# ---- design 1 ----
Fig. 1: design 1, signal wires on met2
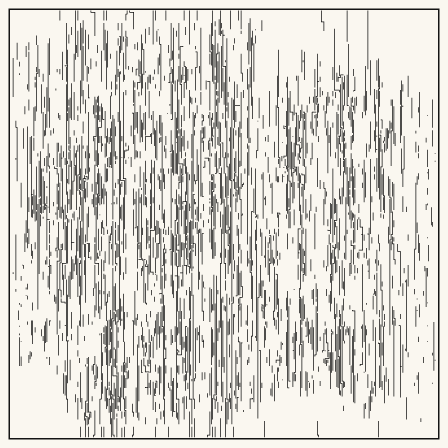

## src/rtl/fp_div_seq.sv

```systemverilog
// Sequential floating-point divider: RESULT = IN_A / IN_B using a restoring
// mantissa divider (one quotient bit per cycle) with round-to-nearest-even.
module fp_div_seq #(
    parameter int EXP_W = 8,
    parameter int MAN_W = 23
) (
    input  logic                 CLOCK,
    input  logic                 RESET,
    input  logic                 START,
    input  logic [EXP_W+MAN_W:0] IN_A,
    input  logic [EXP_W+MAN_W:0] IN_B,
    output logic                 READY,
    output logic                 DONE,
    output logic [EXP_W+MAN_W:0] RESULT,
    output logic [3:0]           EXCEPTION
);

    localparam int W     = 1 + EXP_W + MAN_W;
    localparam int EW    = EXP_W + 2;
    localparam int BIAS  = (1 << (EXP_W - 1)) - 1;
    localparam int CNT_W = $clog2(MAN_W + 3);
    localparam logic [EXP_W-1:0]     EXP_ONES = '1;
    localparam logic signed [EW-1:0] EMAX     = EW'((1 << EXP_W) - 1);

    typedef enum logic [2:0] {S_IDLE, S_UNPACK, S_DIVIDE, S_ROUND, S_FINISH} state_t;

    state_t                  state;
    logic [W-1:0]            a_q, b_q;
    logic                    sign_q;
    logic signed [EW-1:0]    exp_q;
    logic [MAN_W+1:0]        rem_q;
    logic [MAN_W:0]          mb_q;
    logic [MAN_W+2:0]        quo_q;
    logic [CNT_W-1:0]        cnt_q;
    logic                    special_q;
    logic [W-1:0]            spec_res_q;
    logic [3:0]              spec_exc_q;

    // Operand classification
    logic [EXP_W-1:0]        a_exp, b_exp;
    logic [MAN_W-1:0]        a_frac, b_frac;
    logic                    a_zero, b_zero, a_inf, b_inf, a_nan, b_nan;
    logic                    u_sign, u_special;
    logic [W-1:0]            u_res;
    logic [3:0]              u_exc;
    logic signed [EW-1:0]    u_exp;

    always_comb begin
        a_exp  = a_q[W-2:MAN_W];
        b_exp  = b_q[W-2:MAN_W];
        a_frac = a_q[MAN_W-1:0];
        b_frac = b_q[MAN_W-1:0];
        a_zero = (a_exp == '0);
        b_zero = (b_exp == '0);
        a_inf  = (a_exp == EXP_ONES) && (a_frac == '0);
        b_inf  = (b_exp == EXP_ONES) && (b_frac == '0);
        a_nan  = (a_exp == EXP_ONES) && (a_frac != '0);
        b_nan  = (b_exp == EXP_ONES) && (b_frac != '0);
        u_sign = a_q[W-1] ^ b_q[W-1];
        u_exp  = {2'b00, a_exp} - {2'b00, b_exp} + EW'(BIAS);

        u_special = 1'b1;
        u_res     = '0;
        u_exc     = '0;
        if (a_nan || b_nan || (a_zero && b_zero) || (a_inf && b_inf)) begin
            u_res = {1'b0, EXP_ONES, 1'b1, {(MAN_W-1){1'b0}}};
            u_exc = 4'b1000;
        end else if (a_inf) begin
            u_res = {u_sign, EXP_ONES, {MAN_W{1'b0}}};
        end else if (b_zero) begin
            u_res = {u_sign, EXP_ONES, {MAN_W{1'b0}}};
            u_exc = 4'b0100;
        end else if (a_zero || b_inf) begin
            u_res = {u_sign, {(W-1){1'b0}}};
        end else begin
            u_special = 1'b0;
        end
    end

    // One restoring step
    logic                    d_ge;
    logic [MAN_W+1:0]        d_diff, d_rem_next;

    always_comb begin
        d_ge       = (rem_q >= {1'b0, mb_q});
        d_diff     = d_ge ? (rem_q - {1'b0, mb_q}) : rem_q;
        d_rem_next = d_diff << 1;
    end

    // Normalise, round to nearest even, range check
    logic [MAN_W-1:0]        r_frac;
    logic                    r_g, r_s, r_up, r_ovf, r_unf;
    logic [MAN_W:0]          r_fsum;
    logic signed [EW-1:0]    r_exp, r_exp_fin;
    logic [W-1:0]            r_res;
    logic [3:0]              r_exc;

    always_comb begin
        if (quo_q[MAN_W+2]) begin
            r_frac = quo_q[MAN_W+1:2];
            r_g    = quo_q[1];
            r_s    = quo_q[0] | (rem_q != '0);
            r_exp  = exp_q;
        end else begin
            r_frac = quo_q[MAN_W:1];
            r_g    = quo_q[0];
            r_s    = (rem_q != '0);
            r_exp  = exp_q - EW'(1);
        end
        r_up      = r_g & (r_s | r_frac[0]);
        // The hidden leading one is always set, so a carry out of the
        // fraction is the mantissa overflow; the fraction is then all zero.
        r_fsum    = {1'b0, r_frac} + {{MAN_W{1'b0}}, r_up};
        r_exp_fin = r_exp + {{(EW-1){1'b0}}, r_fsum[MAN_W]};
        r_ovf     = (r_exp_fin >= EMAX);
        r_unf     = r_exp_fin[EW-1] | (r_exp_fin == '0);
        r_exc     = {2'b00, r_ovf, r_unf};
        if (r_ovf)
            r_res = {sign_q, EXP_ONES, {MAN_W{1'b0}}};
        else if (r_unf)
            r_res = {sign_q, {(W-1){1'b0}}};
        else
            r_res = {sign_q, r_exp_fin[EXP_W-1:0], r_fsum[MAN_W-1:0]};
    end

    always_ff @(posedge CLOCK or negedge RESET) begin
        if (!RESET) begin
            state      <= S_IDLE;
            READY      <= 1'b1;
            DONE       <= 1'b0;
            RESULT     <= '0;
            EXCEPTION  <= '0;
            a_q        <= '0;
            b_q        <= '0;
            sign_q     <= 1'b0;
            exp_q      <= '0;
            rem_q      <= '0;
            mb_q       <= '0;
            quo_q      <= '0;
            cnt_q      <= '0;
            special_q  <= 1'b0;
            spec_res_q <= '0;
            spec_exc_q <= '0;
        end else begin
            case (state)
                S_IDLE: begin
                    if (START) begin
                        a_q   <= IN_A;
                        b_q   <= IN_B;
                        READY <= 1'b0;
                        state <= S_UNPACK;
                    end
                end
                S_UNPACK: begin
                    sign_q     <= u_sign;
                    exp_q      <= u_exp;
                    rem_q      <= {1'b0, 1'b1, a_frac};
                    mb_q       <= {1'b1, b_frac};
                    quo_q      <= '0;
                    cnt_q      <= CNT_W'(MAN_W + 2);
                    special_q  <= u_special;
                    spec_res_q <= u_res;
                    spec_exc_q <= u_exc;
                    // Special operands pass through ROUND untouched so their
                    // DONE lands on the third edge after START.
                    state      <= u_special ? S_ROUND : S_DIVIDE;
                end
                S_DIVIDE: begin
                    rem_q <= d_rem_next;
                    quo_q <= {quo_q[MAN_W+1:0], d_ge};
                    cnt_q <= cnt_q - CNT_W'(1);
                    if (cnt_q == '0)
                        state <= S_ROUND;
                end
                S_ROUND: begin
                    RESULT    <= special_q ? spec_res_q : r_res;
                    EXCEPTION <= special_q ? spec_exc_q : r_exc;
                    DONE      <= 1'b1;
                    state     <= S_FINISH;
                end
                S_FINISH: begin
                    DONE  <= 1'b0;
                    READY <= 1'b1;
                    state <= S_IDLE;
                end
                default: state <= S_IDLE;
            endcase
        end
    end

endmodule

```

## config.mk

```make
export PLATFORM = sky130hd
export DESIGN_NAME = fp_div_seq
export DESIGN_NICKNAME = d
export VERILOG_FILES = /design/src/rtl/fp_div_seq.sv
export SDC_FILE = /design/constraint.sdc
export NUM_CORES = 1
export LEC_CHECK = 0
export CAP_MARGIN = 20
export CORE_MARGIN = 1.5
export CORE_UTILIZATION = 50
export CTS_CLUSTER_DIAMETER = 30
export DETAILED_ROUTE_END_ITERATION = 6
export GPL_ROUTABILITY_DRIVEN = 1
export GPL_TIMING_DRIVEN = 1
export PLACE_DENSITY_LB_ADDON = 0.2
export RECOVER_POWER = 50
export SYNTH_ARGS = -nofsm -noshare
export SYNTH_HDL_FRONTEND = slang
export SYNTH_SLANG_ARGS = --single-unit
```

## constraint.sdc

```tcl
create_clock -name CLOCK -period 4.9 [get_ports CLOCK]
set_clock_uncertainty 0.05 [all_clocks]
set_input_delay 0.98 -clock CLOCK [delete_from_list [all_inputs] [get_ports CLOCK]]
set_output_delay 0.98 -clock CLOCK [all_outputs]
set_load 0.1 [all_outputs]
```

# ---- design 2 ----
$ cat src/rtl/mem_stage_pkg.sv
// Shared op encodings, default widths and counter width for the MEM stage.
`timescale 1ns/1ps
package mem_stage_pkg;

  localparam int DEF_WORD_LEN     = 16;
  localparam int DEF_ADDR_LEN     = 10;
  localparam int DEF_REG_ADDR_LEN = 3;
  localparam int PERF_CNT_LEN     = 16;

  typedef enum logic [1:0] {
    OP_ALU   = 2'b00,
    OP_LOAD  = 2'b01,
    OP_STORE = 2'b10,
    OP_RSVD  = 2'b11
  } op_e;

  // Reserved encoding behaves as an ALU pass, so only load/store need decoding.
  function automatic logic op_is_load(input logic [1:0] op);
    return op == OP_LOAD;
  endfunction

  function automatic logic op_is_store(input logic [1:0] op);
    return op == OP_STORE;
  endfunction

endpackage

$ cat src/rtl/mem_stage_perf.sv
// Saturating 16-bit counters of accepted loads and stores.
// Only instantiated when MEM_STAGE_PERF_EN is defined.
`timescale 1ns/1ps
module mem_stage_perf
  import mem_stage_pkg::*;
(
  input  logic                    i_clk,
  input  logic                    i_rst_n,
  input  logic                    i_load_acc,
  input  logic                    i_store_acc,
  output logic [PERF_CNT_LEN-1:0] o_perf_loads,
  output logic [PERF_CNT_LEN-1:0] o_perf_stores
);

  logic [1:0]                   inc;
  logic [1:0][PERF_CNT_LEN-1:0] cnt_q;

  assign inc = {i_store_acc, i_load_acc};

  generate
    for (genvar gi = 0; gi < 2; gi++) begin : g_cnt
      logic [PERF_CNT_LEN-1:0] cnt_reg;
      logic [PERF_CNT_LEN-1:0] cnt_next;

      // Sticks at all-ones instead of wrapping.
      always_comb begin
        cnt_next = cnt_reg;
        if (inc[gi] && (cnt_reg != '1)) begin
          cnt_next = cnt_reg + 1'b1;
        end
      end

      always_ff @(posedge i_clk or negedge i_rst_n) begin
        if (!i_rst_n) begin
          cnt_reg <= '0;
        end else begin
          cnt_reg <= cnt_next;
        end
      end

      assign cnt_q[gi] = cnt_reg;
    end
  endgenerate

  assign o_perf_loads  = cnt_q[0];
  assign o_perf_stores = cnt_q[1];

endmodule

$ cat src/rtl/mem_stage.sv
// Pipeline MEM stage: drives data memory, registers the MEM/WB slot.
// Optional perf counters enabled by defining MEM_STAGE_PERF_EN.
`timescale 1ns/1ps
module mem_stage
  import mem_stage_pkg::*;
#(
  parameter int p_WORD_LEN     = DEF_WORD_LEN,
  parameter int p_ADDR_LEN     = DEF_ADDR_LEN,
  parameter int p_REG_ADDR_LEN = DEF_REG_ADDR_LEN
) (
  input  logic                      i_clk,
  input  logic                      i_rst_n,
  input  logic                      i_valid,
  input  logic [1:0]                i_op,
  input  logic [p_WORD_LEN-1:0]     i_alu_result,
  input  logic [p_WORD_LEN-1:0]     i_store_data,
  input  logic [p_REG_ADDR_LEN-1:0] i_rd,
  input  logic                      i_rd_wr_en,
  input  logic                      i_stall,
  input  logic                      i_flush,
  output logic                      o_ready,
  output logic [p_ADDR_LEN-1:0]     o_mem_addr,
  output logic                      o_mem_wr_en,
  output logic [p_WORD_LEN-1:0]     o_mem_wr_data,
  input  logic [p_WORD_LEN-1:0]     i_mem_rd_data,
  output logic                      o_wb_valid,
  output logic [p_WORD_LEN-1:0]     o_wb_data,
  output logic [p_REG_ADDR_LEN-1:0] o_wb_rd,
  output logic                      o_wb_wr_en,
  output logic                      o_load_busy,
  output logic [p_REG_ADDR_LEN-1:0] o_load_rd
`ifdef MEM_STAGE_PERF_EN
 ,output logic [PERF_CNT_LEN-1:0]   o_perf_loads,
  output logic [PERF_CNT_LEN-1:0]   o_perf_stores
`endif
);

  logic is_load;
  logic is_store;
  logic slot_live;
  logic accept;

  assign is_load   = op_is_load(i_op);
  assign is_store  = op_is_store(i_op);
  assign slot_live = i_valid & ~i_flush;
  assign accept    = slot_live & ~i_stall;

  assign o_ready       = ~i_stall;
  assign o_mem_addr    = i_alu_result[p_ADDR_LEN-1:0];
  assign o_mem_wr_data = i_store_data;
  // Gated by reset so an in-flight store cannot land while reset is asserted.
  assign o_mem_wr_en   = i_rst_n & accept & is_store;
  assign o_load_busy   = i_valid & is_load;
  assign o_load_rd     = i_rd;

  logic                      wb_valid_reg, wb_valid_next;
  logic [p_WORD_LEN-1:0]     wb_data_reg,  wb_data_next;
  logic [p_REG_ADDR_LEN-1:0] wb_rd_reg,    wb_rd_next;
  logic                      wb_wr_en_reg, wb_wr_en_next;

  always_comb begin
    wb_valid_next = wb_valid_reg;
    wb_data_next  = wb_data_reg;
    wb_rd_next    = wb_rd_reg;
    wb_wr_en_next = wb_wr_en_reg;
    if (!i_stall) begin
      wb_valid_next = slot_live;
      wb_data_next  = is_load ? i_mem_rd_data : i_alu_result;
      wb_rd_next    = i_rd;
      // r0 is hard-wired zero in the register file, never target it.
      wb_wr_en_next = slot_live & i_rd_wr_en & ~is_store & (i_rd != '0);
    end
  end

  always_ff @(posedge i_clk or negedge i_rst_n) begin
    if (!i_rst_n) begin
      wb_valid_reg <= 1'b0;
      wb_data_reg  <= '0;
      wb_rd_reg    <= '0;
      wb_wr_en_reg <= 1'b0;
    end else begin
      wb_valid_reg <= wb_valid_next;
      wb_data_reg  <= wb_data_next;
      wb_rd_reg    <= wb_rd_next;
      wb_wr_en_reg <= wb_wr_en_next;
    end
  end

  assign o_wb_valid = wb_valid_reg;
  assign o_wb_data  = wb_data_reg;
  assign o_wb_rd    = wb_rd_reg;
  assign o_wb_wr_en = wb_wr_en_reg;

`ifdef MEM_STAGE_PERF_EN
  mem_stage_perf u_perf (
    .i_clk         (i_clk),
    .i_rst_n       (i_rst_n),
    .i_load_acc    (accept & is_load),
    .i_store_acc   (accept & is_store),
    .o_perf_loads  (o_perf_loads),
    .o_perf_stores (o_perf_stores)
  );
`endif

endmodule

$ cat config.mk
export PLATFORM = sky130hd
export DESIGN_NAME = mem_stage
export DESIGN_NICKNAME = d
export VERILOG_FILES = /design/src/rtl/mem_stage_pkg.sv /design/src/rtl/mem_stage_perf.sv /design/src/rtl/mem_stage.sv
export SDC_FILE = /design/constraint.sdc
export NUM_CORES = 1
export LEC_CHECK = 0
export ABC_AREA = 1
export CAP_MARGIN = 5
export CELL_PAD_IN_SITES_DETAIL_PLACEMENT = 0
export CELL_PAD_IN_SITES_GLOBAL_PLACEMENT = 1
export CORE_MARGIN = 5
export CORE_UTILIZATION = 23
export CTS_BUF_LIST = sky130_fd_sc_hd__clkbuf_2
export DETAILED_ROUTE_END_ITERATION = 6
export GPL_TIMING_DRIVEN = 0
export PLACE_DENSITY_LB_ADDON = 0.1
export SLEW_MARGIN = 20
export SYNTH_ARGS = -nofsm -noshare
export SYNTH_HDL_FRONTEND = slang
export SYNTH_HIERARCHICAL = 1
export SYNTH_SLANG_ARGS = --single-unit
$ cat constraint.sdc
create_clock -name i_clk -period 1 [get_ports i_clk]
set_input_delay 0.1 -clock i_clk [delete_from_list [all_inputs] [get_ports i_clk]]
set_output_delay 0.1 -clock i_clk [all_outputs]
set_load 0.01 [all_outputs]
# ---- design 3 ----
--- src/rtl/mips_fetch_pkg.sv ---
// Shared types and constants for the MIPS instruction fetch unit.
package mips_fetch_pkg;

  localparam int WORD_W = 32;
  localparam logic [WORD_W-1:0] DEFAULT_RESET_PC = 32'h0000_0000;

  typedef enum logic [1:0] {
    FETCH = 2'd0,
    WAIT  = 2'd1,
    HOLD  = 2'd2
  } fetchStateT;

endpackage

--- src/rtl/next_pc_calc.sv ---
// Combinational next-PC selection applied when decode accepts the held instruction.
module next_pc_calc
  import mips_fetch_pkg::*;
(
  input  logic [WORD_W-1:0] pcPlus4,
  input  logic              branch,
  input  logic              zero,
  input  logic              jump,
  input  logic [WORD_W-1:0] branchOffset,
  input  logic [25:0]       jumpIndex,
  output logic [WORD_W-1:0] nextPc
);

  // Jump wins over a taken branch; all arithmetic wraps modulo 2^32.
  always_comb begin
    nextPc = pcPlus4;
    if (jump) begin
      nextPc = {pcPlus4[31:28], jumpIndex, 2'b00};
    end else if (branch && zero) begin
      nextPc = pcPlus4 + (branchOffset << 2);
    end
  end

endmodule

--- src/rtl/instruction_fetch_unit.sv ---
// Single-outstanding instruction fetch: FETCH -> WAIT -> HOLD, one word per pass.
module instruction_fetch_unit
  import mips_fetch_pkg::*;
#(
  parameter logic [WORD_W-1:0] RESET_PC = DEFAULT_RESET_PC
) (
  input  logic        clk,
  input  logic        rst_n,
  output logic        imem_req,
  output logic [31:0] imem_addr,
  input  logic        imem_ready,
  input  logic        imem_rvalid,
  input  logic [31:0] imem_rdata,
  input  logic        Branch,
  input  logic        Zero,
  input  logic        Jump,
  input  logic [31:0] branch_offset,
  input  logic [25:0] jump_index,
  input  logic        stall,
  output logic [31:0] instr,
  output logic [5:0]  OpCode,
  output logic [31:0] pc_plus4,
  output logic        instr_valid,
  output logic [1:0]  fsmState
);

  fetchStateT        state;
  logic [WORD_W-1:0] pc;
  logic [WORD_W-1:0] nextPc;

  next_pc_calc u_next_pc_calc (
    .pcPlus4      (pc_plus4),
    .branch       (Branch),
    .zero         (Zero),
    .jump         (Jump),
    .branchOffset (branch_offset),
    .jumpIndex    (jump_index),
    .nextPc       (nextPc)
  );

  // Handshakes: a request transfers on a cycle with imem_req && imem_ready;
  // its response is taken only in WAIT on imem_rvalid; decode accepts the
  // held word on a cycle with instr_valid && !stall.
  assign imem_req  = (state == FETCH) && rst_n;
  assign imem_addr = {pc[31:2], 2'b00};
  assign OpCode    = instr[31:26];
  assign fsmState  = state;

  always_ff @(posedge clk) begin
    if (!rst_n) begin
      state       <= FETCH;
      pc          <= RESET_PC;
      instr       <= '0;
      pc_plus4    <= '0;
      instr_valid <= 1'b0;
    end else begin
      case (state)
        FETCH: begin
          if (imem_ready) state <= WAIT;
        end
        WAIT: begin
          if (imem_rvalid) begin
            instr       <= imem_rdata;
            pc_plus4    <= {pc[31:2], 2'b00} + 32'd4;
            instr_valid <= 1'b1;
            state       <= HOLD;
          end
        end
        HOLD: begin
          if (!stall) begin
            instr_valid <= 1'b0;
            pc          <= nextPc;
            state       <= FETCH;
          end
        end
        default: state <= FETCH;
      endcase
    end
  end

endmodule

--- config.mk ---
export PLATFORM = sky130hd
export DESIGN_NAME = instruction_fetch_unit
export DESIGN_NICKNAME = d
export VERILOG_FILES = /design/src/rtl/mips_fetch_pkg.sv /design/src/rtl/next_pc_calc.sv /design/src/rtl/instruction_fetch_unit.sv
export SDC_FILE = /design/constraint.sdc
export NUM_CORES = 1
export LEC_CHECK = 0
export CAP_MARGIN = 5
export CORE_MARGIN = 3
export CORE_UTILIZATION = 47
export CTS_CLUSTER_SIZE = 40
export DETAILED_ROUTE_END_ITERATION = 12
export PLACE_DENSITY = 0.81
export SLEW_MARGIN = 20
export SYNTH_ARGS = -nofsm -noshare
export SYNTH_HDL_FRONTEND = slang
export SYNTH_SLANG_ARGS = --single-unit
--- constraint.sdc ---
create_clock -name clk -period 3.4 [get_ports clk]
set_clock_uncertainty 0.1 [all_clocks]
set_input_delay 0.51 -clock clk [delete_from_list [all_inputs] [get_ports clk]]
set_output_delay 0.51 -clock clk [all_outputs]
set_load 0.02 [all_outputs]
# ---- design 4 ----
File: src/rtl/rv32i_inenc_if.sv
// Descriptor-in / word-out bus of the RV32I instruction encoder.
// The slave modport is the encoder's view; the master modport is the loader's view.
`timescale 1ns/1ps
interface rv32i_inenc_if #(
   parameter int unsigned ERR_W = 8
);
   logic             clr_i;
   logic             in_valid_i;
   logic             in_ready_o;
   logic [3:0]       cls_i;
   logic [4:0]       rd_i;
   logic [4:0]       rs1_i;
   logic [4:0]       rs2_i;
   logic [2:0]       funct3_i;
   logic [6:0]       funct7_i;
   logic [31:0]      imm_i;
   logic             out_valid_o;
   logic             out_ready_i;
   logic [31:0]      word_o;
   logic [31:0]      addr_o;
   logic             err_o;
   logic [ERR_W-1:0] err_cnt_o;

   modport slave (
      input  clr_i, in_valid_i, cls_i, rd_i, rs1_i, rs2_i, funct3_i, funct7_i, imm_i,
             out_ready_i,
      output in_ready_o, out_valid_o, word_o, addr_o, err_o, err_cnt_o
   );

   modport master (
      output clr_i, in_valid_i, cls_i, rd_i, rs1_i, rs2_i, funct3_i, funct7_i, imm_i,
             out_ready_i,
      input  in_ready_o, out_valid_o, word_o, addr_o, err_o, err_cnt_o
   );
endinterface

File: src/rtl/rv32i_inenc.sv
// RV32I instruction encoder: packs a decoded descriptor into a 32-bit word with a sequential
// instruction-memory address; descriptors whose immediate does not fit are consumed and counted.
`timescale 1ns/1ps
module rv32i_inenc #(
   parameter logic [31:0] BASE_ADDR = 32'h0000_0000,
   parameter int unsigned ERR_W     = 8
) (
   input logic          clk_i,
   input logic          rst_i,
   rv32i_inenc_if.slave bus
);

   localparam logic [0:0] StEmpty = 1'b0;
   localparam logic [0:0] StFull  = 1'b1;

   localparam logic [3:0] ClsArr   = 4'd0;
   localparam logic [3:0] ClsAri   = 4'd1;
   localparam logic [3:0] ClsLd    = 4'd2;
   localparam logic [3:0] ClsSt    = 4'd3;
   localparam logic [3:0] ClsBr    = 4'd4;
   localparam logic [3:0] ClsJal   = 4'd5;
   localparam logic [3:0] ClsJalr  = 4'd6;
   localparam logic [3:0] ClsLui   = 4'd7;
   localparam logic [3:0] ClsAuipc = 4'd8;
   localparam logic [3:0] ClsEbc   = 4'd9;

   localparam logic [6:0] OpArr   = 7'h33;
   localparam logic [6:0] OpAri   = 7'h13;
   localparam logic [6:0] OpLd    = 7'h03;
   localparam logic [6:0] OpSt    = 7'h23;
   localparam logic [6:0] OpBr    = 7'h63;
   localparam logic [6:0] OpJal   = 7'h6F;
   localparam logic [6:0] OpJalr  = 7'h67;
   localparam logic [6:0] OpLui   = 7'h37;
   localparam logic [6:0] OpAuipc = 7'h17;
   localparam logic [6:0] OpEbc   = 7'h73;

   logic [0:0]       state_q, state_d;
   logic [31:0]      word_q, word_d;
   logic [31:0]      addr_q, addr_d;
   logic [31:0]      next_addr_q, next_addr_d;
   logic             err_q, err_d;
   logic [ERR_W-1:0] err_cnt_q, err_cnt_d;

   logic [31:0] imm;
   logic        fits12, fits13, fits21, is_shift;
   logic [31:0] enc_word;
   logic        enc_legal;
   logic        out_valid, in_ready, accept;

   assign imm      = bus.imm_i;
   // An immediate fits N bits signed when every bit above the sign bit copies it.
   assign fits12   = (imm[31:11] == '0) || (imm[31:11] == '1);
   assign fits13   = (imm[31:12] == '0) || (imm[31:12] == '1);
   assign fits21   = (imm[31:20] == '0) || (imm[31:20] == '1);
   assign is_shift = (bus.funct3_i == 3'd1) || (bus.funct3_i == 3'd5);

   always_comb begin
      enc_word  = '0;
      enc_legal = 1'b0;
      case (bus.cls_i)
         ClsArr: begin
            enc_word  = {bus.funct7_i, bus.rs2_i, bus.rs1_i, bus.funct3_i, bus.rd_i, OpArr};
            enc_legal = 1'b1;
         end
         ClsAri: begin
            if (is_shift) begin
               enc_word  = {bus.funct7_i, imm[4:0], bus.rs1_i, bus.funct3_i, bus.rd_i, OpAri};
               enc_legal = (imm[31:5] == '0);
            end else begin
               enc_word  = {imm[11:0], bus.rs1_i, bus.funct3_i, bus.rd_i, OpAri};
               enc_legal = fits12;
            end
         end
         ClsLd: begin
            enc_word  = {imm[11:0], bus.rs1_i, bus.funct3_i, bus.rd_i, OpLd};
            enc_legal = fits12;
         end
         ClsJalr: begin
            enc_word  = {imm[11:0], bus.rs1_i, bus.funct3_i, bus.rd_i, OpJalr};
            enc_legal = fits12;
         end
         ClsEbc: begin
            enc_word  = {imm[11:0], bus.rs1_i, bus.funct3_i, bus.rd_i, OpEbc};
            enc_legal = fits12;
         end
         ClsSt: begin
            enc_word  = {imm[11:5], bus.rs2_i, bus.rs1_i, bus.funct3_i, imm[4:0], OpSt};
            enc_legal = fits12;
         end
         ClsBr: begin
            enc_word  = {imm[12], imm[10:5], bus.rs2_i, bus.rs1_i, bus.funct3_i, imm[4:1],
                         imm[11], OpBr};
            enc_legal = fits13 && !imm[0];
         end
         ClsJal: begin
            enc_word  = {imm[20], imm[10:1], imm[11], imm[19:12], bus.rd_i, OpJal};
            enc_legal = fits21 && !imm[0];
         end
         ClsLui: begin
            enc_word  = {imm[31:12], bus.rd_i, OpLui};
            enc_legal = (imm[11:0] == '0);
         end
         ClsAuipc: begin
            enc_word  = {imm[31:12], bus.rd_i, OpAuipc};
            enc_legal = (imm[11:0] == '0);
         end
         default: begin
            enc_word  = '0;
            enc_legal = 1'b0;
         end
      endcase
   end

   assign out_valid = (state_q == StFull);
   assign in_ready  = !out_valid || bus.out_ready_i;
   assign accept    = bus.in_valid_i && in_ready;

   always_comb begin
      state_d     = state_q;
      word_d      = word_q;
      addr_d      = addr_q;
      next_addr_d = next_addr_q;
      err_d       = 1'b0;
      err_cnt_d   = err_cnt_q;
      if (bus.clr_i) begin
         // Clear wins over a same-cycle accept; the descriptor vanishes without an error.
         state_d     = StEmpty;
         next_addr_d = BASE_ADDR;
      end else if (accept && enc_legal) begin
         state_d     = StFull;
         word_d      = enc_word;
         addr_d      = next_addr_q;
         next_addr_d = next_addr_q + 32'd4;
      end else begin
         if (accept) begin
            err_d = 1'b1;
            if (!(&err_cnt_q)) begin
               err_cnt_d = err_cnt_q + 1'b1;
            end
         end
         if (bus.out_ready_i) begin
            state_d = StEmpty;
         end
      end
   end

   always_ff @(posedge clk_i or posedge rst_i) begin
      if (rst_i) begin
         state_q     <= StEmpty;
         word_q      <= '0;
         addr_q      <= BASE_ADDR;
         next_addr_q <= BASE_ADDR;
         err_q       <= 1'b0;
         err_cnt_q   <= '0;
      end else begin
         state_q     <= state_d;
         word_q      <= word_d;
         addr_q      <= addr_d;
         next_addr_q <= next_addr_d;
         err_q       <= err_d;
         err_cnt_q   <= err_cnt_d;
      end
   end

   assign bus.in_ready_o  = in_ready;
   assign bus.out_valid_o = out_valid;
   assign bus.word_o      = word_q;
   assign bus.addr_o      = addr_q;
   assign bus.err_o       = err_q;
   assign bus.err_cnt_o   = err_cnt_q;

endmodule

File: src/flat_wrapper.sv
// flat-port wrapper written by rule: the top's interface ports become plain ports
module rv32i_inenc_flat 
#(
   parameter logic [31:0] BASE_ADDR = 32'h0000_0000,
   parameter int unsigned ERR_W     = 8
)
  (clk_i, rst_i, bus_clr_i, bus_in_valid_i, bus_cls_i, bus_rd_i, bus_rs1_i, bus_rs2_i, bus_funct3_i, bus_funct7_i, bus_imm_i, bus_out_ready_i, bus_in_ready_o, bus_out_valid_o, bus_word_o, bus_addr_o, bus_err_o, bus_err_cnt_o);
  rv32i_inenc_if #(.ERR_W(ERR_W)) bus_i ();
  input logic clk_i;
  input logic rst_i;
  input wire logic [$bits(bus_i.clr_i)-1:0] bus_clr_i;
  input wire logic [$bits(bus_i.in_valid_i)-1:0] bus_in_valid_i;
  input wire logic [$bits(bus_i.cls_i)-1:0] bus_cls_i;
  input wire logic [$bits(bus_i.rd_i)-1:0] bus_rd_i;
  input wire logic [$bits(bus_i.rs1_i)-1:0] bus_rs1_i;
  input wire logic [$bits(bus_i.rs2_i)-1:0] bus_rs2_i;
  input wire logic [$bits(bus_i.funct3_i)-1:0] bus_funct3_i;
  input wire logic [$bits(bus_i.funct7_i)-1:0] bus_funct7_i;
  input wire logic [$bits(bus_i.imm_i)-1:0] bus_imm_i;
  input wire logic [$bits(bus_i.out_ready_i)-1:0] bus_out_ready_i;
  output wire logic [$bits(bus_i.in_ready_o)-1:0] bus_in_ready_o;
  output wire logic [$bits(bus_i.out_valid_o)-1:0] bus_out_valid_o;
  output wire logic [$bits(bus_i.word_o)-1:0] bus_word_o;
  output wire logic [$bits(bus_i.addr_o)-1:0] bus_addr_o;
  output wire logic [$bits(bus_i.err_o)-1:0] bus_err_o;
  output wire logic [$bits(bus_i.err_cnt_o)-1:0] bus_err_cnt_o;
  assign bus_i.clr_i = bus_clr_i;
  assign bus_i.in_valid_i = bus_in_valid_i;
  assign bus_i.cls_i = bus_cls_i;
  assign bus_i.rd_i = bus_rd_i;
  assign bus_i.rs1_i = bus_rs1_i;
  assign bus_i.rs2_i = bus_rs2_i;
  assign bus_i.funct3_i = bus_funct3_i;
  assign bus_i.funct7_i = bus_funct7_i;
  assign bus_i.imm_i = bus_imm_i;
  assign bus_i.out_ready_i = bus_out_ready_i;
  assign bus_in_ready_o = bus_i.in_ready_o;
  assign bus_out_valid_o = bus_i.out_valid_o;
  assign bus_word_o = bus_i.word_o;
  assign bus_addr_o = bus_i.addr_o;
  assign bus_err_o = bus_i.err_o;
  assign bus_err_cnt_o = bus_i.err_cnt_o;
  rv32i_inenc #(.BASE_ADDR(BASE_ADDR), .ERR_W(ERR_W)) u_core (.clk_i(clk_i), .rst_i(rst_i), .bus(bus_i));
endmodule
File: config.mk
export PLATFORM = sky130hd
export DESIGN_NAME = rv32i_inenc_flat
export DESIGN_NICKNAME = d
export VERILOG_FILES = /design/src/rtl/rv32i_inenc_if.sv /design/src/rtl/rv32i_inenc.sv /design/src/flat_wrapper.sv
export SDC_FILE = /design/constraint.sdc
export NUM_CORES = 1
export LEC_CHECK = 0
export CORE_ASPECT_RATIO = 1.2
export CORE_MARGIN = 2
export CORE_UTILIZATION = 40
export DETAILED_ROUTE_END_ITERATION = 6
export PLACE_DENSITY = 0.69
export SETUP_SLACK_MARGIN = 0.1
export SYNTH_ARGS = -nofsm -noshare
export SYNTH_HDL_FRONTEND = slang
export SYNTH_SLANG_ARGS = --single-unit
File: constraint.sdc
create_clock -name clk_i -period 8.1 [get_ports clk_i]
set_input_delay 1.62 -clock clk_i [delete_from_list [all_inputs] [get_ports clk_i]]
set_output_delay 1.62 -clock clk_i [all_outputs]
set_load 0.01 [all_outputs]
Fig. 2: design 2, gate families picked out
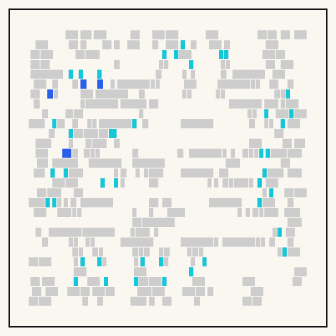
family	color	cells	where
inverting AOI/OAI gates	blue	4	north-west
inverters	cyan	41	spread over the die

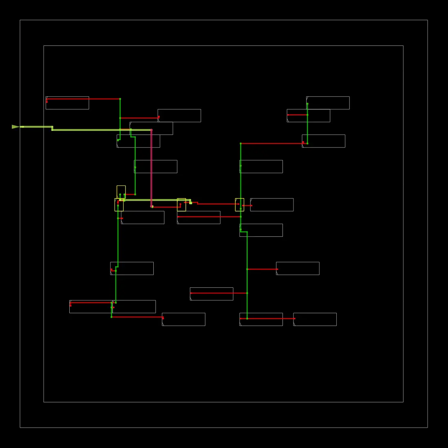
Fig. 3. Clock wiring as the flow saved it (design 2).
Latency at later pin: 0.31 ns
Flops: 21
Num CTS Buffers: 3

==> flow_summary.yaml, design 2 <==
# generated from flow reports
synth:
  ys_sh_simple_pct: 29.21
  yosys.area_share.aoi_pct: 1.648
  ys_types: 15
  synth-edff-count: 0
  syn-cell-area_sq_um: 1366
  syn_avg_cell_area_sq_um: 6.936
  synth_stat.cells: 197
power:
  p_comb_share_pct: 39.3
  swShare_pct: 30.01
  p_int_uw: 1558
  ir_worst_vdd_mv: 0.4550
cells_and_area:
  num_antenna_cells: 0
  logic_area_sq_um: 440.4
  regArea_sq_um: 525.5
  bufAreaShareNonClock_pct: 49.90
  comb_cells: 100
  largest_reg_flops: 16
  lay_top_count: "nand2_1"
global_route:
  grt_busiest_layer: "met2"
  antenna_found_initial: 0
  grtUsageMet2_pct: 17.32
critical_path:
  crit_family: "flip-flops"
  worstSetupPathType: "reg -> out"
  cp-start-kind: "flip-flop"
  crit_chain: "buf_2"
routing:
  dr_wl_met3_um: 479
floorplanning:
  die_width_um: 87.08
placed_design:
  placed_cells: 366
  placed_cell_area_sq_um: 2401
  io_buffers: 94
sta:
  min_period_over_period_pct: 99.98
  drv_slew: 0
  tns_ns: 0
outcome:
  run_status: "finished, final reports clean"
clock_tree:
  h-tree-depth: 1
==> design 2: path summary, 6_finish.rpt <==
kind | end | from | slack [ns] | cells after the start
setup / recovery | o_wb_data[3] | o_wb_data[3] | 0.0002 | 1
hold / removal | o_wb_rd[1] | i_stall | 0.08 | 2
setup reg to reg | o_wb_data[2] | o_wb_data[2] | 0.14 | 4
hold reg to reg | o_wb_data[9] | o_wb_data[9] | 0.51 | 2
max in group asynchronous | o_wb_data[15] | i_rst_n | 0.55 | 3
min in group asynchronous | o_wb_rd[0] | i_rst_n | 0.29 | 3
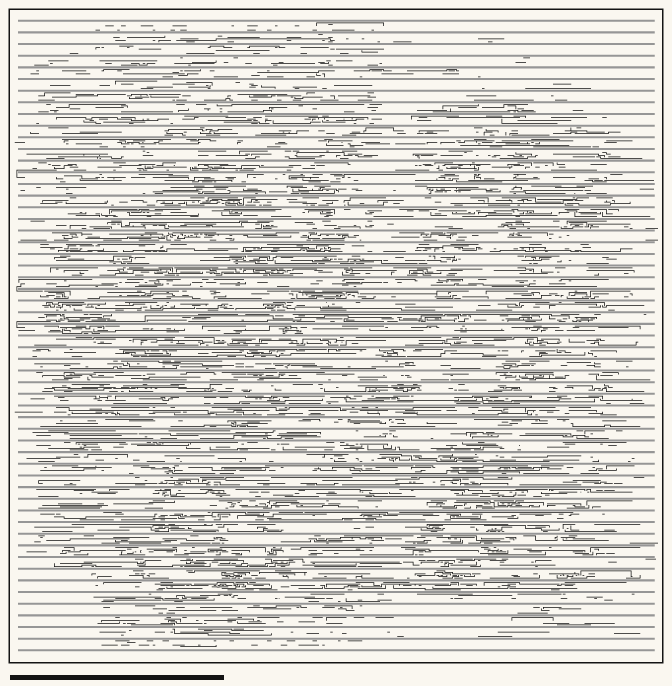
Fig. 4. Metal 1 (design 1).
Bar = 50 um. Supply wires on this layer in gray.
main direction	horizontal
longest straight run	41.4 um
wire length on this layer	12200 um

Notes on Fig. 1 above:
longest straight run	88.1 um
share of all routed wire	47%

==> flow_summary.yaml, design 1 <==
# generated from flow reports
global_route:
  grt_pass1_wl_um: 43610
  grt_usage_pct: 22.75
  met1_usage_pct: 31.59
placed_design:
  io_buffers: 104
  gp_congestion: 0.8532
sta:
  slew_headroom_pct: -91.76
  layout_min_cycle_time_ns: 4.473
  setup_slack_ns: 0.4267
  hold_violations: 0
  min_period_over_period_pct: 91.29
  drv_slew: 183
critical_path:
  crit_path_end_kind: "flip-flop"
cells_and_area:
  drive_gt1_share_pct: 13.16
  synthToLayoutAreaGrowth_pct: 23.89
  inverters: 49
  clkbuf_count: 54
outcome:
  violations: "capacitance limit, slew limit"
  run_status: "finished, violations left"
routing:
  route.detailed.drc: 0
  wl_per_cell_um: 16.86
  dr_wl_met3_um: 1077
  drtAntennaViolNets: 0
synth:
  ff_type: "dfrtp_1"
  ys_warn_count: 0
  syn-cell-area_sq_um: 11120
  top_area_cell: "dfrtp_1"
floorplanning:
  fp.coreArea_sq_um: 21820
flow_run:
  max_cap_violations: 3
clock_tree:
  cts_buffer_depth: 3
power:
  p_per_area_nw_per_um2: 786.6
==> design 1: kinds of logic after synthesis <==
family	after synthesis	synth area share, %
muxes	76	7.497
xor gates and xnor gates	72	5.741
buffers and inverters	113	4.345
DFF	201	45.26
adders and majority gates	41	4.750
and+or+nand+nor	338	14.89
AOI/OAI and AO/OA	296	17.51
==> design 1: where the power goes <==
part	switching [uW]	internal, uW
logic	2960	2020
clock network	943	1960
registers	640	2310
total	4540	6290
==> design 1: repair_timing <==
action	4_1_cts	5_1_grt
hold buffers	0	0
gates resized	0	1
buffers inserted	0	0
setup endpoints to repair	0	23
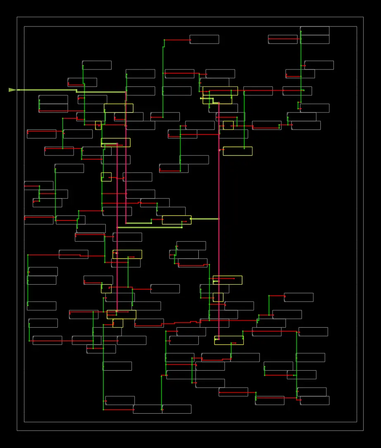
Fig. 5. Clock wiring as the flow saved it (design 4).
Flops: 101
clk pwr: 446 uW

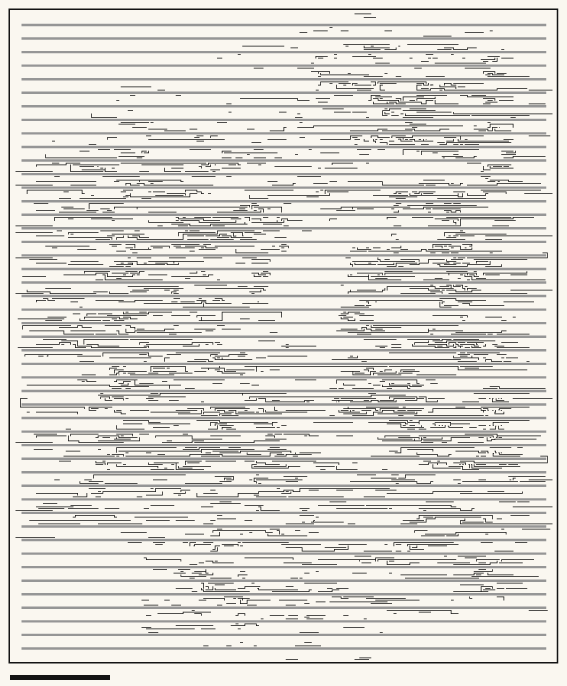
Fig. 6. Metal 1 (design 4).
Bar = 20 um. Supply wires on this layer in gray.
share of all routed wire	41%
wire length on this layer	6200 um
longest straight run	29.9 um
nets with wire on the layer	637
main direction	horizontal

==> flow_summary.yaml, design 4 <==
# generated from flow reports
outcome:
  run_status: "finished, final reports clean"
sta:
  rsz0062_at_grt: "no"
  setup_violations: 0
  slew_headroom_pct: 24.96
  tns_ns: 0
  tightestPinTransition_ns: 1.114
  hold_violations: 0
synth:
  topCombFamilyByArea: "simple AND/OR/NAND/NOR gates"
  synth-edff-count: 0
  top_cell_area_share_pct: 47.12
  ys_types: 56
  synth_stat.cells: 532
  ys_sh_simple_pct: 19.36
  top_cells_by_area: "dfrtp_1 47%, mux2_2 9.0%, nor2_1 5.3%"
  yosys.area_share.aoi_pct: 16.54
  synthCells: 532
worst_hold_path:
  min_path_type: "reg -> reg"
  hp-start: "u_core.bus.err_cnt_o[5]"
global_route:
  met3_usage_pct: 3.423
  grt_usage_pct: 21.18
power:
  p_leak_uw: 0.002955
  p_comb_share_pct: 22.6
  p_int_uw: 966.9
  clkPwrFrac_pct: 33.1
  swShare_pct: 28.26
cells_and_area:
  finish.instance_area_sq_um: 7144
  comb_share_pct: 37.06
  synthToLayoutAreaGrowth_pct: 33.19
  largest_reg_flops: 31
  comb_cells: 389
  dominant_cells: "multi-input combinational cells"
  seq_share_pct: 35.38
routing:
  vias_per_cell: 5.663
  dr.first_iter.drc_count: 379
clock_tree:
  cts_buffers: 9
  postCtsSetupRepairBufs: 0
  ctsHoldBuffers: 0
  cts_resized: 0
floorplanning:
  fp.coreArea_sq_um: 13180
  boundaryPins: 141
  chipArea_sq_um: 14360
critical_path:
  critPathMaxFanout: 31
  critPathCapture: "u_core.bus.addr_o[4]"
  reg2reg_slack_ns: 5.24
flow_run:
  openroad.warnings: 26
-- design 4: stage by stage --
stage | std cells | util [%] | hold slack [ns] | setup WS, ns
6_report | 826 | 54.21 | 0.4930 | 2.905
5_1_grt | 826 | 54.21 | 0.5239 | 2.580
4_1_cts | 826 | 54.21 | 0.5010 | 2.903
3_5_place_dp | 810 | 51.90 | 0.4876 | 2.561
3_3_place_gp | 810 | 51.90 | 0.4742 | 2.619
2_1_floorplan | 533 | - | 0.5039 | 3.833
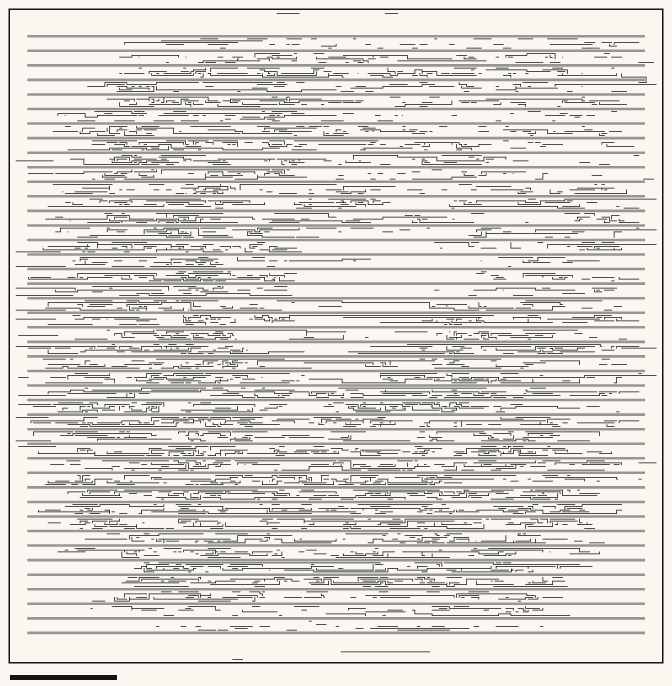
Fig. 7. Metal 1 (design 3).
Bar = 20 um. Supply wires on this layer in gray.
wire length on this layer	8570 um
longest straight run	41.4 um
nets with wire on the layer	1001
share of all routed wire	44%
main direction	horizontal

==> flow_summary.yaml, design 3 <==
# generated from flow reports
placed_design:
  io_buffers: 197
  dp_slack_ns: -0.005187
  gp_congestion: 0.9195
  placed_cells: 1157
synth:
  ys_warn_count: 0
  synthCells: 822
  top_cells_by_area: "dfxtp_1 30%, nand2_1 9.9%, ha_1 5.9%"
  synth-edff-count: 0
  ff_type: "dfxtp_1"
  synth_top_cell_by_count: "nand2_1"
global_route:
  grt_max_degree: 96
  antenna_found_initial: 0
  first_global_vias: 6062
sta:
  hold_violations: 0
  rsz0062_at_grt: "no"
  tns_ns: 0
  drv_slew: 0
cells_and_area:
  n_all_buffers: 216
  nFlopsAndLatches: 95
  fin_nets: 1125
  synthToLayoutAreaGrowth_pct: 37.91
  utilization_pct: 67.58
  fillers: 1085
  lay_top_count: "clkdlybuf4s50_1"
  bufAreaShareNonClock_pct: 24.33
critical_path:
  max_stage_delay_ns: 0.43
  critPathMaxFanout: 3
  crit_slowest_cell: "fa_1"
flow_run:
  max_cap_violations: 0
routing:
  drtAntennaViolNets: 0
  dr.first_iter.drc_count: 423
clock_tree:
  clk_pin_slew_ns: 0.07
  cts_buffers: 9
  ctsHoldBuffers: 0
power:
  power_leader: "registers"
  seq_power_uw: 1200
  p_leak_uw: 0.003517
  ir_worst_vdd_mv: 0.2067
worst_hold_path:
  min_path_type: "reg -> reg"
outcome:
  run_status: "finished, final reports clean"
design 3: registers in the layout (all words and copies together) (netlist names):
signal	flops
fsmState	2
instr	32
instr_valid	1
pc	30
pc_plus4	30
design 3: per-layer routing:
metal | global-route usage, % | wire, um
met1 | 34.88 | 8566
met2 | 41.33 | 9012
met3 | 4.828 | 1440
met4 | 9.804 | 518
met5 | 0 | 0
design 3: tightest hold or removal path, delay by kind of cell, from the launching register on:
kind | cells | cell delay (ns)
AND-OR/OR-AND | 1 | 0.06
flip-flops | 1 | 0.31
AND/OR/NAND/NOR | 1 | 0.05

==> gallery <==
M3 wires.
picture 1
Bar = 50 um. Cells faint in the background.
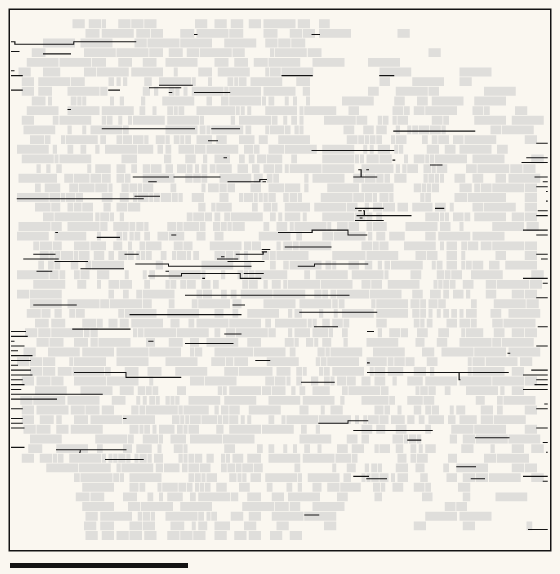
picture 2
Bar = 20 um. Cells faint in the background.
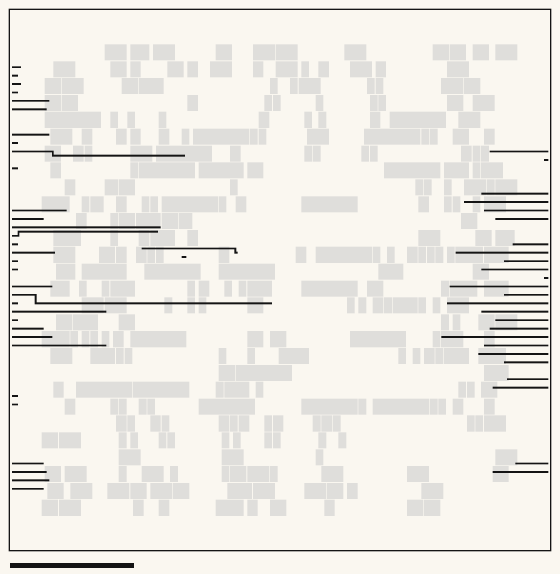
picture 3
Bar = 20 um. Cells faint in the background.
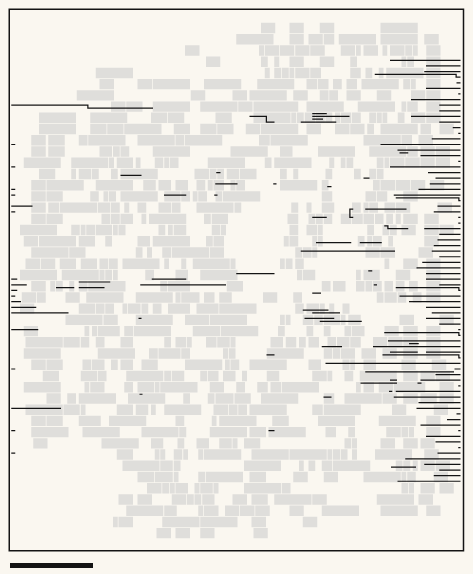
picture 4
Bar = 20 um. Cells faint in the background.
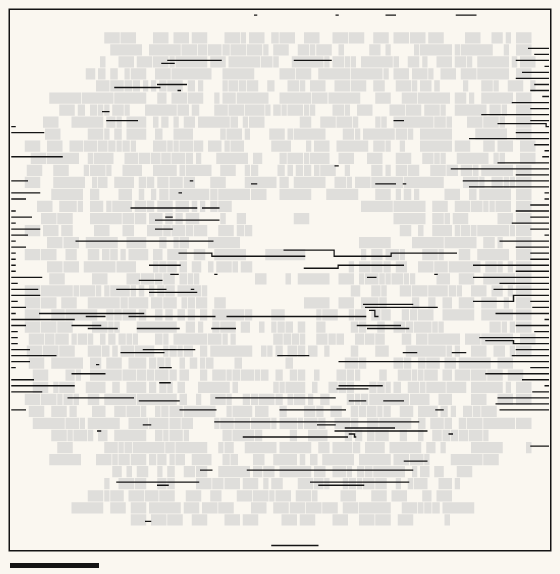
picture 1: design 1
picture 4: design 3
picture 2: design 2
picture 3: design 4
The one with the smallest die is picture 2.

Key to picture 1:
share of all routed wire	4.1%
main direction	horizontal


# ---- design 5 ----
`config.mk`:
```
export PLATFORM = sky130hd
export DESIGN_NAME = sdft_scheduler
export DESIGN_NICKNAME = d
export VERILOG_FILES = /design/src/rtl/sdft_scheduler.sv
export SDC_FILE = /design/constraint.sdc
export NUM_CORES = 1
export LEC_CHECK = 0
export CELL_PAD_IN_SITES_DETAIL_PLACEMENT = 1
export CELL_PAD_IN_SITES_GLOBAL_PLACEMENT = 1
export CORE_ASPECT_RATIO = 1.4
export CORE_UTILIZATION = 40
export CTS_CLUSTER_DIAMETER = 150
export DETAILED_ROUTE_END_ITERATION = 8
export GPL_ROUTABILITY_DRIVEN = 0
export PLACE_DENSITY = 0.62
export SYNTH_ARGS = -nofsm -noshare
export SYNTH_HDL_FRONTEND = slang
export SYNTH_SLANG_ARGS = --single-unit
```
`constraint.sdc`:
```
create_clock -name clk -period 3.3 [get_ports clk]
set_clock_uncertainty 0.15 [all_clocks]
set_input_delay 0.495 -clock clk [delete_from_list [all_inputs] [get_ports clk]]
set_output_delay 0.495 -clock clk [all_outputs]
set_load 0.01 [all_outputs]
```
`src/rtl/sdft_scheduler.sv`:
```
// Sample-rate divider, per-bin issue sequencer and double-buffered magnitude
// store that sits between the ADC, the sliding-DFT core and the VGA bar renderer.
module sdft_scheduler #(
  parameter int data_width = 8,
  parameter int freq_bins  = 16,
  parameter int mag_width  = 23,
  parameter int sample_div = 1024,
  parameter int bin_w      = $clog2(freq_bins)
) (
  input  logic                  clk,
  input  logic                  reset_n,
  input  logic [data_width-1:0] adc,
  input  logic                  vsync,
  output logic                  adc_clk,
  output logic [data_width-1:0] core_sample,
  output logic [bin_w-1:0]      core_bin,
  output logic                  core_valid,
  input  logic                  core_ready,
  input  logic                  res_valid,
  input  logic [bin_w-1:0]      res_bin,
  input  logic [mag_width-1:0]  res_mag,
  input  logic [bin_w-1:0]      disp_bin,
  output logic [mag_width-1:0]  disp_mag,
  output logic                  busy,
  output logic                  overrun
);

  localparam int div_w = $clog2(sample_div);
  localparam int cnt_w = bin_w + 1;

  typedef enum logic [1:0] {IDLE, ISSUE, DRAIN} state_t;

  state_t               state;
  state_t               state_nxt;
  logic [div_w-1:0]     div_cnt;
  logic [cnt_w-1:0]     res_cnt;
  logic                 tick;
  logic                 xfer;
  logic                 last_bin;
  logic                 res_full;
  logic                 sweep_start;
  logic                 sweep_done;
  logic                 swap;
  logic                 front_sel;
  logic                 front_valid;
  logic                 back_full;
  logic                 vsync_q;
  logic [mag_width-1:0] bank [2*freq_bins];

  assign tick     = (div_cnt == div_w'(sample_div - 1));
  assign adc_clk  = (div_cnt < div_w'(sample_div / 2));
  assign last_bin = (core_bin == bin_w'(freq_bins - 1));
  assign res_full = (res_cnt == cnt_w'(freq_bins));
  assign xfer     = core_valid && core_ready;
  assign swap     = vsync && !vsync_q && back_full;
  assign busy     = (state != IDLE);

  always_comb begin
    state_nxt   = state;
    core_valid  = 1'b0;
    sweep_start = 1'b0;
    sweep_done  = 1'b0;
    case (state)
      IDLE: begin
        if (tick) begin
          state_nxt   = ISSUE;
          sweep_start = 1'b1;
        end
      end
      ISSUE: begin
        core_valid = 1'b1;
        if (core_ready && last_bin) state_nxt = DRAIN;
      end
      DRAIN: begin
        if (res_full) begin
          state_nxt  = IDLE;
          sweep_done = 1'b1;
        end
      end
      default: state_nxt = IDLE;
    endcase
  end

  always_ff @(posedge clk or negedge reset_n) begin
    if (!reset_n) begin
      state       <= IDLE;
      div_cnt     <= '0;
      core_sample <= '0;
      core_bin    <= '0;
      res_cnt     <= '0;
      back_full   <= 1'b0;
      front_sel   <= 1'b0;
      front_valid <= 1'b0;
      vsync_q     <= 1'b0;
      overrun     <= 1'b0;
    end else begin
      state   <= state_nxt;
      vsync_q <= vsync;
      div_cnt <= tick ? '0 : div_cnt + 1'b1;
      // A tick outside IDLE is a lost sample; state is deliberately left alone
      if (tick && state != IDLE) overrun <= 1'b1;
      if (sweep_start) begin
        core_sample <= adc;
        core_bin    <= '0;
      end else if (xfer && !last_bin) begin
        core_bin <= core_bin + 1'b1;
      end
      if (sweep_start) res_cnt <= '0;
      else if (res_valid && !res_full) res_cnt <= res_cnt + 1'b1;
      if (swap) begin
        front_sel   <= ~front_sel;
        front_valid <= 1'b1;
      end
      // Newest spectrum wins: a fresh sweep invalidates an unswapped back bank
      if (sweep_start || swap) back_full <= 1'b0;
      else if (sweep_done) back_full <= 1'b1;
    end
  end

  always_ff @(posedge clk) begin
    if (res_valid) bank[{~front_sel, res_bin}] <= res_mag;
  end

  always_ff @(posedge clk or negedge reset_n) begin
    if (!reset_n) disp_mag <= '0;
    else disp_mag <= front_valid ? bank[{front_sel, disp_bin}] : '0;
  end

endmodule

```
# ---- design 6 ----
==> src/rtl/cu_pkg.sv <==
// cu_pkg: opcodes, state and instruction-class enums, control bundle for cu_sequencer
package cu_pkg;

  localparam logic [4:0] OP_LD   = 5'b00000;
  localparam logic [4:0] OP_LDI  = 5'b00001;
  localparam logic [4:0] OP_ST   = 5'b00010;
  localparam logic [4:0] OP_ADD  = 5'b00011;
  localparam logic [4:0] OP_SUB  = 5'b00100;
  localparam logic [4:0] OP_SHR  = 5'b00101;
  localparam logic [4:0] OP_SHL  = 5'b00110;
  localparam logic [4:0] OP_ROR  = 5'b00111;
  localparam logic [4:0] OP_ROL  = 5'b01000;
  localparam logic [4:0] OP_AND  = 5'b01001;
  localparam logic [4:0] OP_OR   = 5'b01010;
  localparam logic [4:0] OP_ADDI = 5'b01011;
  localparam logic [4:0] OP_ANDI = 5'b01100;
  localparam logic [4:0] OP_ORI  = 5'b01101;
  localparam logic [4:0] OP_MUL  = 5'b01110;
  localparam logic [4:0] OP_DIV  = 5'b01111;
  localparam logic [4:0] OP_NEG  = 5'b10000;
  localparam logic [4:0] OP_NOT  = 5'b10001;
  localparam logic [4:0] OP_BR   = 5'b10010;
  localparam logic [4:0] OP_JR   = 5'b10011;
  localparam logic [4:0] OP_JAL  = 5'b10100;
  localparam logic [4:0] OP_IN   = 5'b10101;
  localparam logic [4:0] OP_OUT  = 5'b10110;
  localparam logic [4:0] OP_MFHI = 5'b10111;
  localparam logic [4:0] OP_MFLO = 5'b11000;
  localparam logic [4:0] OP_NOP  = 5'b11001;
  localparam logic [4:0] OP_HALT = 5'b11010;

  typedef enum logic [5:0] {
    S_RESET, S_FETCH0, S_FETCH1, S_FETCH2, S_DECODE, S_HALT,
    S_ALU_T3, S_ALU_T4, S_ALU_T5,
    S_IMM_T3, S_LDI_T3, S_IMM_T4, S_IMM_T5,
    S_MD_T3, S_MD_T4, S_MD_T5, S_MD_T6,
    S_UN_T3, S_UN_T4,
    S_LD_T3, S_LD_T4, S_LD_T5, S_LD_T6, S_LD_T7,
    S_ST_T3, S_ST_T4, S_ST_T5, S_ST_T6, S_ST_T7,
    S_BR_T3, S_BR_T4, S_BR_T5, S_BR_T6,
    S_JR_T3, S_JAL_T3, S_JAL_T4,
    S_MFHI_T3, S_MFLO_T3, S_IN_T3, S_OUT_T3
  } state_t;

  typedef enum logic [4:0] {
    C_ALU, C_IMM, C_MD, C_UN, C_LD, C_ST, C_BR, C_JR, C_JAL,
    C_IN, C_OUT, C_MFHI, C_MFLO, C_NOP, C_HALT, C_ILL
  } cls_t;

  // Field order matches the output port order so the top can unpack it in one assign
  typedef struct packed {
    logic pc_out, zhi_out, zlo_out, mdr_out, hi_out, lo_out, c_out, r_out, ba_out, inport_out;
    logic mar_en, pc_en, mdr_en, ir_en, y_en, hi_in, lo_in, zhi_in, zlo_in, r_en, con_en, outport_en;
    logic inc_pc, mdr_read, ram_write, gra, grb, grc;
  } ctl_t;

  function automatic cls_t op_class(input logic [4:0] op);
    case (op)
      OP_ADD, OP_SUB, OP_AND, OP_OR, OP_SHL, OP_SHR, OP_ROL, OP_ROR: op_class = C_ALU;
      OP_ADDI, OP_ANDI, OP_ORI, OP_LDI:                              op_class = C_IMM;
      OP_MUL, OP_DIV:                                                op_class = C_MD;
      OP_NEG, OP_NOT:                                                op_class = C_UN;
      OP_LD:   op_class = C_LD;
      OP_ST:   op_class = C_ST;
      OP_BR:   op_class = C_BR;
      OP_JR:   op_class = C_JR;
      OP_JAL:  op_class = C_JAL;
      OP_IN:   op_class = C_IN;
      OP_OUT:  op_class = C_OUT;
      OP_MFHI: op_class = C_MFHI;
      OP_MFLO: op_class = C_MFLO;
      OP_NOP:  op_class = C_NOP;
      OP_HALT: op_class = C_HALT;
      default: op_class = C_ILL;
    endcase
  endfunction

endpackage

==> src/rtl/cu_wait_timer.sv <==
// cu_wait_timer: counts consecutive memory wait cycles and raises a sticky bus error at WAIT_LIMIT
module cu_wait_timer #(
  parameter int WAIT_LIMIT = 15
) (
  input  logic Clock,
  input  logic Reset,
  input  logic in_wait,
  input  logic Mem_ready,
  output logic timeout,
  output logic Bus_error
);

  localparam int CW = $clog2(WAIT_LIMIT + 1);

  logic [CW-1:0] cnt;

  assign timeout = in_wait && !Mem_ready && (cnt == CW'(WAIT_LIMIT - 1));

  // Wait states are never adjacent, so clearing outside a stall equals clearing on entry
  always_ff @(posedge Clock or posedge Reset) begin
    if (Reset) begin
      cnt       <= '0;
      Bus_error <= 1'b0;
    end else begin
      cnt <= (in_wait && !Mem_ready) ? cnt + 1'b1 : '0;
      if (timeout) Bus_error <= 1'b1;
    end
  end

endmodule

==> src/rtl/cu_sequencer.sv <==
// cu_sequencer: multi-cycle Moore control sequencer; CU_WAIT_TIMEOUT_EN adds a memory wait timeout
module cu_sequencer
  import cu_pkg::*;
#(
  parameter int NUM_REGS   = 16,
  parameter int LINK_REG   = 14,
  parameter int WAIT_LIMIT = 15
) (
  input  logic                Clock,
  input  logic                Reset,
  input  logic [31:0]         IR,
  input  logic                Mem_ready,
  input  logic                CON_ff,
  input  logic                Stop,
  input  logic                Resume,
  output logic                PCout,
  output logic                ZHighout,
  output logic                ZLowout,
  output logic                MDRout,
  output logic                HIout,
  output logic                LOout,
  output logic                Cout,
  output logic                Rout,
  output logic                BAout,
  output logic                InPortout,
  output logic                MAR_enable,
  output logic                PC_enable,
  output logic                MDR_enable,
  output logic                IR_enable,
  output logic                Y_enable,
  output logic                HIin,
  output logic                LOin,
  output logic                ZHighIn,
  output logic                ZLowIn,
  output logic                R_enable,
  output logic                CON_enable,
  output logic                OutPort_enable,
  output logic                IncPC,
  output logic                MDR_read,
  output logic                RAM_write,
  output logic                Gra,
  output logic                Grb,
  output logic                Grc,
  output logic [NUM_REGS-1:0] R_enableIn,
  output logic                Run,
  output logic                Illegal_op,
  output logic                Bus_error,
  output logic [5:0]          State
);

  if (LINK_REG >= NUM_REGS || WAIT_LIMIT < 1) begin : g_bad_cfg
    $error("cu_sequencer: LINK_REG must be below NUM_REGS and WAIT_LIMIT at least 1");
  end

  state_t     state, nxt;
  ctl_t       c;
  logic [4:0] op;
  logic       in_wait, timeout, bus_err, unused_ir;
  state_t     bnd;

  assign op        = IR[31:27];
  assign unused_ir = ^IR[26:0];
  assign in_wait   = state inside {S_FETCH1, S_LD_T6, S_ST_T7};
  assign bnd       = Stop ? S_HALT : S_FETCH0;

`ifdef CU_WAIT_TIMEOUT_EN
  cu_wait_timer #(.WAIT_LIMIT(WAIT_LIMIT)) u_wait_timer (
    .Clock    (Clock),
    .Reset    (Reset),
    .in_wait  (in_wait),
    .Mem_ready(Mem_ready),
    .timeout  (timeout),
    .Bus_error(bus_err)
  );
`else
  assign timeout = 1'b0;
  assign bus_err = 1'b0;
`endif

  // State register
  always_ff @(posedge Clock or posedge Reset) begin
    if (Reset) state <= S_RESET;
    else       state <= nxt;
  end

  // Next-state: fetch, decode dispatch, per-class T-steps, boundary, halt and waits
  always_comb begin
    nxt = state;
    case (state)
      S_RESET:  nxt = S_FETCH0;
      S_FETCH0: nxt = S_FETCH1;
      S_FETCH1: nxt = Mem_ready ? S_FETCH2 : S_FETCH1;
      S_FETCH2: nxt = S_DECODE;
      S_DECODE:
        case (op_class(op))
          C_ALU:   nxt = S_ALU_T3;
          C_IMM:   nxt = (op == OP_LDI) ? S_LDI_T3 : S_IMM_T3;
          C_MD:    nxt = S_MD_T3;
          C_UN:    nxt = S_UN_T3;
          C_LD:    nxt = S_LD_T3;
          C_ST:    nxt = S_ST_T3;
          C_BR:    nxt = S_BR_T3;
          C_JR:    nxt = S_JR_T3;
          C_JAL:   nxt = S_JAL_T3;
          C_IN:    nxt = S_IN_T3;
          C_OUT:   nxt = S_OUT_T3;
          C_MFHI:  nxt = S_MFHI_T3;
          C_MFLO:  nxt = S_MFLO_T3;
          C_HALT:  nxt = S_HALT;
          default: nxt = bnd;
        endcase
      S_HALT:   nxt = (Resume && !Stop && !bus_err) ? S_FETCH0 : S_HALT;
      S_ALU_T3: nxt = S_ALU_T4;
      S_ALU_T4: nxt = S_ALU_T5;
      S_IMM_T3, S_LDI_T3: nxt = S_IMM_T4;
      S_IMM_T4: nxt = S_IMM_T5;
      S_MD_T3:  nxt = S_MD_T4;
      S_MD_T4:  nxt = S_MD_T5;
      S_MD_T5:  nxt = S_MD_T6;
      S_UN_T3:  nxt = S_UN_T4;
      S_LD_T3:  nxt = S_LD_T4;
      S_LD_T4:  nxt = S_LD_T5;
      S_LD_T5:  nxt = S_LD_T6;
      S_LD_T6:  nxt = Mem_ready ? S_LD_T7 : S_LD_T6;
      S_ST_T3:  nxt = S_ST_T4;
      S_ST_T4:  nxt = S_ST_T5;
      S_ST_T5:  nxt = S_ST_T6;
      S_ST_T6:  nxt = S_ST_T7;
      S_ST_T7:  nxt = Mem_ready ? bnd : S_ST_T7;
      S_BR_T3:  nxt = S_BR_T4;
      S_BR_T4:  nxt = S_BR_T5;
      S_BR_T5:  nxt = S_BR_T6;
      S_JAL_T3: nxt = S_JAL_T4;
      S_ALU_T5, S_IMM_T5, S_MD_T6, S_UN_T4, S_LD_T7, S_BR_T6, S_JR_T3, S_JAL_T4,
      S_MFHI_T3, S_MFLO_T3, S_IN_T3, S_OUT_T3: nxt = bnd;
      default:  nxt = S_RESET;
    endcase
    if (timeout) nxt = S_HALT;
  end

  // Control strobes decoded from state alone, except the CON_ff-gated branch commit
  always_comb begin
    c = '0;
    case (state)
      S_FETCH0:                     begin c.pc_out = 1'b1; c.mar_en = 1'b1; end
      S_FETCH1, S_LD_T6:            begin c.mdr_read = 1'b1; c.mdr_en = 1'b1; end
      S_FETCH2:                     begin c.mdr_out = 1'b1; c.ir_en = 1'b1; c.pc_en = 1'b1; c.inc_pc = 1'b1; end
      S_ALU_T3, S_MD_T3, S_IMM_T3:  begin c.grb = 1'b1; c.r_out = 1'b1; c.y_en = 1'b1; end
      S_LDI_T3, S_LD_T3, S_ST_T3:   begin c.grb = 1'b1; c.ba_out = 1'b1; c.y_en = 1'b1; end
      S_ALU_T4, S_MD_T4:            begin c.grc = 1'b1; c.r_out = 1'b1; c.zhi_in = 1'b1; c.zlo_in = 1'b1; end
      S_IMM_T4, S_LD_T4, S_ST_T4, S_BR_T5: begin c.c_out = 1'b1; c.zhi_in = 1'b1; c.zlo_in = 1'b1; end
      S_ALU_T5, S_IMM_T5, S_UN_T4:  begin c.zlo_out = 1'b1; c.gra = 1'b1; c.r_en = 1'b1; end
      S_MD_T5:                      begin c.zlo_out = 1'b1; c.lo_in = 1'b1; end
      S_MD_T6:                      begin c.zhi_out = 1'b1; c.hi_in = 1'b1; end
      S_UN_T3:                      begin c.grb = 1'b1; c.r_out = 1'b1; c.zhi_in = 1'b1; c.zlo_in = 1'b1; end
      S_LD_T5, S_ST_T5:             begin c.zlo_out = 1'b1; c.mar_en = 1'b1; end
      S_LD_T7:                      begin c.mdr_out = 1'b1; c.gra = 1'b1; c.r_en = 1'b1; end
      S_ST_T6:                      begin c.gra = 1'b1; c.r_out = 1'b1; c.mdr_en = 1'b1; end
      S_ST_T7:                      begin c.mdr_out = 1'b1; c.ram_write = 1'b1; end
      S_BR_T3:                      begin c.gra = 1'b1; c.r_out = 1'b1; c.con_en = 1'b1; end
      S_BR_T4:                      begin c.pc_out = 1'b1; c.y_en = 1'b1; end
      S_BR_T6:                      begin c.zlo_out = 1'b1; c.pc_en = CON_ff; end
      S_JR_T3, S_JAL_T4:            begin c.gra = 1'b1; c.r_out = 1'b1; c.pc_en = 1'b1; end
      S_JAL_T3:                     c.pc_out = 1'b1;
      S_MFHI_T3:                    begin c.gra = 1'b1; c.r_en = 1'b1; c.hi_out = 1'b1; end
      S_MFLO_T3:                    begin c.gra = 1'b1; c.r_en = 1'b1; c.lo_out = 1'b1; end
      S_IN_T3:                      begin c.gra = 1'b1; c.r_en = 1'b1; c.inport_out = 1'b1; end
      S_OUT_T3:                     begin c.gra = 1'b1; c.r_out = 1'b1; c.outport_en = 1'b1; end
      default:                      c = '0;
    endcase
  end

  assign {PCout, ZHighout, ZLowout, MDRout, HIout, LOout, Cout, Rout, BAout, InPortout,
          MAR_enable, PC_enable, MDR_enable, IR_enable, Y_enable, HIin, LOin, ZHighIn, ZLowIn,
          R_enable, CON_enable, OutPort_enable, IncPC, MDR_read, RAM_write, Gra, Grb, Grc} = c;

  assign R_enableIn = (state == S_JAL_T3) ? NUM_REGS'(1) << LINK_REG : '0;
  assign Run        = state != S_HALT;
  assign Illegal_op = (state == S_DECODE) && (op_class(op) == C_ILL);
  assign Bus_error  = bus_err;
  assign State      = state;

endmodule
==> config.mk <==
export PLATFORM = sky130hd
export DESIGN_NAME = cu_sequencer
export DESIGN_NICKNAME = d
export VERILOG_FILES = /design/src/rtl/cu_pkg.sv /design/src/rtl/cu_wait_timer.sv /design/src/rtl/cu_sequencer.sv
export SDC_FILE = /design/constraint.sdc
export NUM_CORES = 1
export LEC_CHECK = 0
export CAP_MARGIN = 20
export CORE_ASPECT_RATIO = 2
export CORE_MARGIN = 5
export CORE_UTILIZATION = 35
export CTS_CLUSTER_SIZE = 8
export DETAILED_ROUTE_END_ITERATION = 6
export HOLD_SLACK_MARGIN = 0.03
export PLACE_DENSITY = 0.71
export REMOVE_ABC_BUFFERS = 1
export SLEW_MARGIN = 20
export SYNTH_ARGS = -nofsm -noshare
export SYNTH_HDL_FRONTEND = slang
export SYNTH_SLANG_ARGS = --single-unit
==> constraint.sdc <==
create_clock -name Clock -period 2.36 [get_ports Clock]
set_input_delay 0.354 -clock Clock [delete_from_list [all_inputs] [get_ports Clock]]
set_output_delay 0.354 -clock Clock [all_outputs]
set_load 0.005 [all_outputs]
# ---- design 7 ----
<file path="config.mk">
export PLATFORM = sky130hd
export DESIGN_NAME = pipe_shifter
export DESIGN_NICKNAME = d
export VERILOG_FILES = /design/src/rtl/pipe_shifter.sv
export SDC_FILE = /design/constraint.sdc
export NUM_CORES = 1
export LEC_CHECK = 0
export CORE_ASPECT_RATIO = 1.25
export CORE_MARGIN = 5
export CORE_UTILIZATION = 45
export DETAILED_ROUTE_END_ITERATION = 10
export PLACE_DENSITY = 0.68
export SLEW_MARGIN = 25
export SYNTH_ARGS = -nofsm -noshare
export SYNTH_HDL_FRONTEND = slang
export SYNTH_SLANG_ARGS = --single-unit
</file>
<file path="constraint.sdc">
create_clock -name clock -period 7.3 [get_ports clock]
set_clock_uncertainty 0.15 [all_clocks]
set_input_delay 1.46 -clock clock [delete_from_list [all_inputs] [get_ports clock]]
set_output_delay 1.46 -clock clock [all_outputs]
set_load 0.01 [all_outputs]
</file>
<file path="src/rtl/pipe_shifter.sv">
// Pipelined barrel shifter (SLL/SRL/SRA/ROR), one register stage per shift-amount bit,
// valid/ready handshake with full-pipeline stall. Define SHIFTER_FLAGS_EN for out_zero/out_carry.
module pipe_shifter #(
    parameter int WIDTH = 32,
    parameter int SHW   = $clog2(WIDTH),
    parameter int TAGW  = 4
) (
    input  logic             clock,
    input  logic             reset,
    input  logic             in_valid,
    output logic             in_ready,
    input  logic [WIDTH-1:0] in_data,
    input  logic [SHW-1:0]   in_shamt,
    input  logic [1:0]       in_op,
    input  logic [TAGW-1:0]  in_tag,
    output logic             out_valid,
    input  logic             out_ready,
    output logic [WIDTH-1:0] out_data,
    output logic [TAGW-1:0]  out_tag
`ifdef SHIFTER_FLAGS_EN
    ,
    output logic             out_zero,
    output logic             out_carry
`endif
);

    typedef enum logic [1:0] {
        OP_SLL = 2'b00,
        OP_SRL = 2'b01,
        OP_SRA = 2'b10,
        OP_ROR = 2'b11
    } op_e;

    // Sign is the original operand MSB, so SRA never re-reads partially shifted data.
    typedef struct packed {
        logic            valid;
        op_e             op;
        logic            sign;
        logic [TAGW-1:0] tag;
        logic [WIDTH-1:0] data;
    } stage_t;

    logic adv;

    // The whole pipe moves together or not at all; bubbles are never collapsed.
    assign adv      = !out_valid || out_ready;
    assign in_ready = adv;

    for (genvar k = 0; k < SHW; k++) begin : g_stage
        localparam int DIST = 1 << (SHW - 1 - k);
        localparam logic [WIDTH-1:0] SIGN_FILL = ~({WIDTH{1'b1}} >> DIST);

        stage_t           src;
        logic             en;
        logic [WIDTH-1:0] shifted;
`ifdef SHIFTER_FLAGS_EN
        logic             cin;
        logic             cout;
`endif

        if (k == 0) begin : g_src
            assign src = '{valid: in_valid, op: op_e'(in_op), sign: in_data[WIDTH-1],
                           tag: in_tag, data: in_data};
            assign en  = in_shamt[SHW-1];
`ifdef SHIFTER_FLAGS_EN
            assign cin = 1'b0;
`endif
        end else begin : g_src
            assign src = g_stage[k-1].g_reg.q;
            assign en  = g_stage[k-1].g_reg.amt_q[SHW-1-k];
`ifdef SHIFTER_FLAGS_EN
            assign cin = g_stage[k-1].g_reg.carry_q;
`endif
        end

        // NOTE: every output of a combinational block gets a default first, so no path leaves it unassigned and no latch is inferred.
        always_comb begin
            shifted = src.data;
            if (en) begin
                case (src.op)
                    OP_SLL: shifted = src.data << DIST;
                    OP_SRL: shifted = src.data >> DIST;
                    OP_SRA: shifted = (src.data >> DIST) | (src.sign ? SIGN_FILL : '0);
                    OP_ROR: shifted = (src.data >> DIST) | (src.data << (WIDTH - DIST));
                    default: shifted = src.data;
                endcase
            end
        end

`ifdef SHIFTER_FLAGS_EN
        // The last non-zero stage decides the carry; it always lands on the operand's last bit out.
        always_comb begin
            cout = cin;
            if (en && src.op != OP_ROR) begin
                cout = (src.op == OP_SLL) ? src.data[WIDTH-DIST] : src.data[DIST-1];
            end
        end
`endif

        if (k < SHW - 1) begin : g_reg
            stage_t          q;
            logic [SHW-2-k:0] amt_q;
            logic [SHW-2-k:0] amt_rest;

            if (k == 0) begin : g_amt
                assign amt_rest = in_shamt[SHW-2:0];
            end else begin : g_amt
                assign amt_rest = g_stage[k-1].g_reg.amt_q[SHW-2-k:0];
            end

            // NOTE: state updates use non-blocking assignments so every stage samples its neighbour's pre-edge value.
            always_ff @(posedge clock or posedge reset) begin
                if (reset) begin
                    q     <= '0;
                    amt_q <= '0;
                end else if (adv) begin
                    q     <= '{valid: src.valid, op: src.op, sign: src.sign,
                               tag: src.tag, data: shifted};
                    amt_q <= amt_rest;
                end
            end

`ifdef SHIFTER_FLAGS_EN
            logic carry_q;

            always_ff @(posedge clock or posedge reset) begin
                if (reset) begin
                    carry_q <= 1'b0;
                end else if (adv) begin
                    carry_q <= cout;
                end
            end
`endif
        end else begin : g_out
            // NOTE: data registers are reset too, since out_data and out_tag must read zero out of reset.
            always_ff @(posedge clock or posedge reset) begin
                if (reset) begin
                    out_valid <= 1'b0;
                    out_data  <= '0;
                    out_tag   <= '0;
                end else if (adv) begin
                    out_valid <= src.valid;
                    out_data  <= shifted;
                    out_tag   <= src.tag;
                end
            end

`ifdef SHIFTER_FLAGS_EN
            always_ff @(posedge clock or posedge reset) begin
                if (reset) begin
                    out_zero  <= 1'b0;
                    out_carry <= 1'b0;
                end else if (adv) begin
                    out_zero  <= (shifted == '0);
                    out_carry <= cout;
                end
            end
`endif
        end
    end

endmodule

</file>
# ---- design 8 ----
$ cat config.mk
export PLATFORM = sky130hd
export DESIGN_NAME = t_mod_counter
export DESIGN_NICKNAME = d
export VERILOG_FILES = /design/src/rtl/ddhw_cnt_pkg.sv /design/src/rtl/t_cell.sv /design/src/rtl/t_mod_counter.sv
export SDC_FILE = /design/constraint.sdc
export NUM_CORES = 1
export LEC_CHECK = 0
export CORE_UTILIZATION = 35
export CTS_BUF_LIST = sky130_fd_sc_hd__clkbuf_4 sky130_fd_sc_hd__clkbuf_8 sky130_fd_sc_hd__clkbuf_16
export DETAILED_ROUTE_END_ITERATION = 10
export SLEW_MARGIN = 20
export SYNTH_ARGS = -nofsm -noshare
export SYNTH_HDL_FRONTEND = slang
export SYNTH_SLANG_ARGS = --single-unit
$ cat constraint.sdc
create_clock -name Clk -period 1.66 [get_ports Clk]
set_input_delay 0.249 -clock Clk [delete_from_list [all_inputs] [get_ports Clk]]
set_output_delay 0.249 -clock Clk [all_outputs]
set_load 0.02 [all_outputs]
$ cat src/rtl/ddhw_cnt_pkg.sv
// Shared constants and helpers for the modulo-N toggle counter.
// Holds direction encodings and the load range test.
package ddhw_cnt_pkg;

  localparam logic CNT_UP = 1'b1;
  localparam logic CNT_DN = 1'b0;

  function automatic logic in_range(
    input logic [31:0] val,
    input logic [31:0] mod
  );
    return val < mod;
  endfunction

endpackage

$ cat src/rtl/t_cell.sv
// Single-bit toggle register, async active-low reset.
// Ports: Q state out, T toggle enable, Clk, Rst.
module t_cell (
  output logic Q,
  input  logic T,
  input  logic Clk,
  input  logic Rst
);

  always_ff @(posedge Clk or negedge Rst) begin
    if (!Rst) begin
      Q <= 1'b0;
    end else if (T) begin
      Q <= ~Q;
    end
  end

endmodule

$ cat src/rtl/t_mod_counter.sv
// Modulo-N up/down counter built from t_cell toggle stages.
// Ports: Clk, Rst (async low), En, Up, Load, D -> Q, Tc, Ovf.
// Define CNT_SATURATE_EN to hold at the ends instead of wrapping.
module t_mod_counter
  import ddhw_cnt_pkg::*;
#(
  parameter int WIDTH   = 4,
  parameter int MODULUS = 10
) (
  input  logic             Clk,
  input  logic             Rst,
  input  logic             En,
  input  logic             Up,
  input  logic             Load,
  input  logic [WIDTH-1:0] D,
  output logic [WIDTH-1:0] Q,
  output logic             Tc,
  output logic             Ovf
);

  if (WIDTH < 2 || WIDTH > 16) begin : g_bad_width
    $error("t_mod_counter: WIDTH must be 2..16");
  end
  if (MODULUS < 2 || MODULUS > 2**WIDTH) begin : g_bad_mod
    $error("t_mod_counter: MODULUS must be 2..2**WIDTH");
  end

  localparam logic [WIDTH-1:0] MAX = WIDTH'(MODULUS - 1);

  logic [WIDTH-1:0] nxt;
  logic [WIDTH-1:0] t;
  logic             at_max;
  logic             at_min;
  logic             over;
  logic             ovf_set;

  assign at_max = (Q == MAX);
  assign at_min = (Q == '0);
  assign over   = (Q > MAX);

  always_comb begin
    nxt     = Q;
    ovf_set = 1'b0;
    if (Load) begin
      nxt = in_range(32'(D), 32'(MODULUS)) ? D : '0;
    end else if (En) begin
      if (over) begin
        // forced out-of-range state recovers to zero
        nxt = '0;
      end else if (Up == CNT_UP) begin
        if (at_max) begin
`ifdef CNT_SATURATE_EN
          nxt = Q;
`else
          nxt = '0;
`endif
          ovf_set = 1'b1;
        end else begin
          nxt = Q + WIDTH'(1);
        end
      end else begin
        if (at_min) begin
`ifdef CNT_SATURATE_EN
          nxt = Q;
`else
          nxt = MAX;
`endif
          ovf_set = 1'b1;
        end else begin
          nxt = Q - WIDTH'(1);
        end
      end
    end
  end

  // each cell flips exactly the bits that differ
  assign t = Q ^ nxt;

  for (genvar i = 0; i < WIDTH; i++) begin : g_cell
    t_cell u_cell (
      .Q   (Q[i]),
      .T   (t[i]),
      .Clk (Clk),
      .Rst (Rst)
    );
  end

  assign Tc = En & ~Load &
              (((Up == CNT_UP) & at_max) |
               ((Up == CNT_DN) & at_min));

  always_ff @(posedge Clk or negedge Rst) begin
    if (!Rst) begin
      Ovf <= 1'b0;
    end else if (Load) begin
      Ovf <= 1'b0;
    end else if (ovf_set) begin
      Ovf <= 1'b1;
    end
  end

endmodule

Fig. 8: design 6, M3 wires
Bar = 20 um. Cells faint in the background.
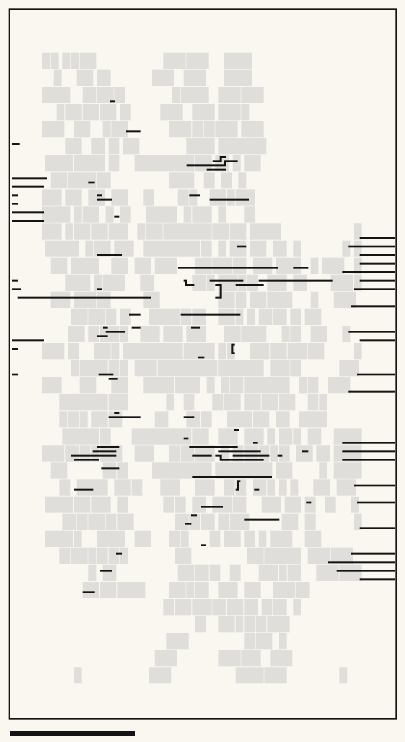
share of all routed wire	5.2%
nets with wire on the layer	72
main direction	horizontal

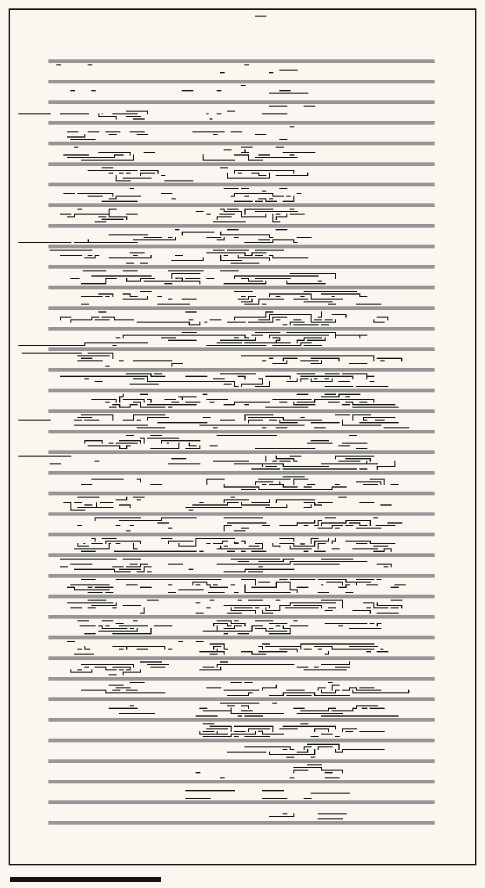
Fig. 9. Metal 1 (design 6).
Bar = 20 um. Supply wires on this layer in gray.
share of all routed wire	31%
nets with wire on the layer	339

==> flow_summary.yaml, design 6 <==
# generated from flow reports
outcome:
  run_status: "finished, final reports clean"
sta:
  fmax_mhz: 427.7
  hold_violations: 0
  fin_worst_skew_ns: 0.003109
placed_design:
  placed_cell_area_sq_um: 2636
  gp_congestion: 0.9641
critical_path:
  startpoint: "State[4]"
  crit_path_end_kind: "output port"
  regToRegEndpoint: "State[2]"
  worstSetupPathType: "reg -> out"
  max_stage_delay_ns: 0.53
  rr_worst_depth: 7
  rr_startpoint: "State[5]"
cells_and_area:
  clock_area_share_pct: 1.407
  utilization_pct: 57.12
  logic_area_sq_um: 1565
  num_antenna_cells: 0
  finish.instance_area_sq_um: 2935
  bufAreaShareNonClock_pct: 36.45
  synthToLayoutAreaGrowth_pct: 58.62
  lay_top_count: "buf_4"
  final_cell_mix: "63 x buf_4, 33 x nor2_1, 28 x clkdlybuf4s50_1"
  dominant_cells: "multi-input combinational cells"
  fin_nets: 423
synth:
  ys_types: 60
  ys_seq_share_pct: 8.114
  async_flop_share_pct: 100.0
  synth_top_cell_by_count: "nor2_1"
  ff_type: "dfrtp_1"
routing:
  drtAntennaViolNets: 0
  dr_wl_met3_um: 386
  maxUsedRoutingLayer: "met4"
power:
  p_clk_uw: 156
  p_comb_share_pct: 86.1
  seqPwrFrac_pct: 8.2
  seq_power_uw: 223
global_route:
  antenna_found_initial: 0
  grtUsageMet2_pct: 41.16
  grt_pass1_wl_um: 11300
clock_tree:
  cts_buffer_depth: 2
  clk_pin_slew_ns: 0.04
floorplanning:
  fp-row-count: 37
  chipArea_sq_um: 6929
  nWellTaps: 58
-- design 6: per-stage QoR --
step / power, uW / setup TNS [ns] / cells / setup WS, ns
6_report: 2726 / 0 / 435 / 0.02210
5_1_grt: 2936 / -0.1682 / 435 / -0.07883
4_1_cts: 2564 / -0.1349 / 429 / -0.05050
3_5_place_dp: 2344 / -2.133 / 424 / -0.4623
3_3_place_gp: 2336 / -2.151 / 424 / -0.4787
2_1_floorplan: 1252 / 0 / 257 / 0.04064
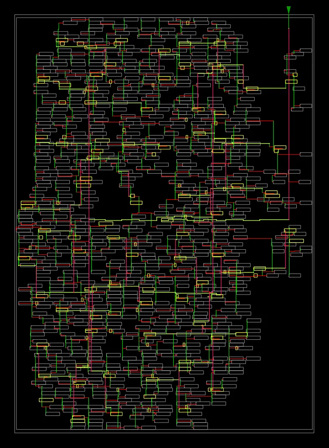
Fig. 10. Clock wiring as the flow saved it (design 5).
CLK BUF: 100
clock sink count: 793
clk pwr: 9030 uW
Latency at later pin: 0.65 ns
Num CTS Buffers: 78

==> flow_summary.yaml, design 5 <==
# generated from flow reports
placed_design:
  io_buffers: 82
critical_path:
  startpoint: "state[0]"
  rr_worst_depth: 3
  cp-start-kind: "flip-flop"
  crit_slowest_cell: "clkdlybuf4s50_1"
  regToRegEndpoint: "bank[14][7]"
  rr_startpoint: "front_sel"
floorplanning:
  nWellTaps: 968
  boundaryPins: 83
sta:
  hold_violations: 0
  tns_ns: 0
  slew_headroom_pct: 32.73
global_route:
  met3_usage_pct: 2.862
  first_global_vias: 16060
  antenna_found_initial: 5
  grt_overflow: 0
  grt_pass1_wl_um: 111600
  grt_usage_pct: 20.08
synth:
  ff_type: "edfxtp_1"
  top_cells_by_area: "edfxtp_1 72%, mux4_2 8.6%, dfrtp_1 4.7%"
  ys_warn_count: 0
  top_area_cell: "edfxtp_1"
  synth-edff-count: 736
  ys_top_cells_by_count: "736 x edfxtp_1, 116 x mux4_2, 57 x dfrtp_1, 54 x mux2_2, 47 x mux2i_1"
outcome:
  run_status: "finished, final reports clean"
cells_and_area:
  bufAreaShareNonClock_pct: 5.377
  drive_gt1_share_pct: 27.21
  largest_register: "bank"
  largest_registers: "bank x736, disp_mag x23, div_cnt x10"
clock_tree:
  h-tree-depth: 3
worst_hold_path:
  min_to: "vsync_q"
  min_path_type: "in -> reg"
routing:
  maxUsedRoutingLayer: "met5"
## design 5: cell families after synthesis
kind of cell             share of synthesized area [%]
AND/OR/NAND/NOR                                  1.801
AND-OR/OR-AND                                    2.879
XOR/XNOR                                        0.4019
buffers and inverters                            1.657
adder cells (fa/ha/maj)                         0.1641
flip-flops                                       77.12
multiplexers                                     15.97
## design 5: report_power, final
part	switching (uW)	internal, uW	total [uW]
Clock	3800	5220	9030
Sequential	254	11300	11500
Combinational	1140	788	1930
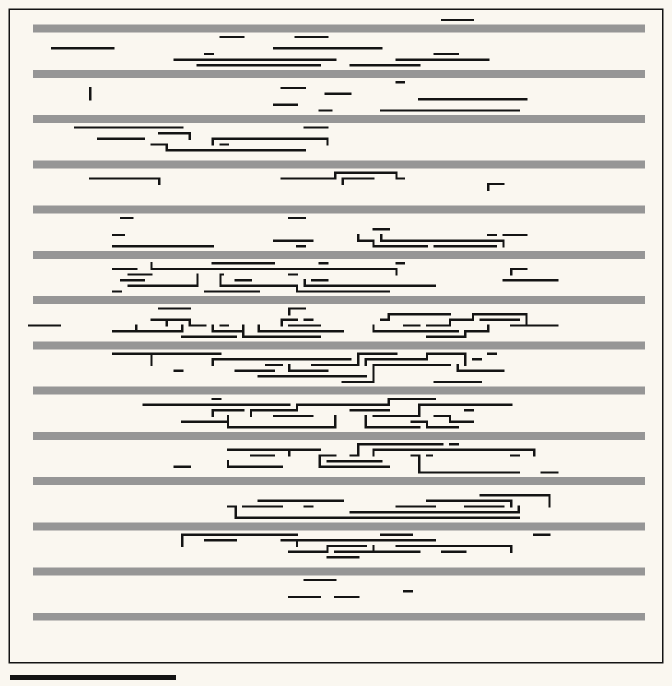
Fig. 11. Metal 1 (design 8).
Bar = 10 um. Supply wires on this layer in gray.
longest straight run	17.0 um
share of all routed wire	48%

==> flow_summary.yaml, design 8 <==
# generated from flow reports
synth:
  yosys-stat-area_sq_um: 484.2
  synthAdderAreaFrac_pct: 0
  ff_type: "dfrtp_1"
  muxShareOfSynthArea_pct: 2.326
  async_flop_share_pct: 100.0
sta:
  drv_slew: 0
  hold_violations: 0
outcome:
  run_status: "finished, final reports clean"
global_route:
  met1_usage_pct: 21.38
  grt_usage_pct: 16.45
routing:
  dr_wl_met3_um: 52
  wl_met1_um: 520
  drtAntennaViolNets: 0
cells_and_area:
  largest_registers: "g_cell.u_cell.Q x4, Ovf x1"
  n_all_buffers: 24
  largest_reg_flops: 4
  comb_share_pct: 40.52
  largest_register: "g_cell.u_cell.Q"
  num_antenna_cells: 0
  clkbuf_count: 4
power:
  power_leader: "combinational cells"
  p_clk_uw: 157
  powerComb_uw: 205
  ir_worst_vdd_mv: 0.4566
  seq_power_uw: 144
clock_tree:
  h-tree-depth: 1
  cts_buffers: 3
critical_path:
  crit_family: "simple AND/OR/NAND/NOR gates"
  worstSetupPathType: "reg -> reg"
  crit_buf_inv: 1
  crit_path_end_kind: "flip-flop"
placed_design:
  placed_cells: 86
floorplanning:
  boundaryPins: 15
==> design 8: path summary, 6_finish.rpt <==
path                                     from                  to  slack, ns  cells after the start
setup / recovery           g_cell[0].u_cell.Q  g_cell[2].u_cell.Q       0.03                      5
hold / removal                            Rst                 Ovf       0.23                      1
setup reg to reg           g_cell[0].u_cell.Q  g_cell[2].u_cell.Q       0.03                      5
hold reg to reg                           Ovf                 Ovf       0.52                      2
max in group asynchronous                 Rst  g_cell[3].u_cell.Q       1.24                      1
min in group Clk                          Ovf                 Ovf       0.52                      2
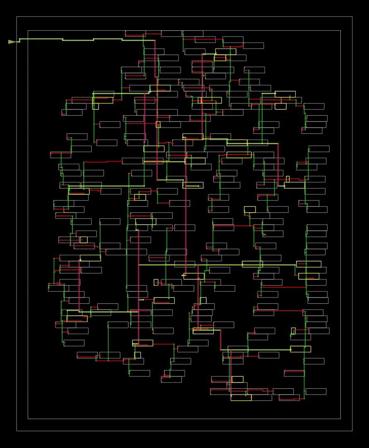
Fig. 12. Clock wiring as the flow saved it (design 7).
clk pwr: 1150 uW
Latency at later pin: 0.51 ns

==> flow_summary.yaml, design 7 <==
# generated from flow reports
synth:
  yosys.area_share.aoi_pct: 33.95
  async_flop_share_pct: 100.0
  muxShareOfSynthArea_pct: 1.350
  ff_type: "dfrtp_1"
  synth_flops: 207
  yosys-stat-area_sq_um: 11120
  top_cells_by_area: "dfrtp_1 47%, o21ai_0 9.5%, o211a_1 8.9%"
placed_design:
  gp_congestion: 0.8157
cells_and_area:
  largest_registers: "g_stage.g_reg.q x160, out_data x32, g_stage.g_reg.amt_q x10"
  drive_gt1_share_pct: 6.746
floorplanning:
  dieHeight_um: 185.8
  boundaryPins: 85
sta:
  min_period_over_period_pct: 70.37
  setup_slack_ns: 2.163
global_route:
  antenna_found_initial: 0
  first_global_vias: 8215
worst_hold_path:
  hp-start: "g_stage[1].g_reg.amt_q[1]"
  min_to: "g_stage[1].g_reg.amt_q[1]"
critical_path:
  path_common_cell: "clkdlybuf4s50_1"
  cp-start-kind: "primary input"
  crit_chain: "clkdlybuf4s50_1 > nor2b_4 > inv_6 > clkdlybuf4s50_1"
outcome:
  run_status: "finished, final reports clean"
clock_tree:
  h-tree-depth: 1
==> design 7: layout make-up <==
cell class              instances  area, sq um
fillers                      2269        11780
flip-flops and latches        207         5181
well taps                     330        412.9
clock inverters                 9        106.4
multi-input cells             799         4898
repair buffers                 98        940.9
clock buffers                  30        651.9
inverters                     117        456.7
==> design 7: layer usage <==
| metal | track usage [%] | wire [um] |
|---|---|---|
| met1 | 25.93 | 11840 |
| met2 | 28.50 | 11740 |
| met3 | 2.192 | 1114 |
| met5 | 0 | 0 |
| met4 | 6.205 | 778 |


==> screenshots <==
Signal wires on met2.
Plate I
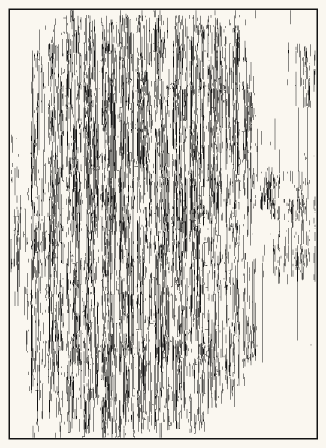
Plate II
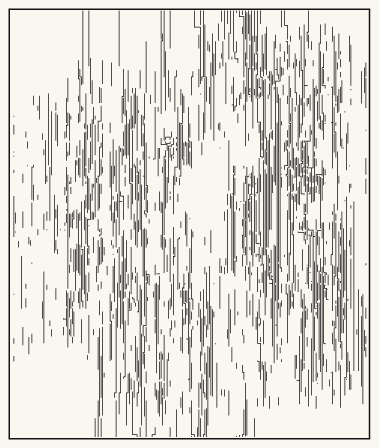
Plate III
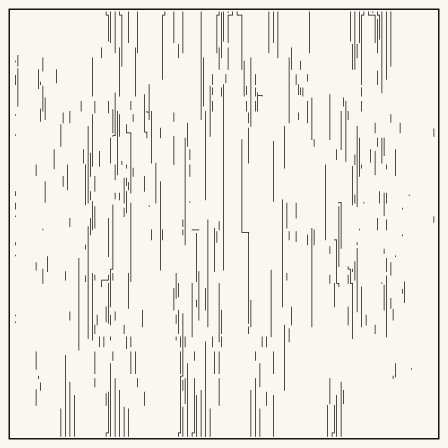
Plate IV
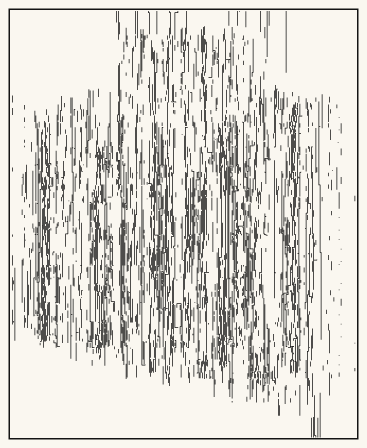
Plate V
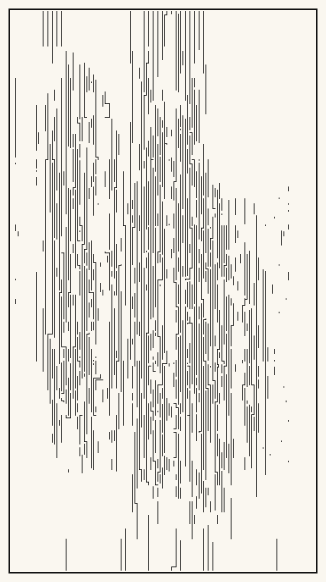
Plate VI
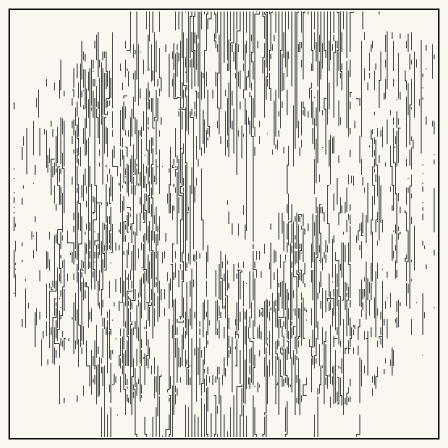
| picture | from |
|---|---|
| Plate III | design 2 |
| Plate IV | design 7 |
| Plate VI | design 3 |
| Plate II | design 4 |
| Plate I | design 5 |
| Plate V | design 6 |


==> screenshots <==
Metal 4.
Supply wires on this layer in gray.
panel A
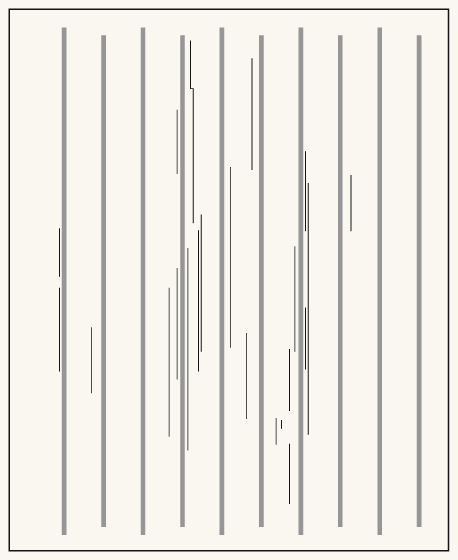
panel B
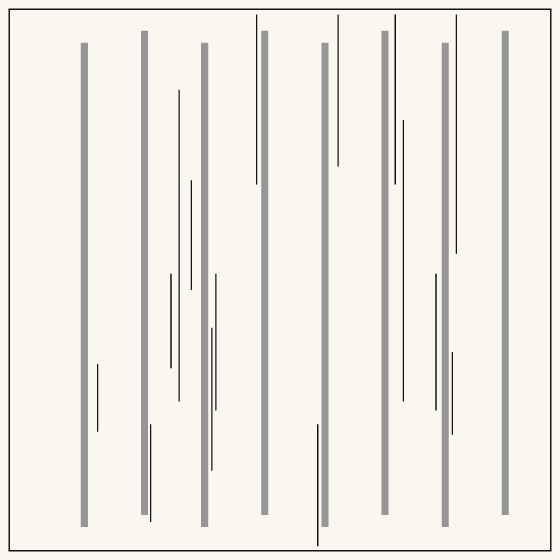
panel C
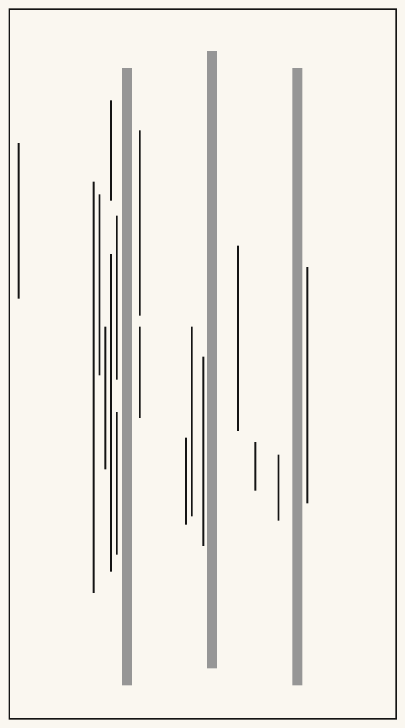
panel D
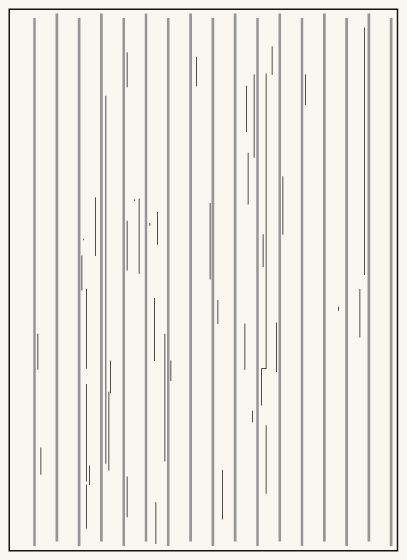
panel E
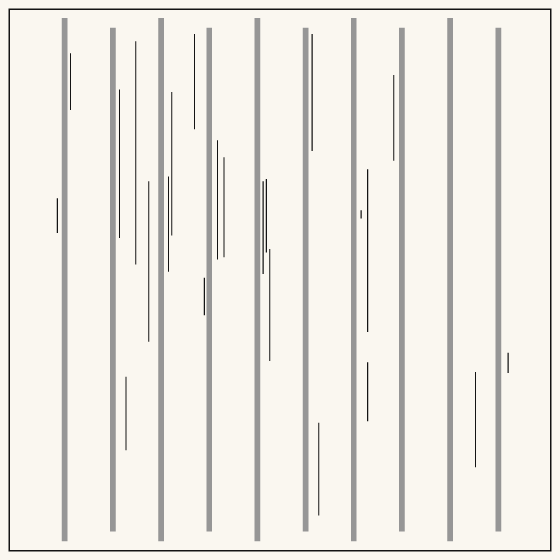
panel F
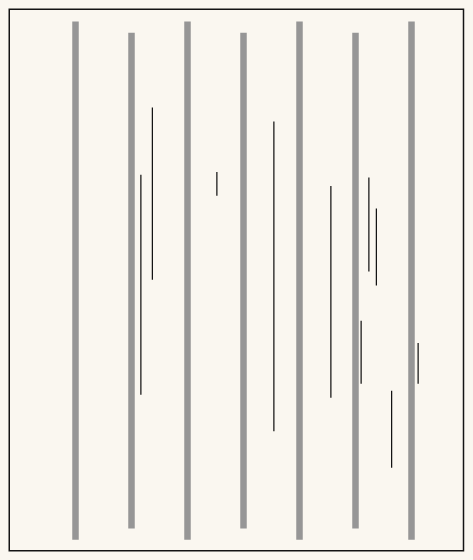
For design 1, see panel E.
For design 3, see panel B.
For design 7, see panel A.
For design 4, see panel F.
For design 6, see panel C.
For design 5, see panel D.

Power and IR drop assume default switching activity.
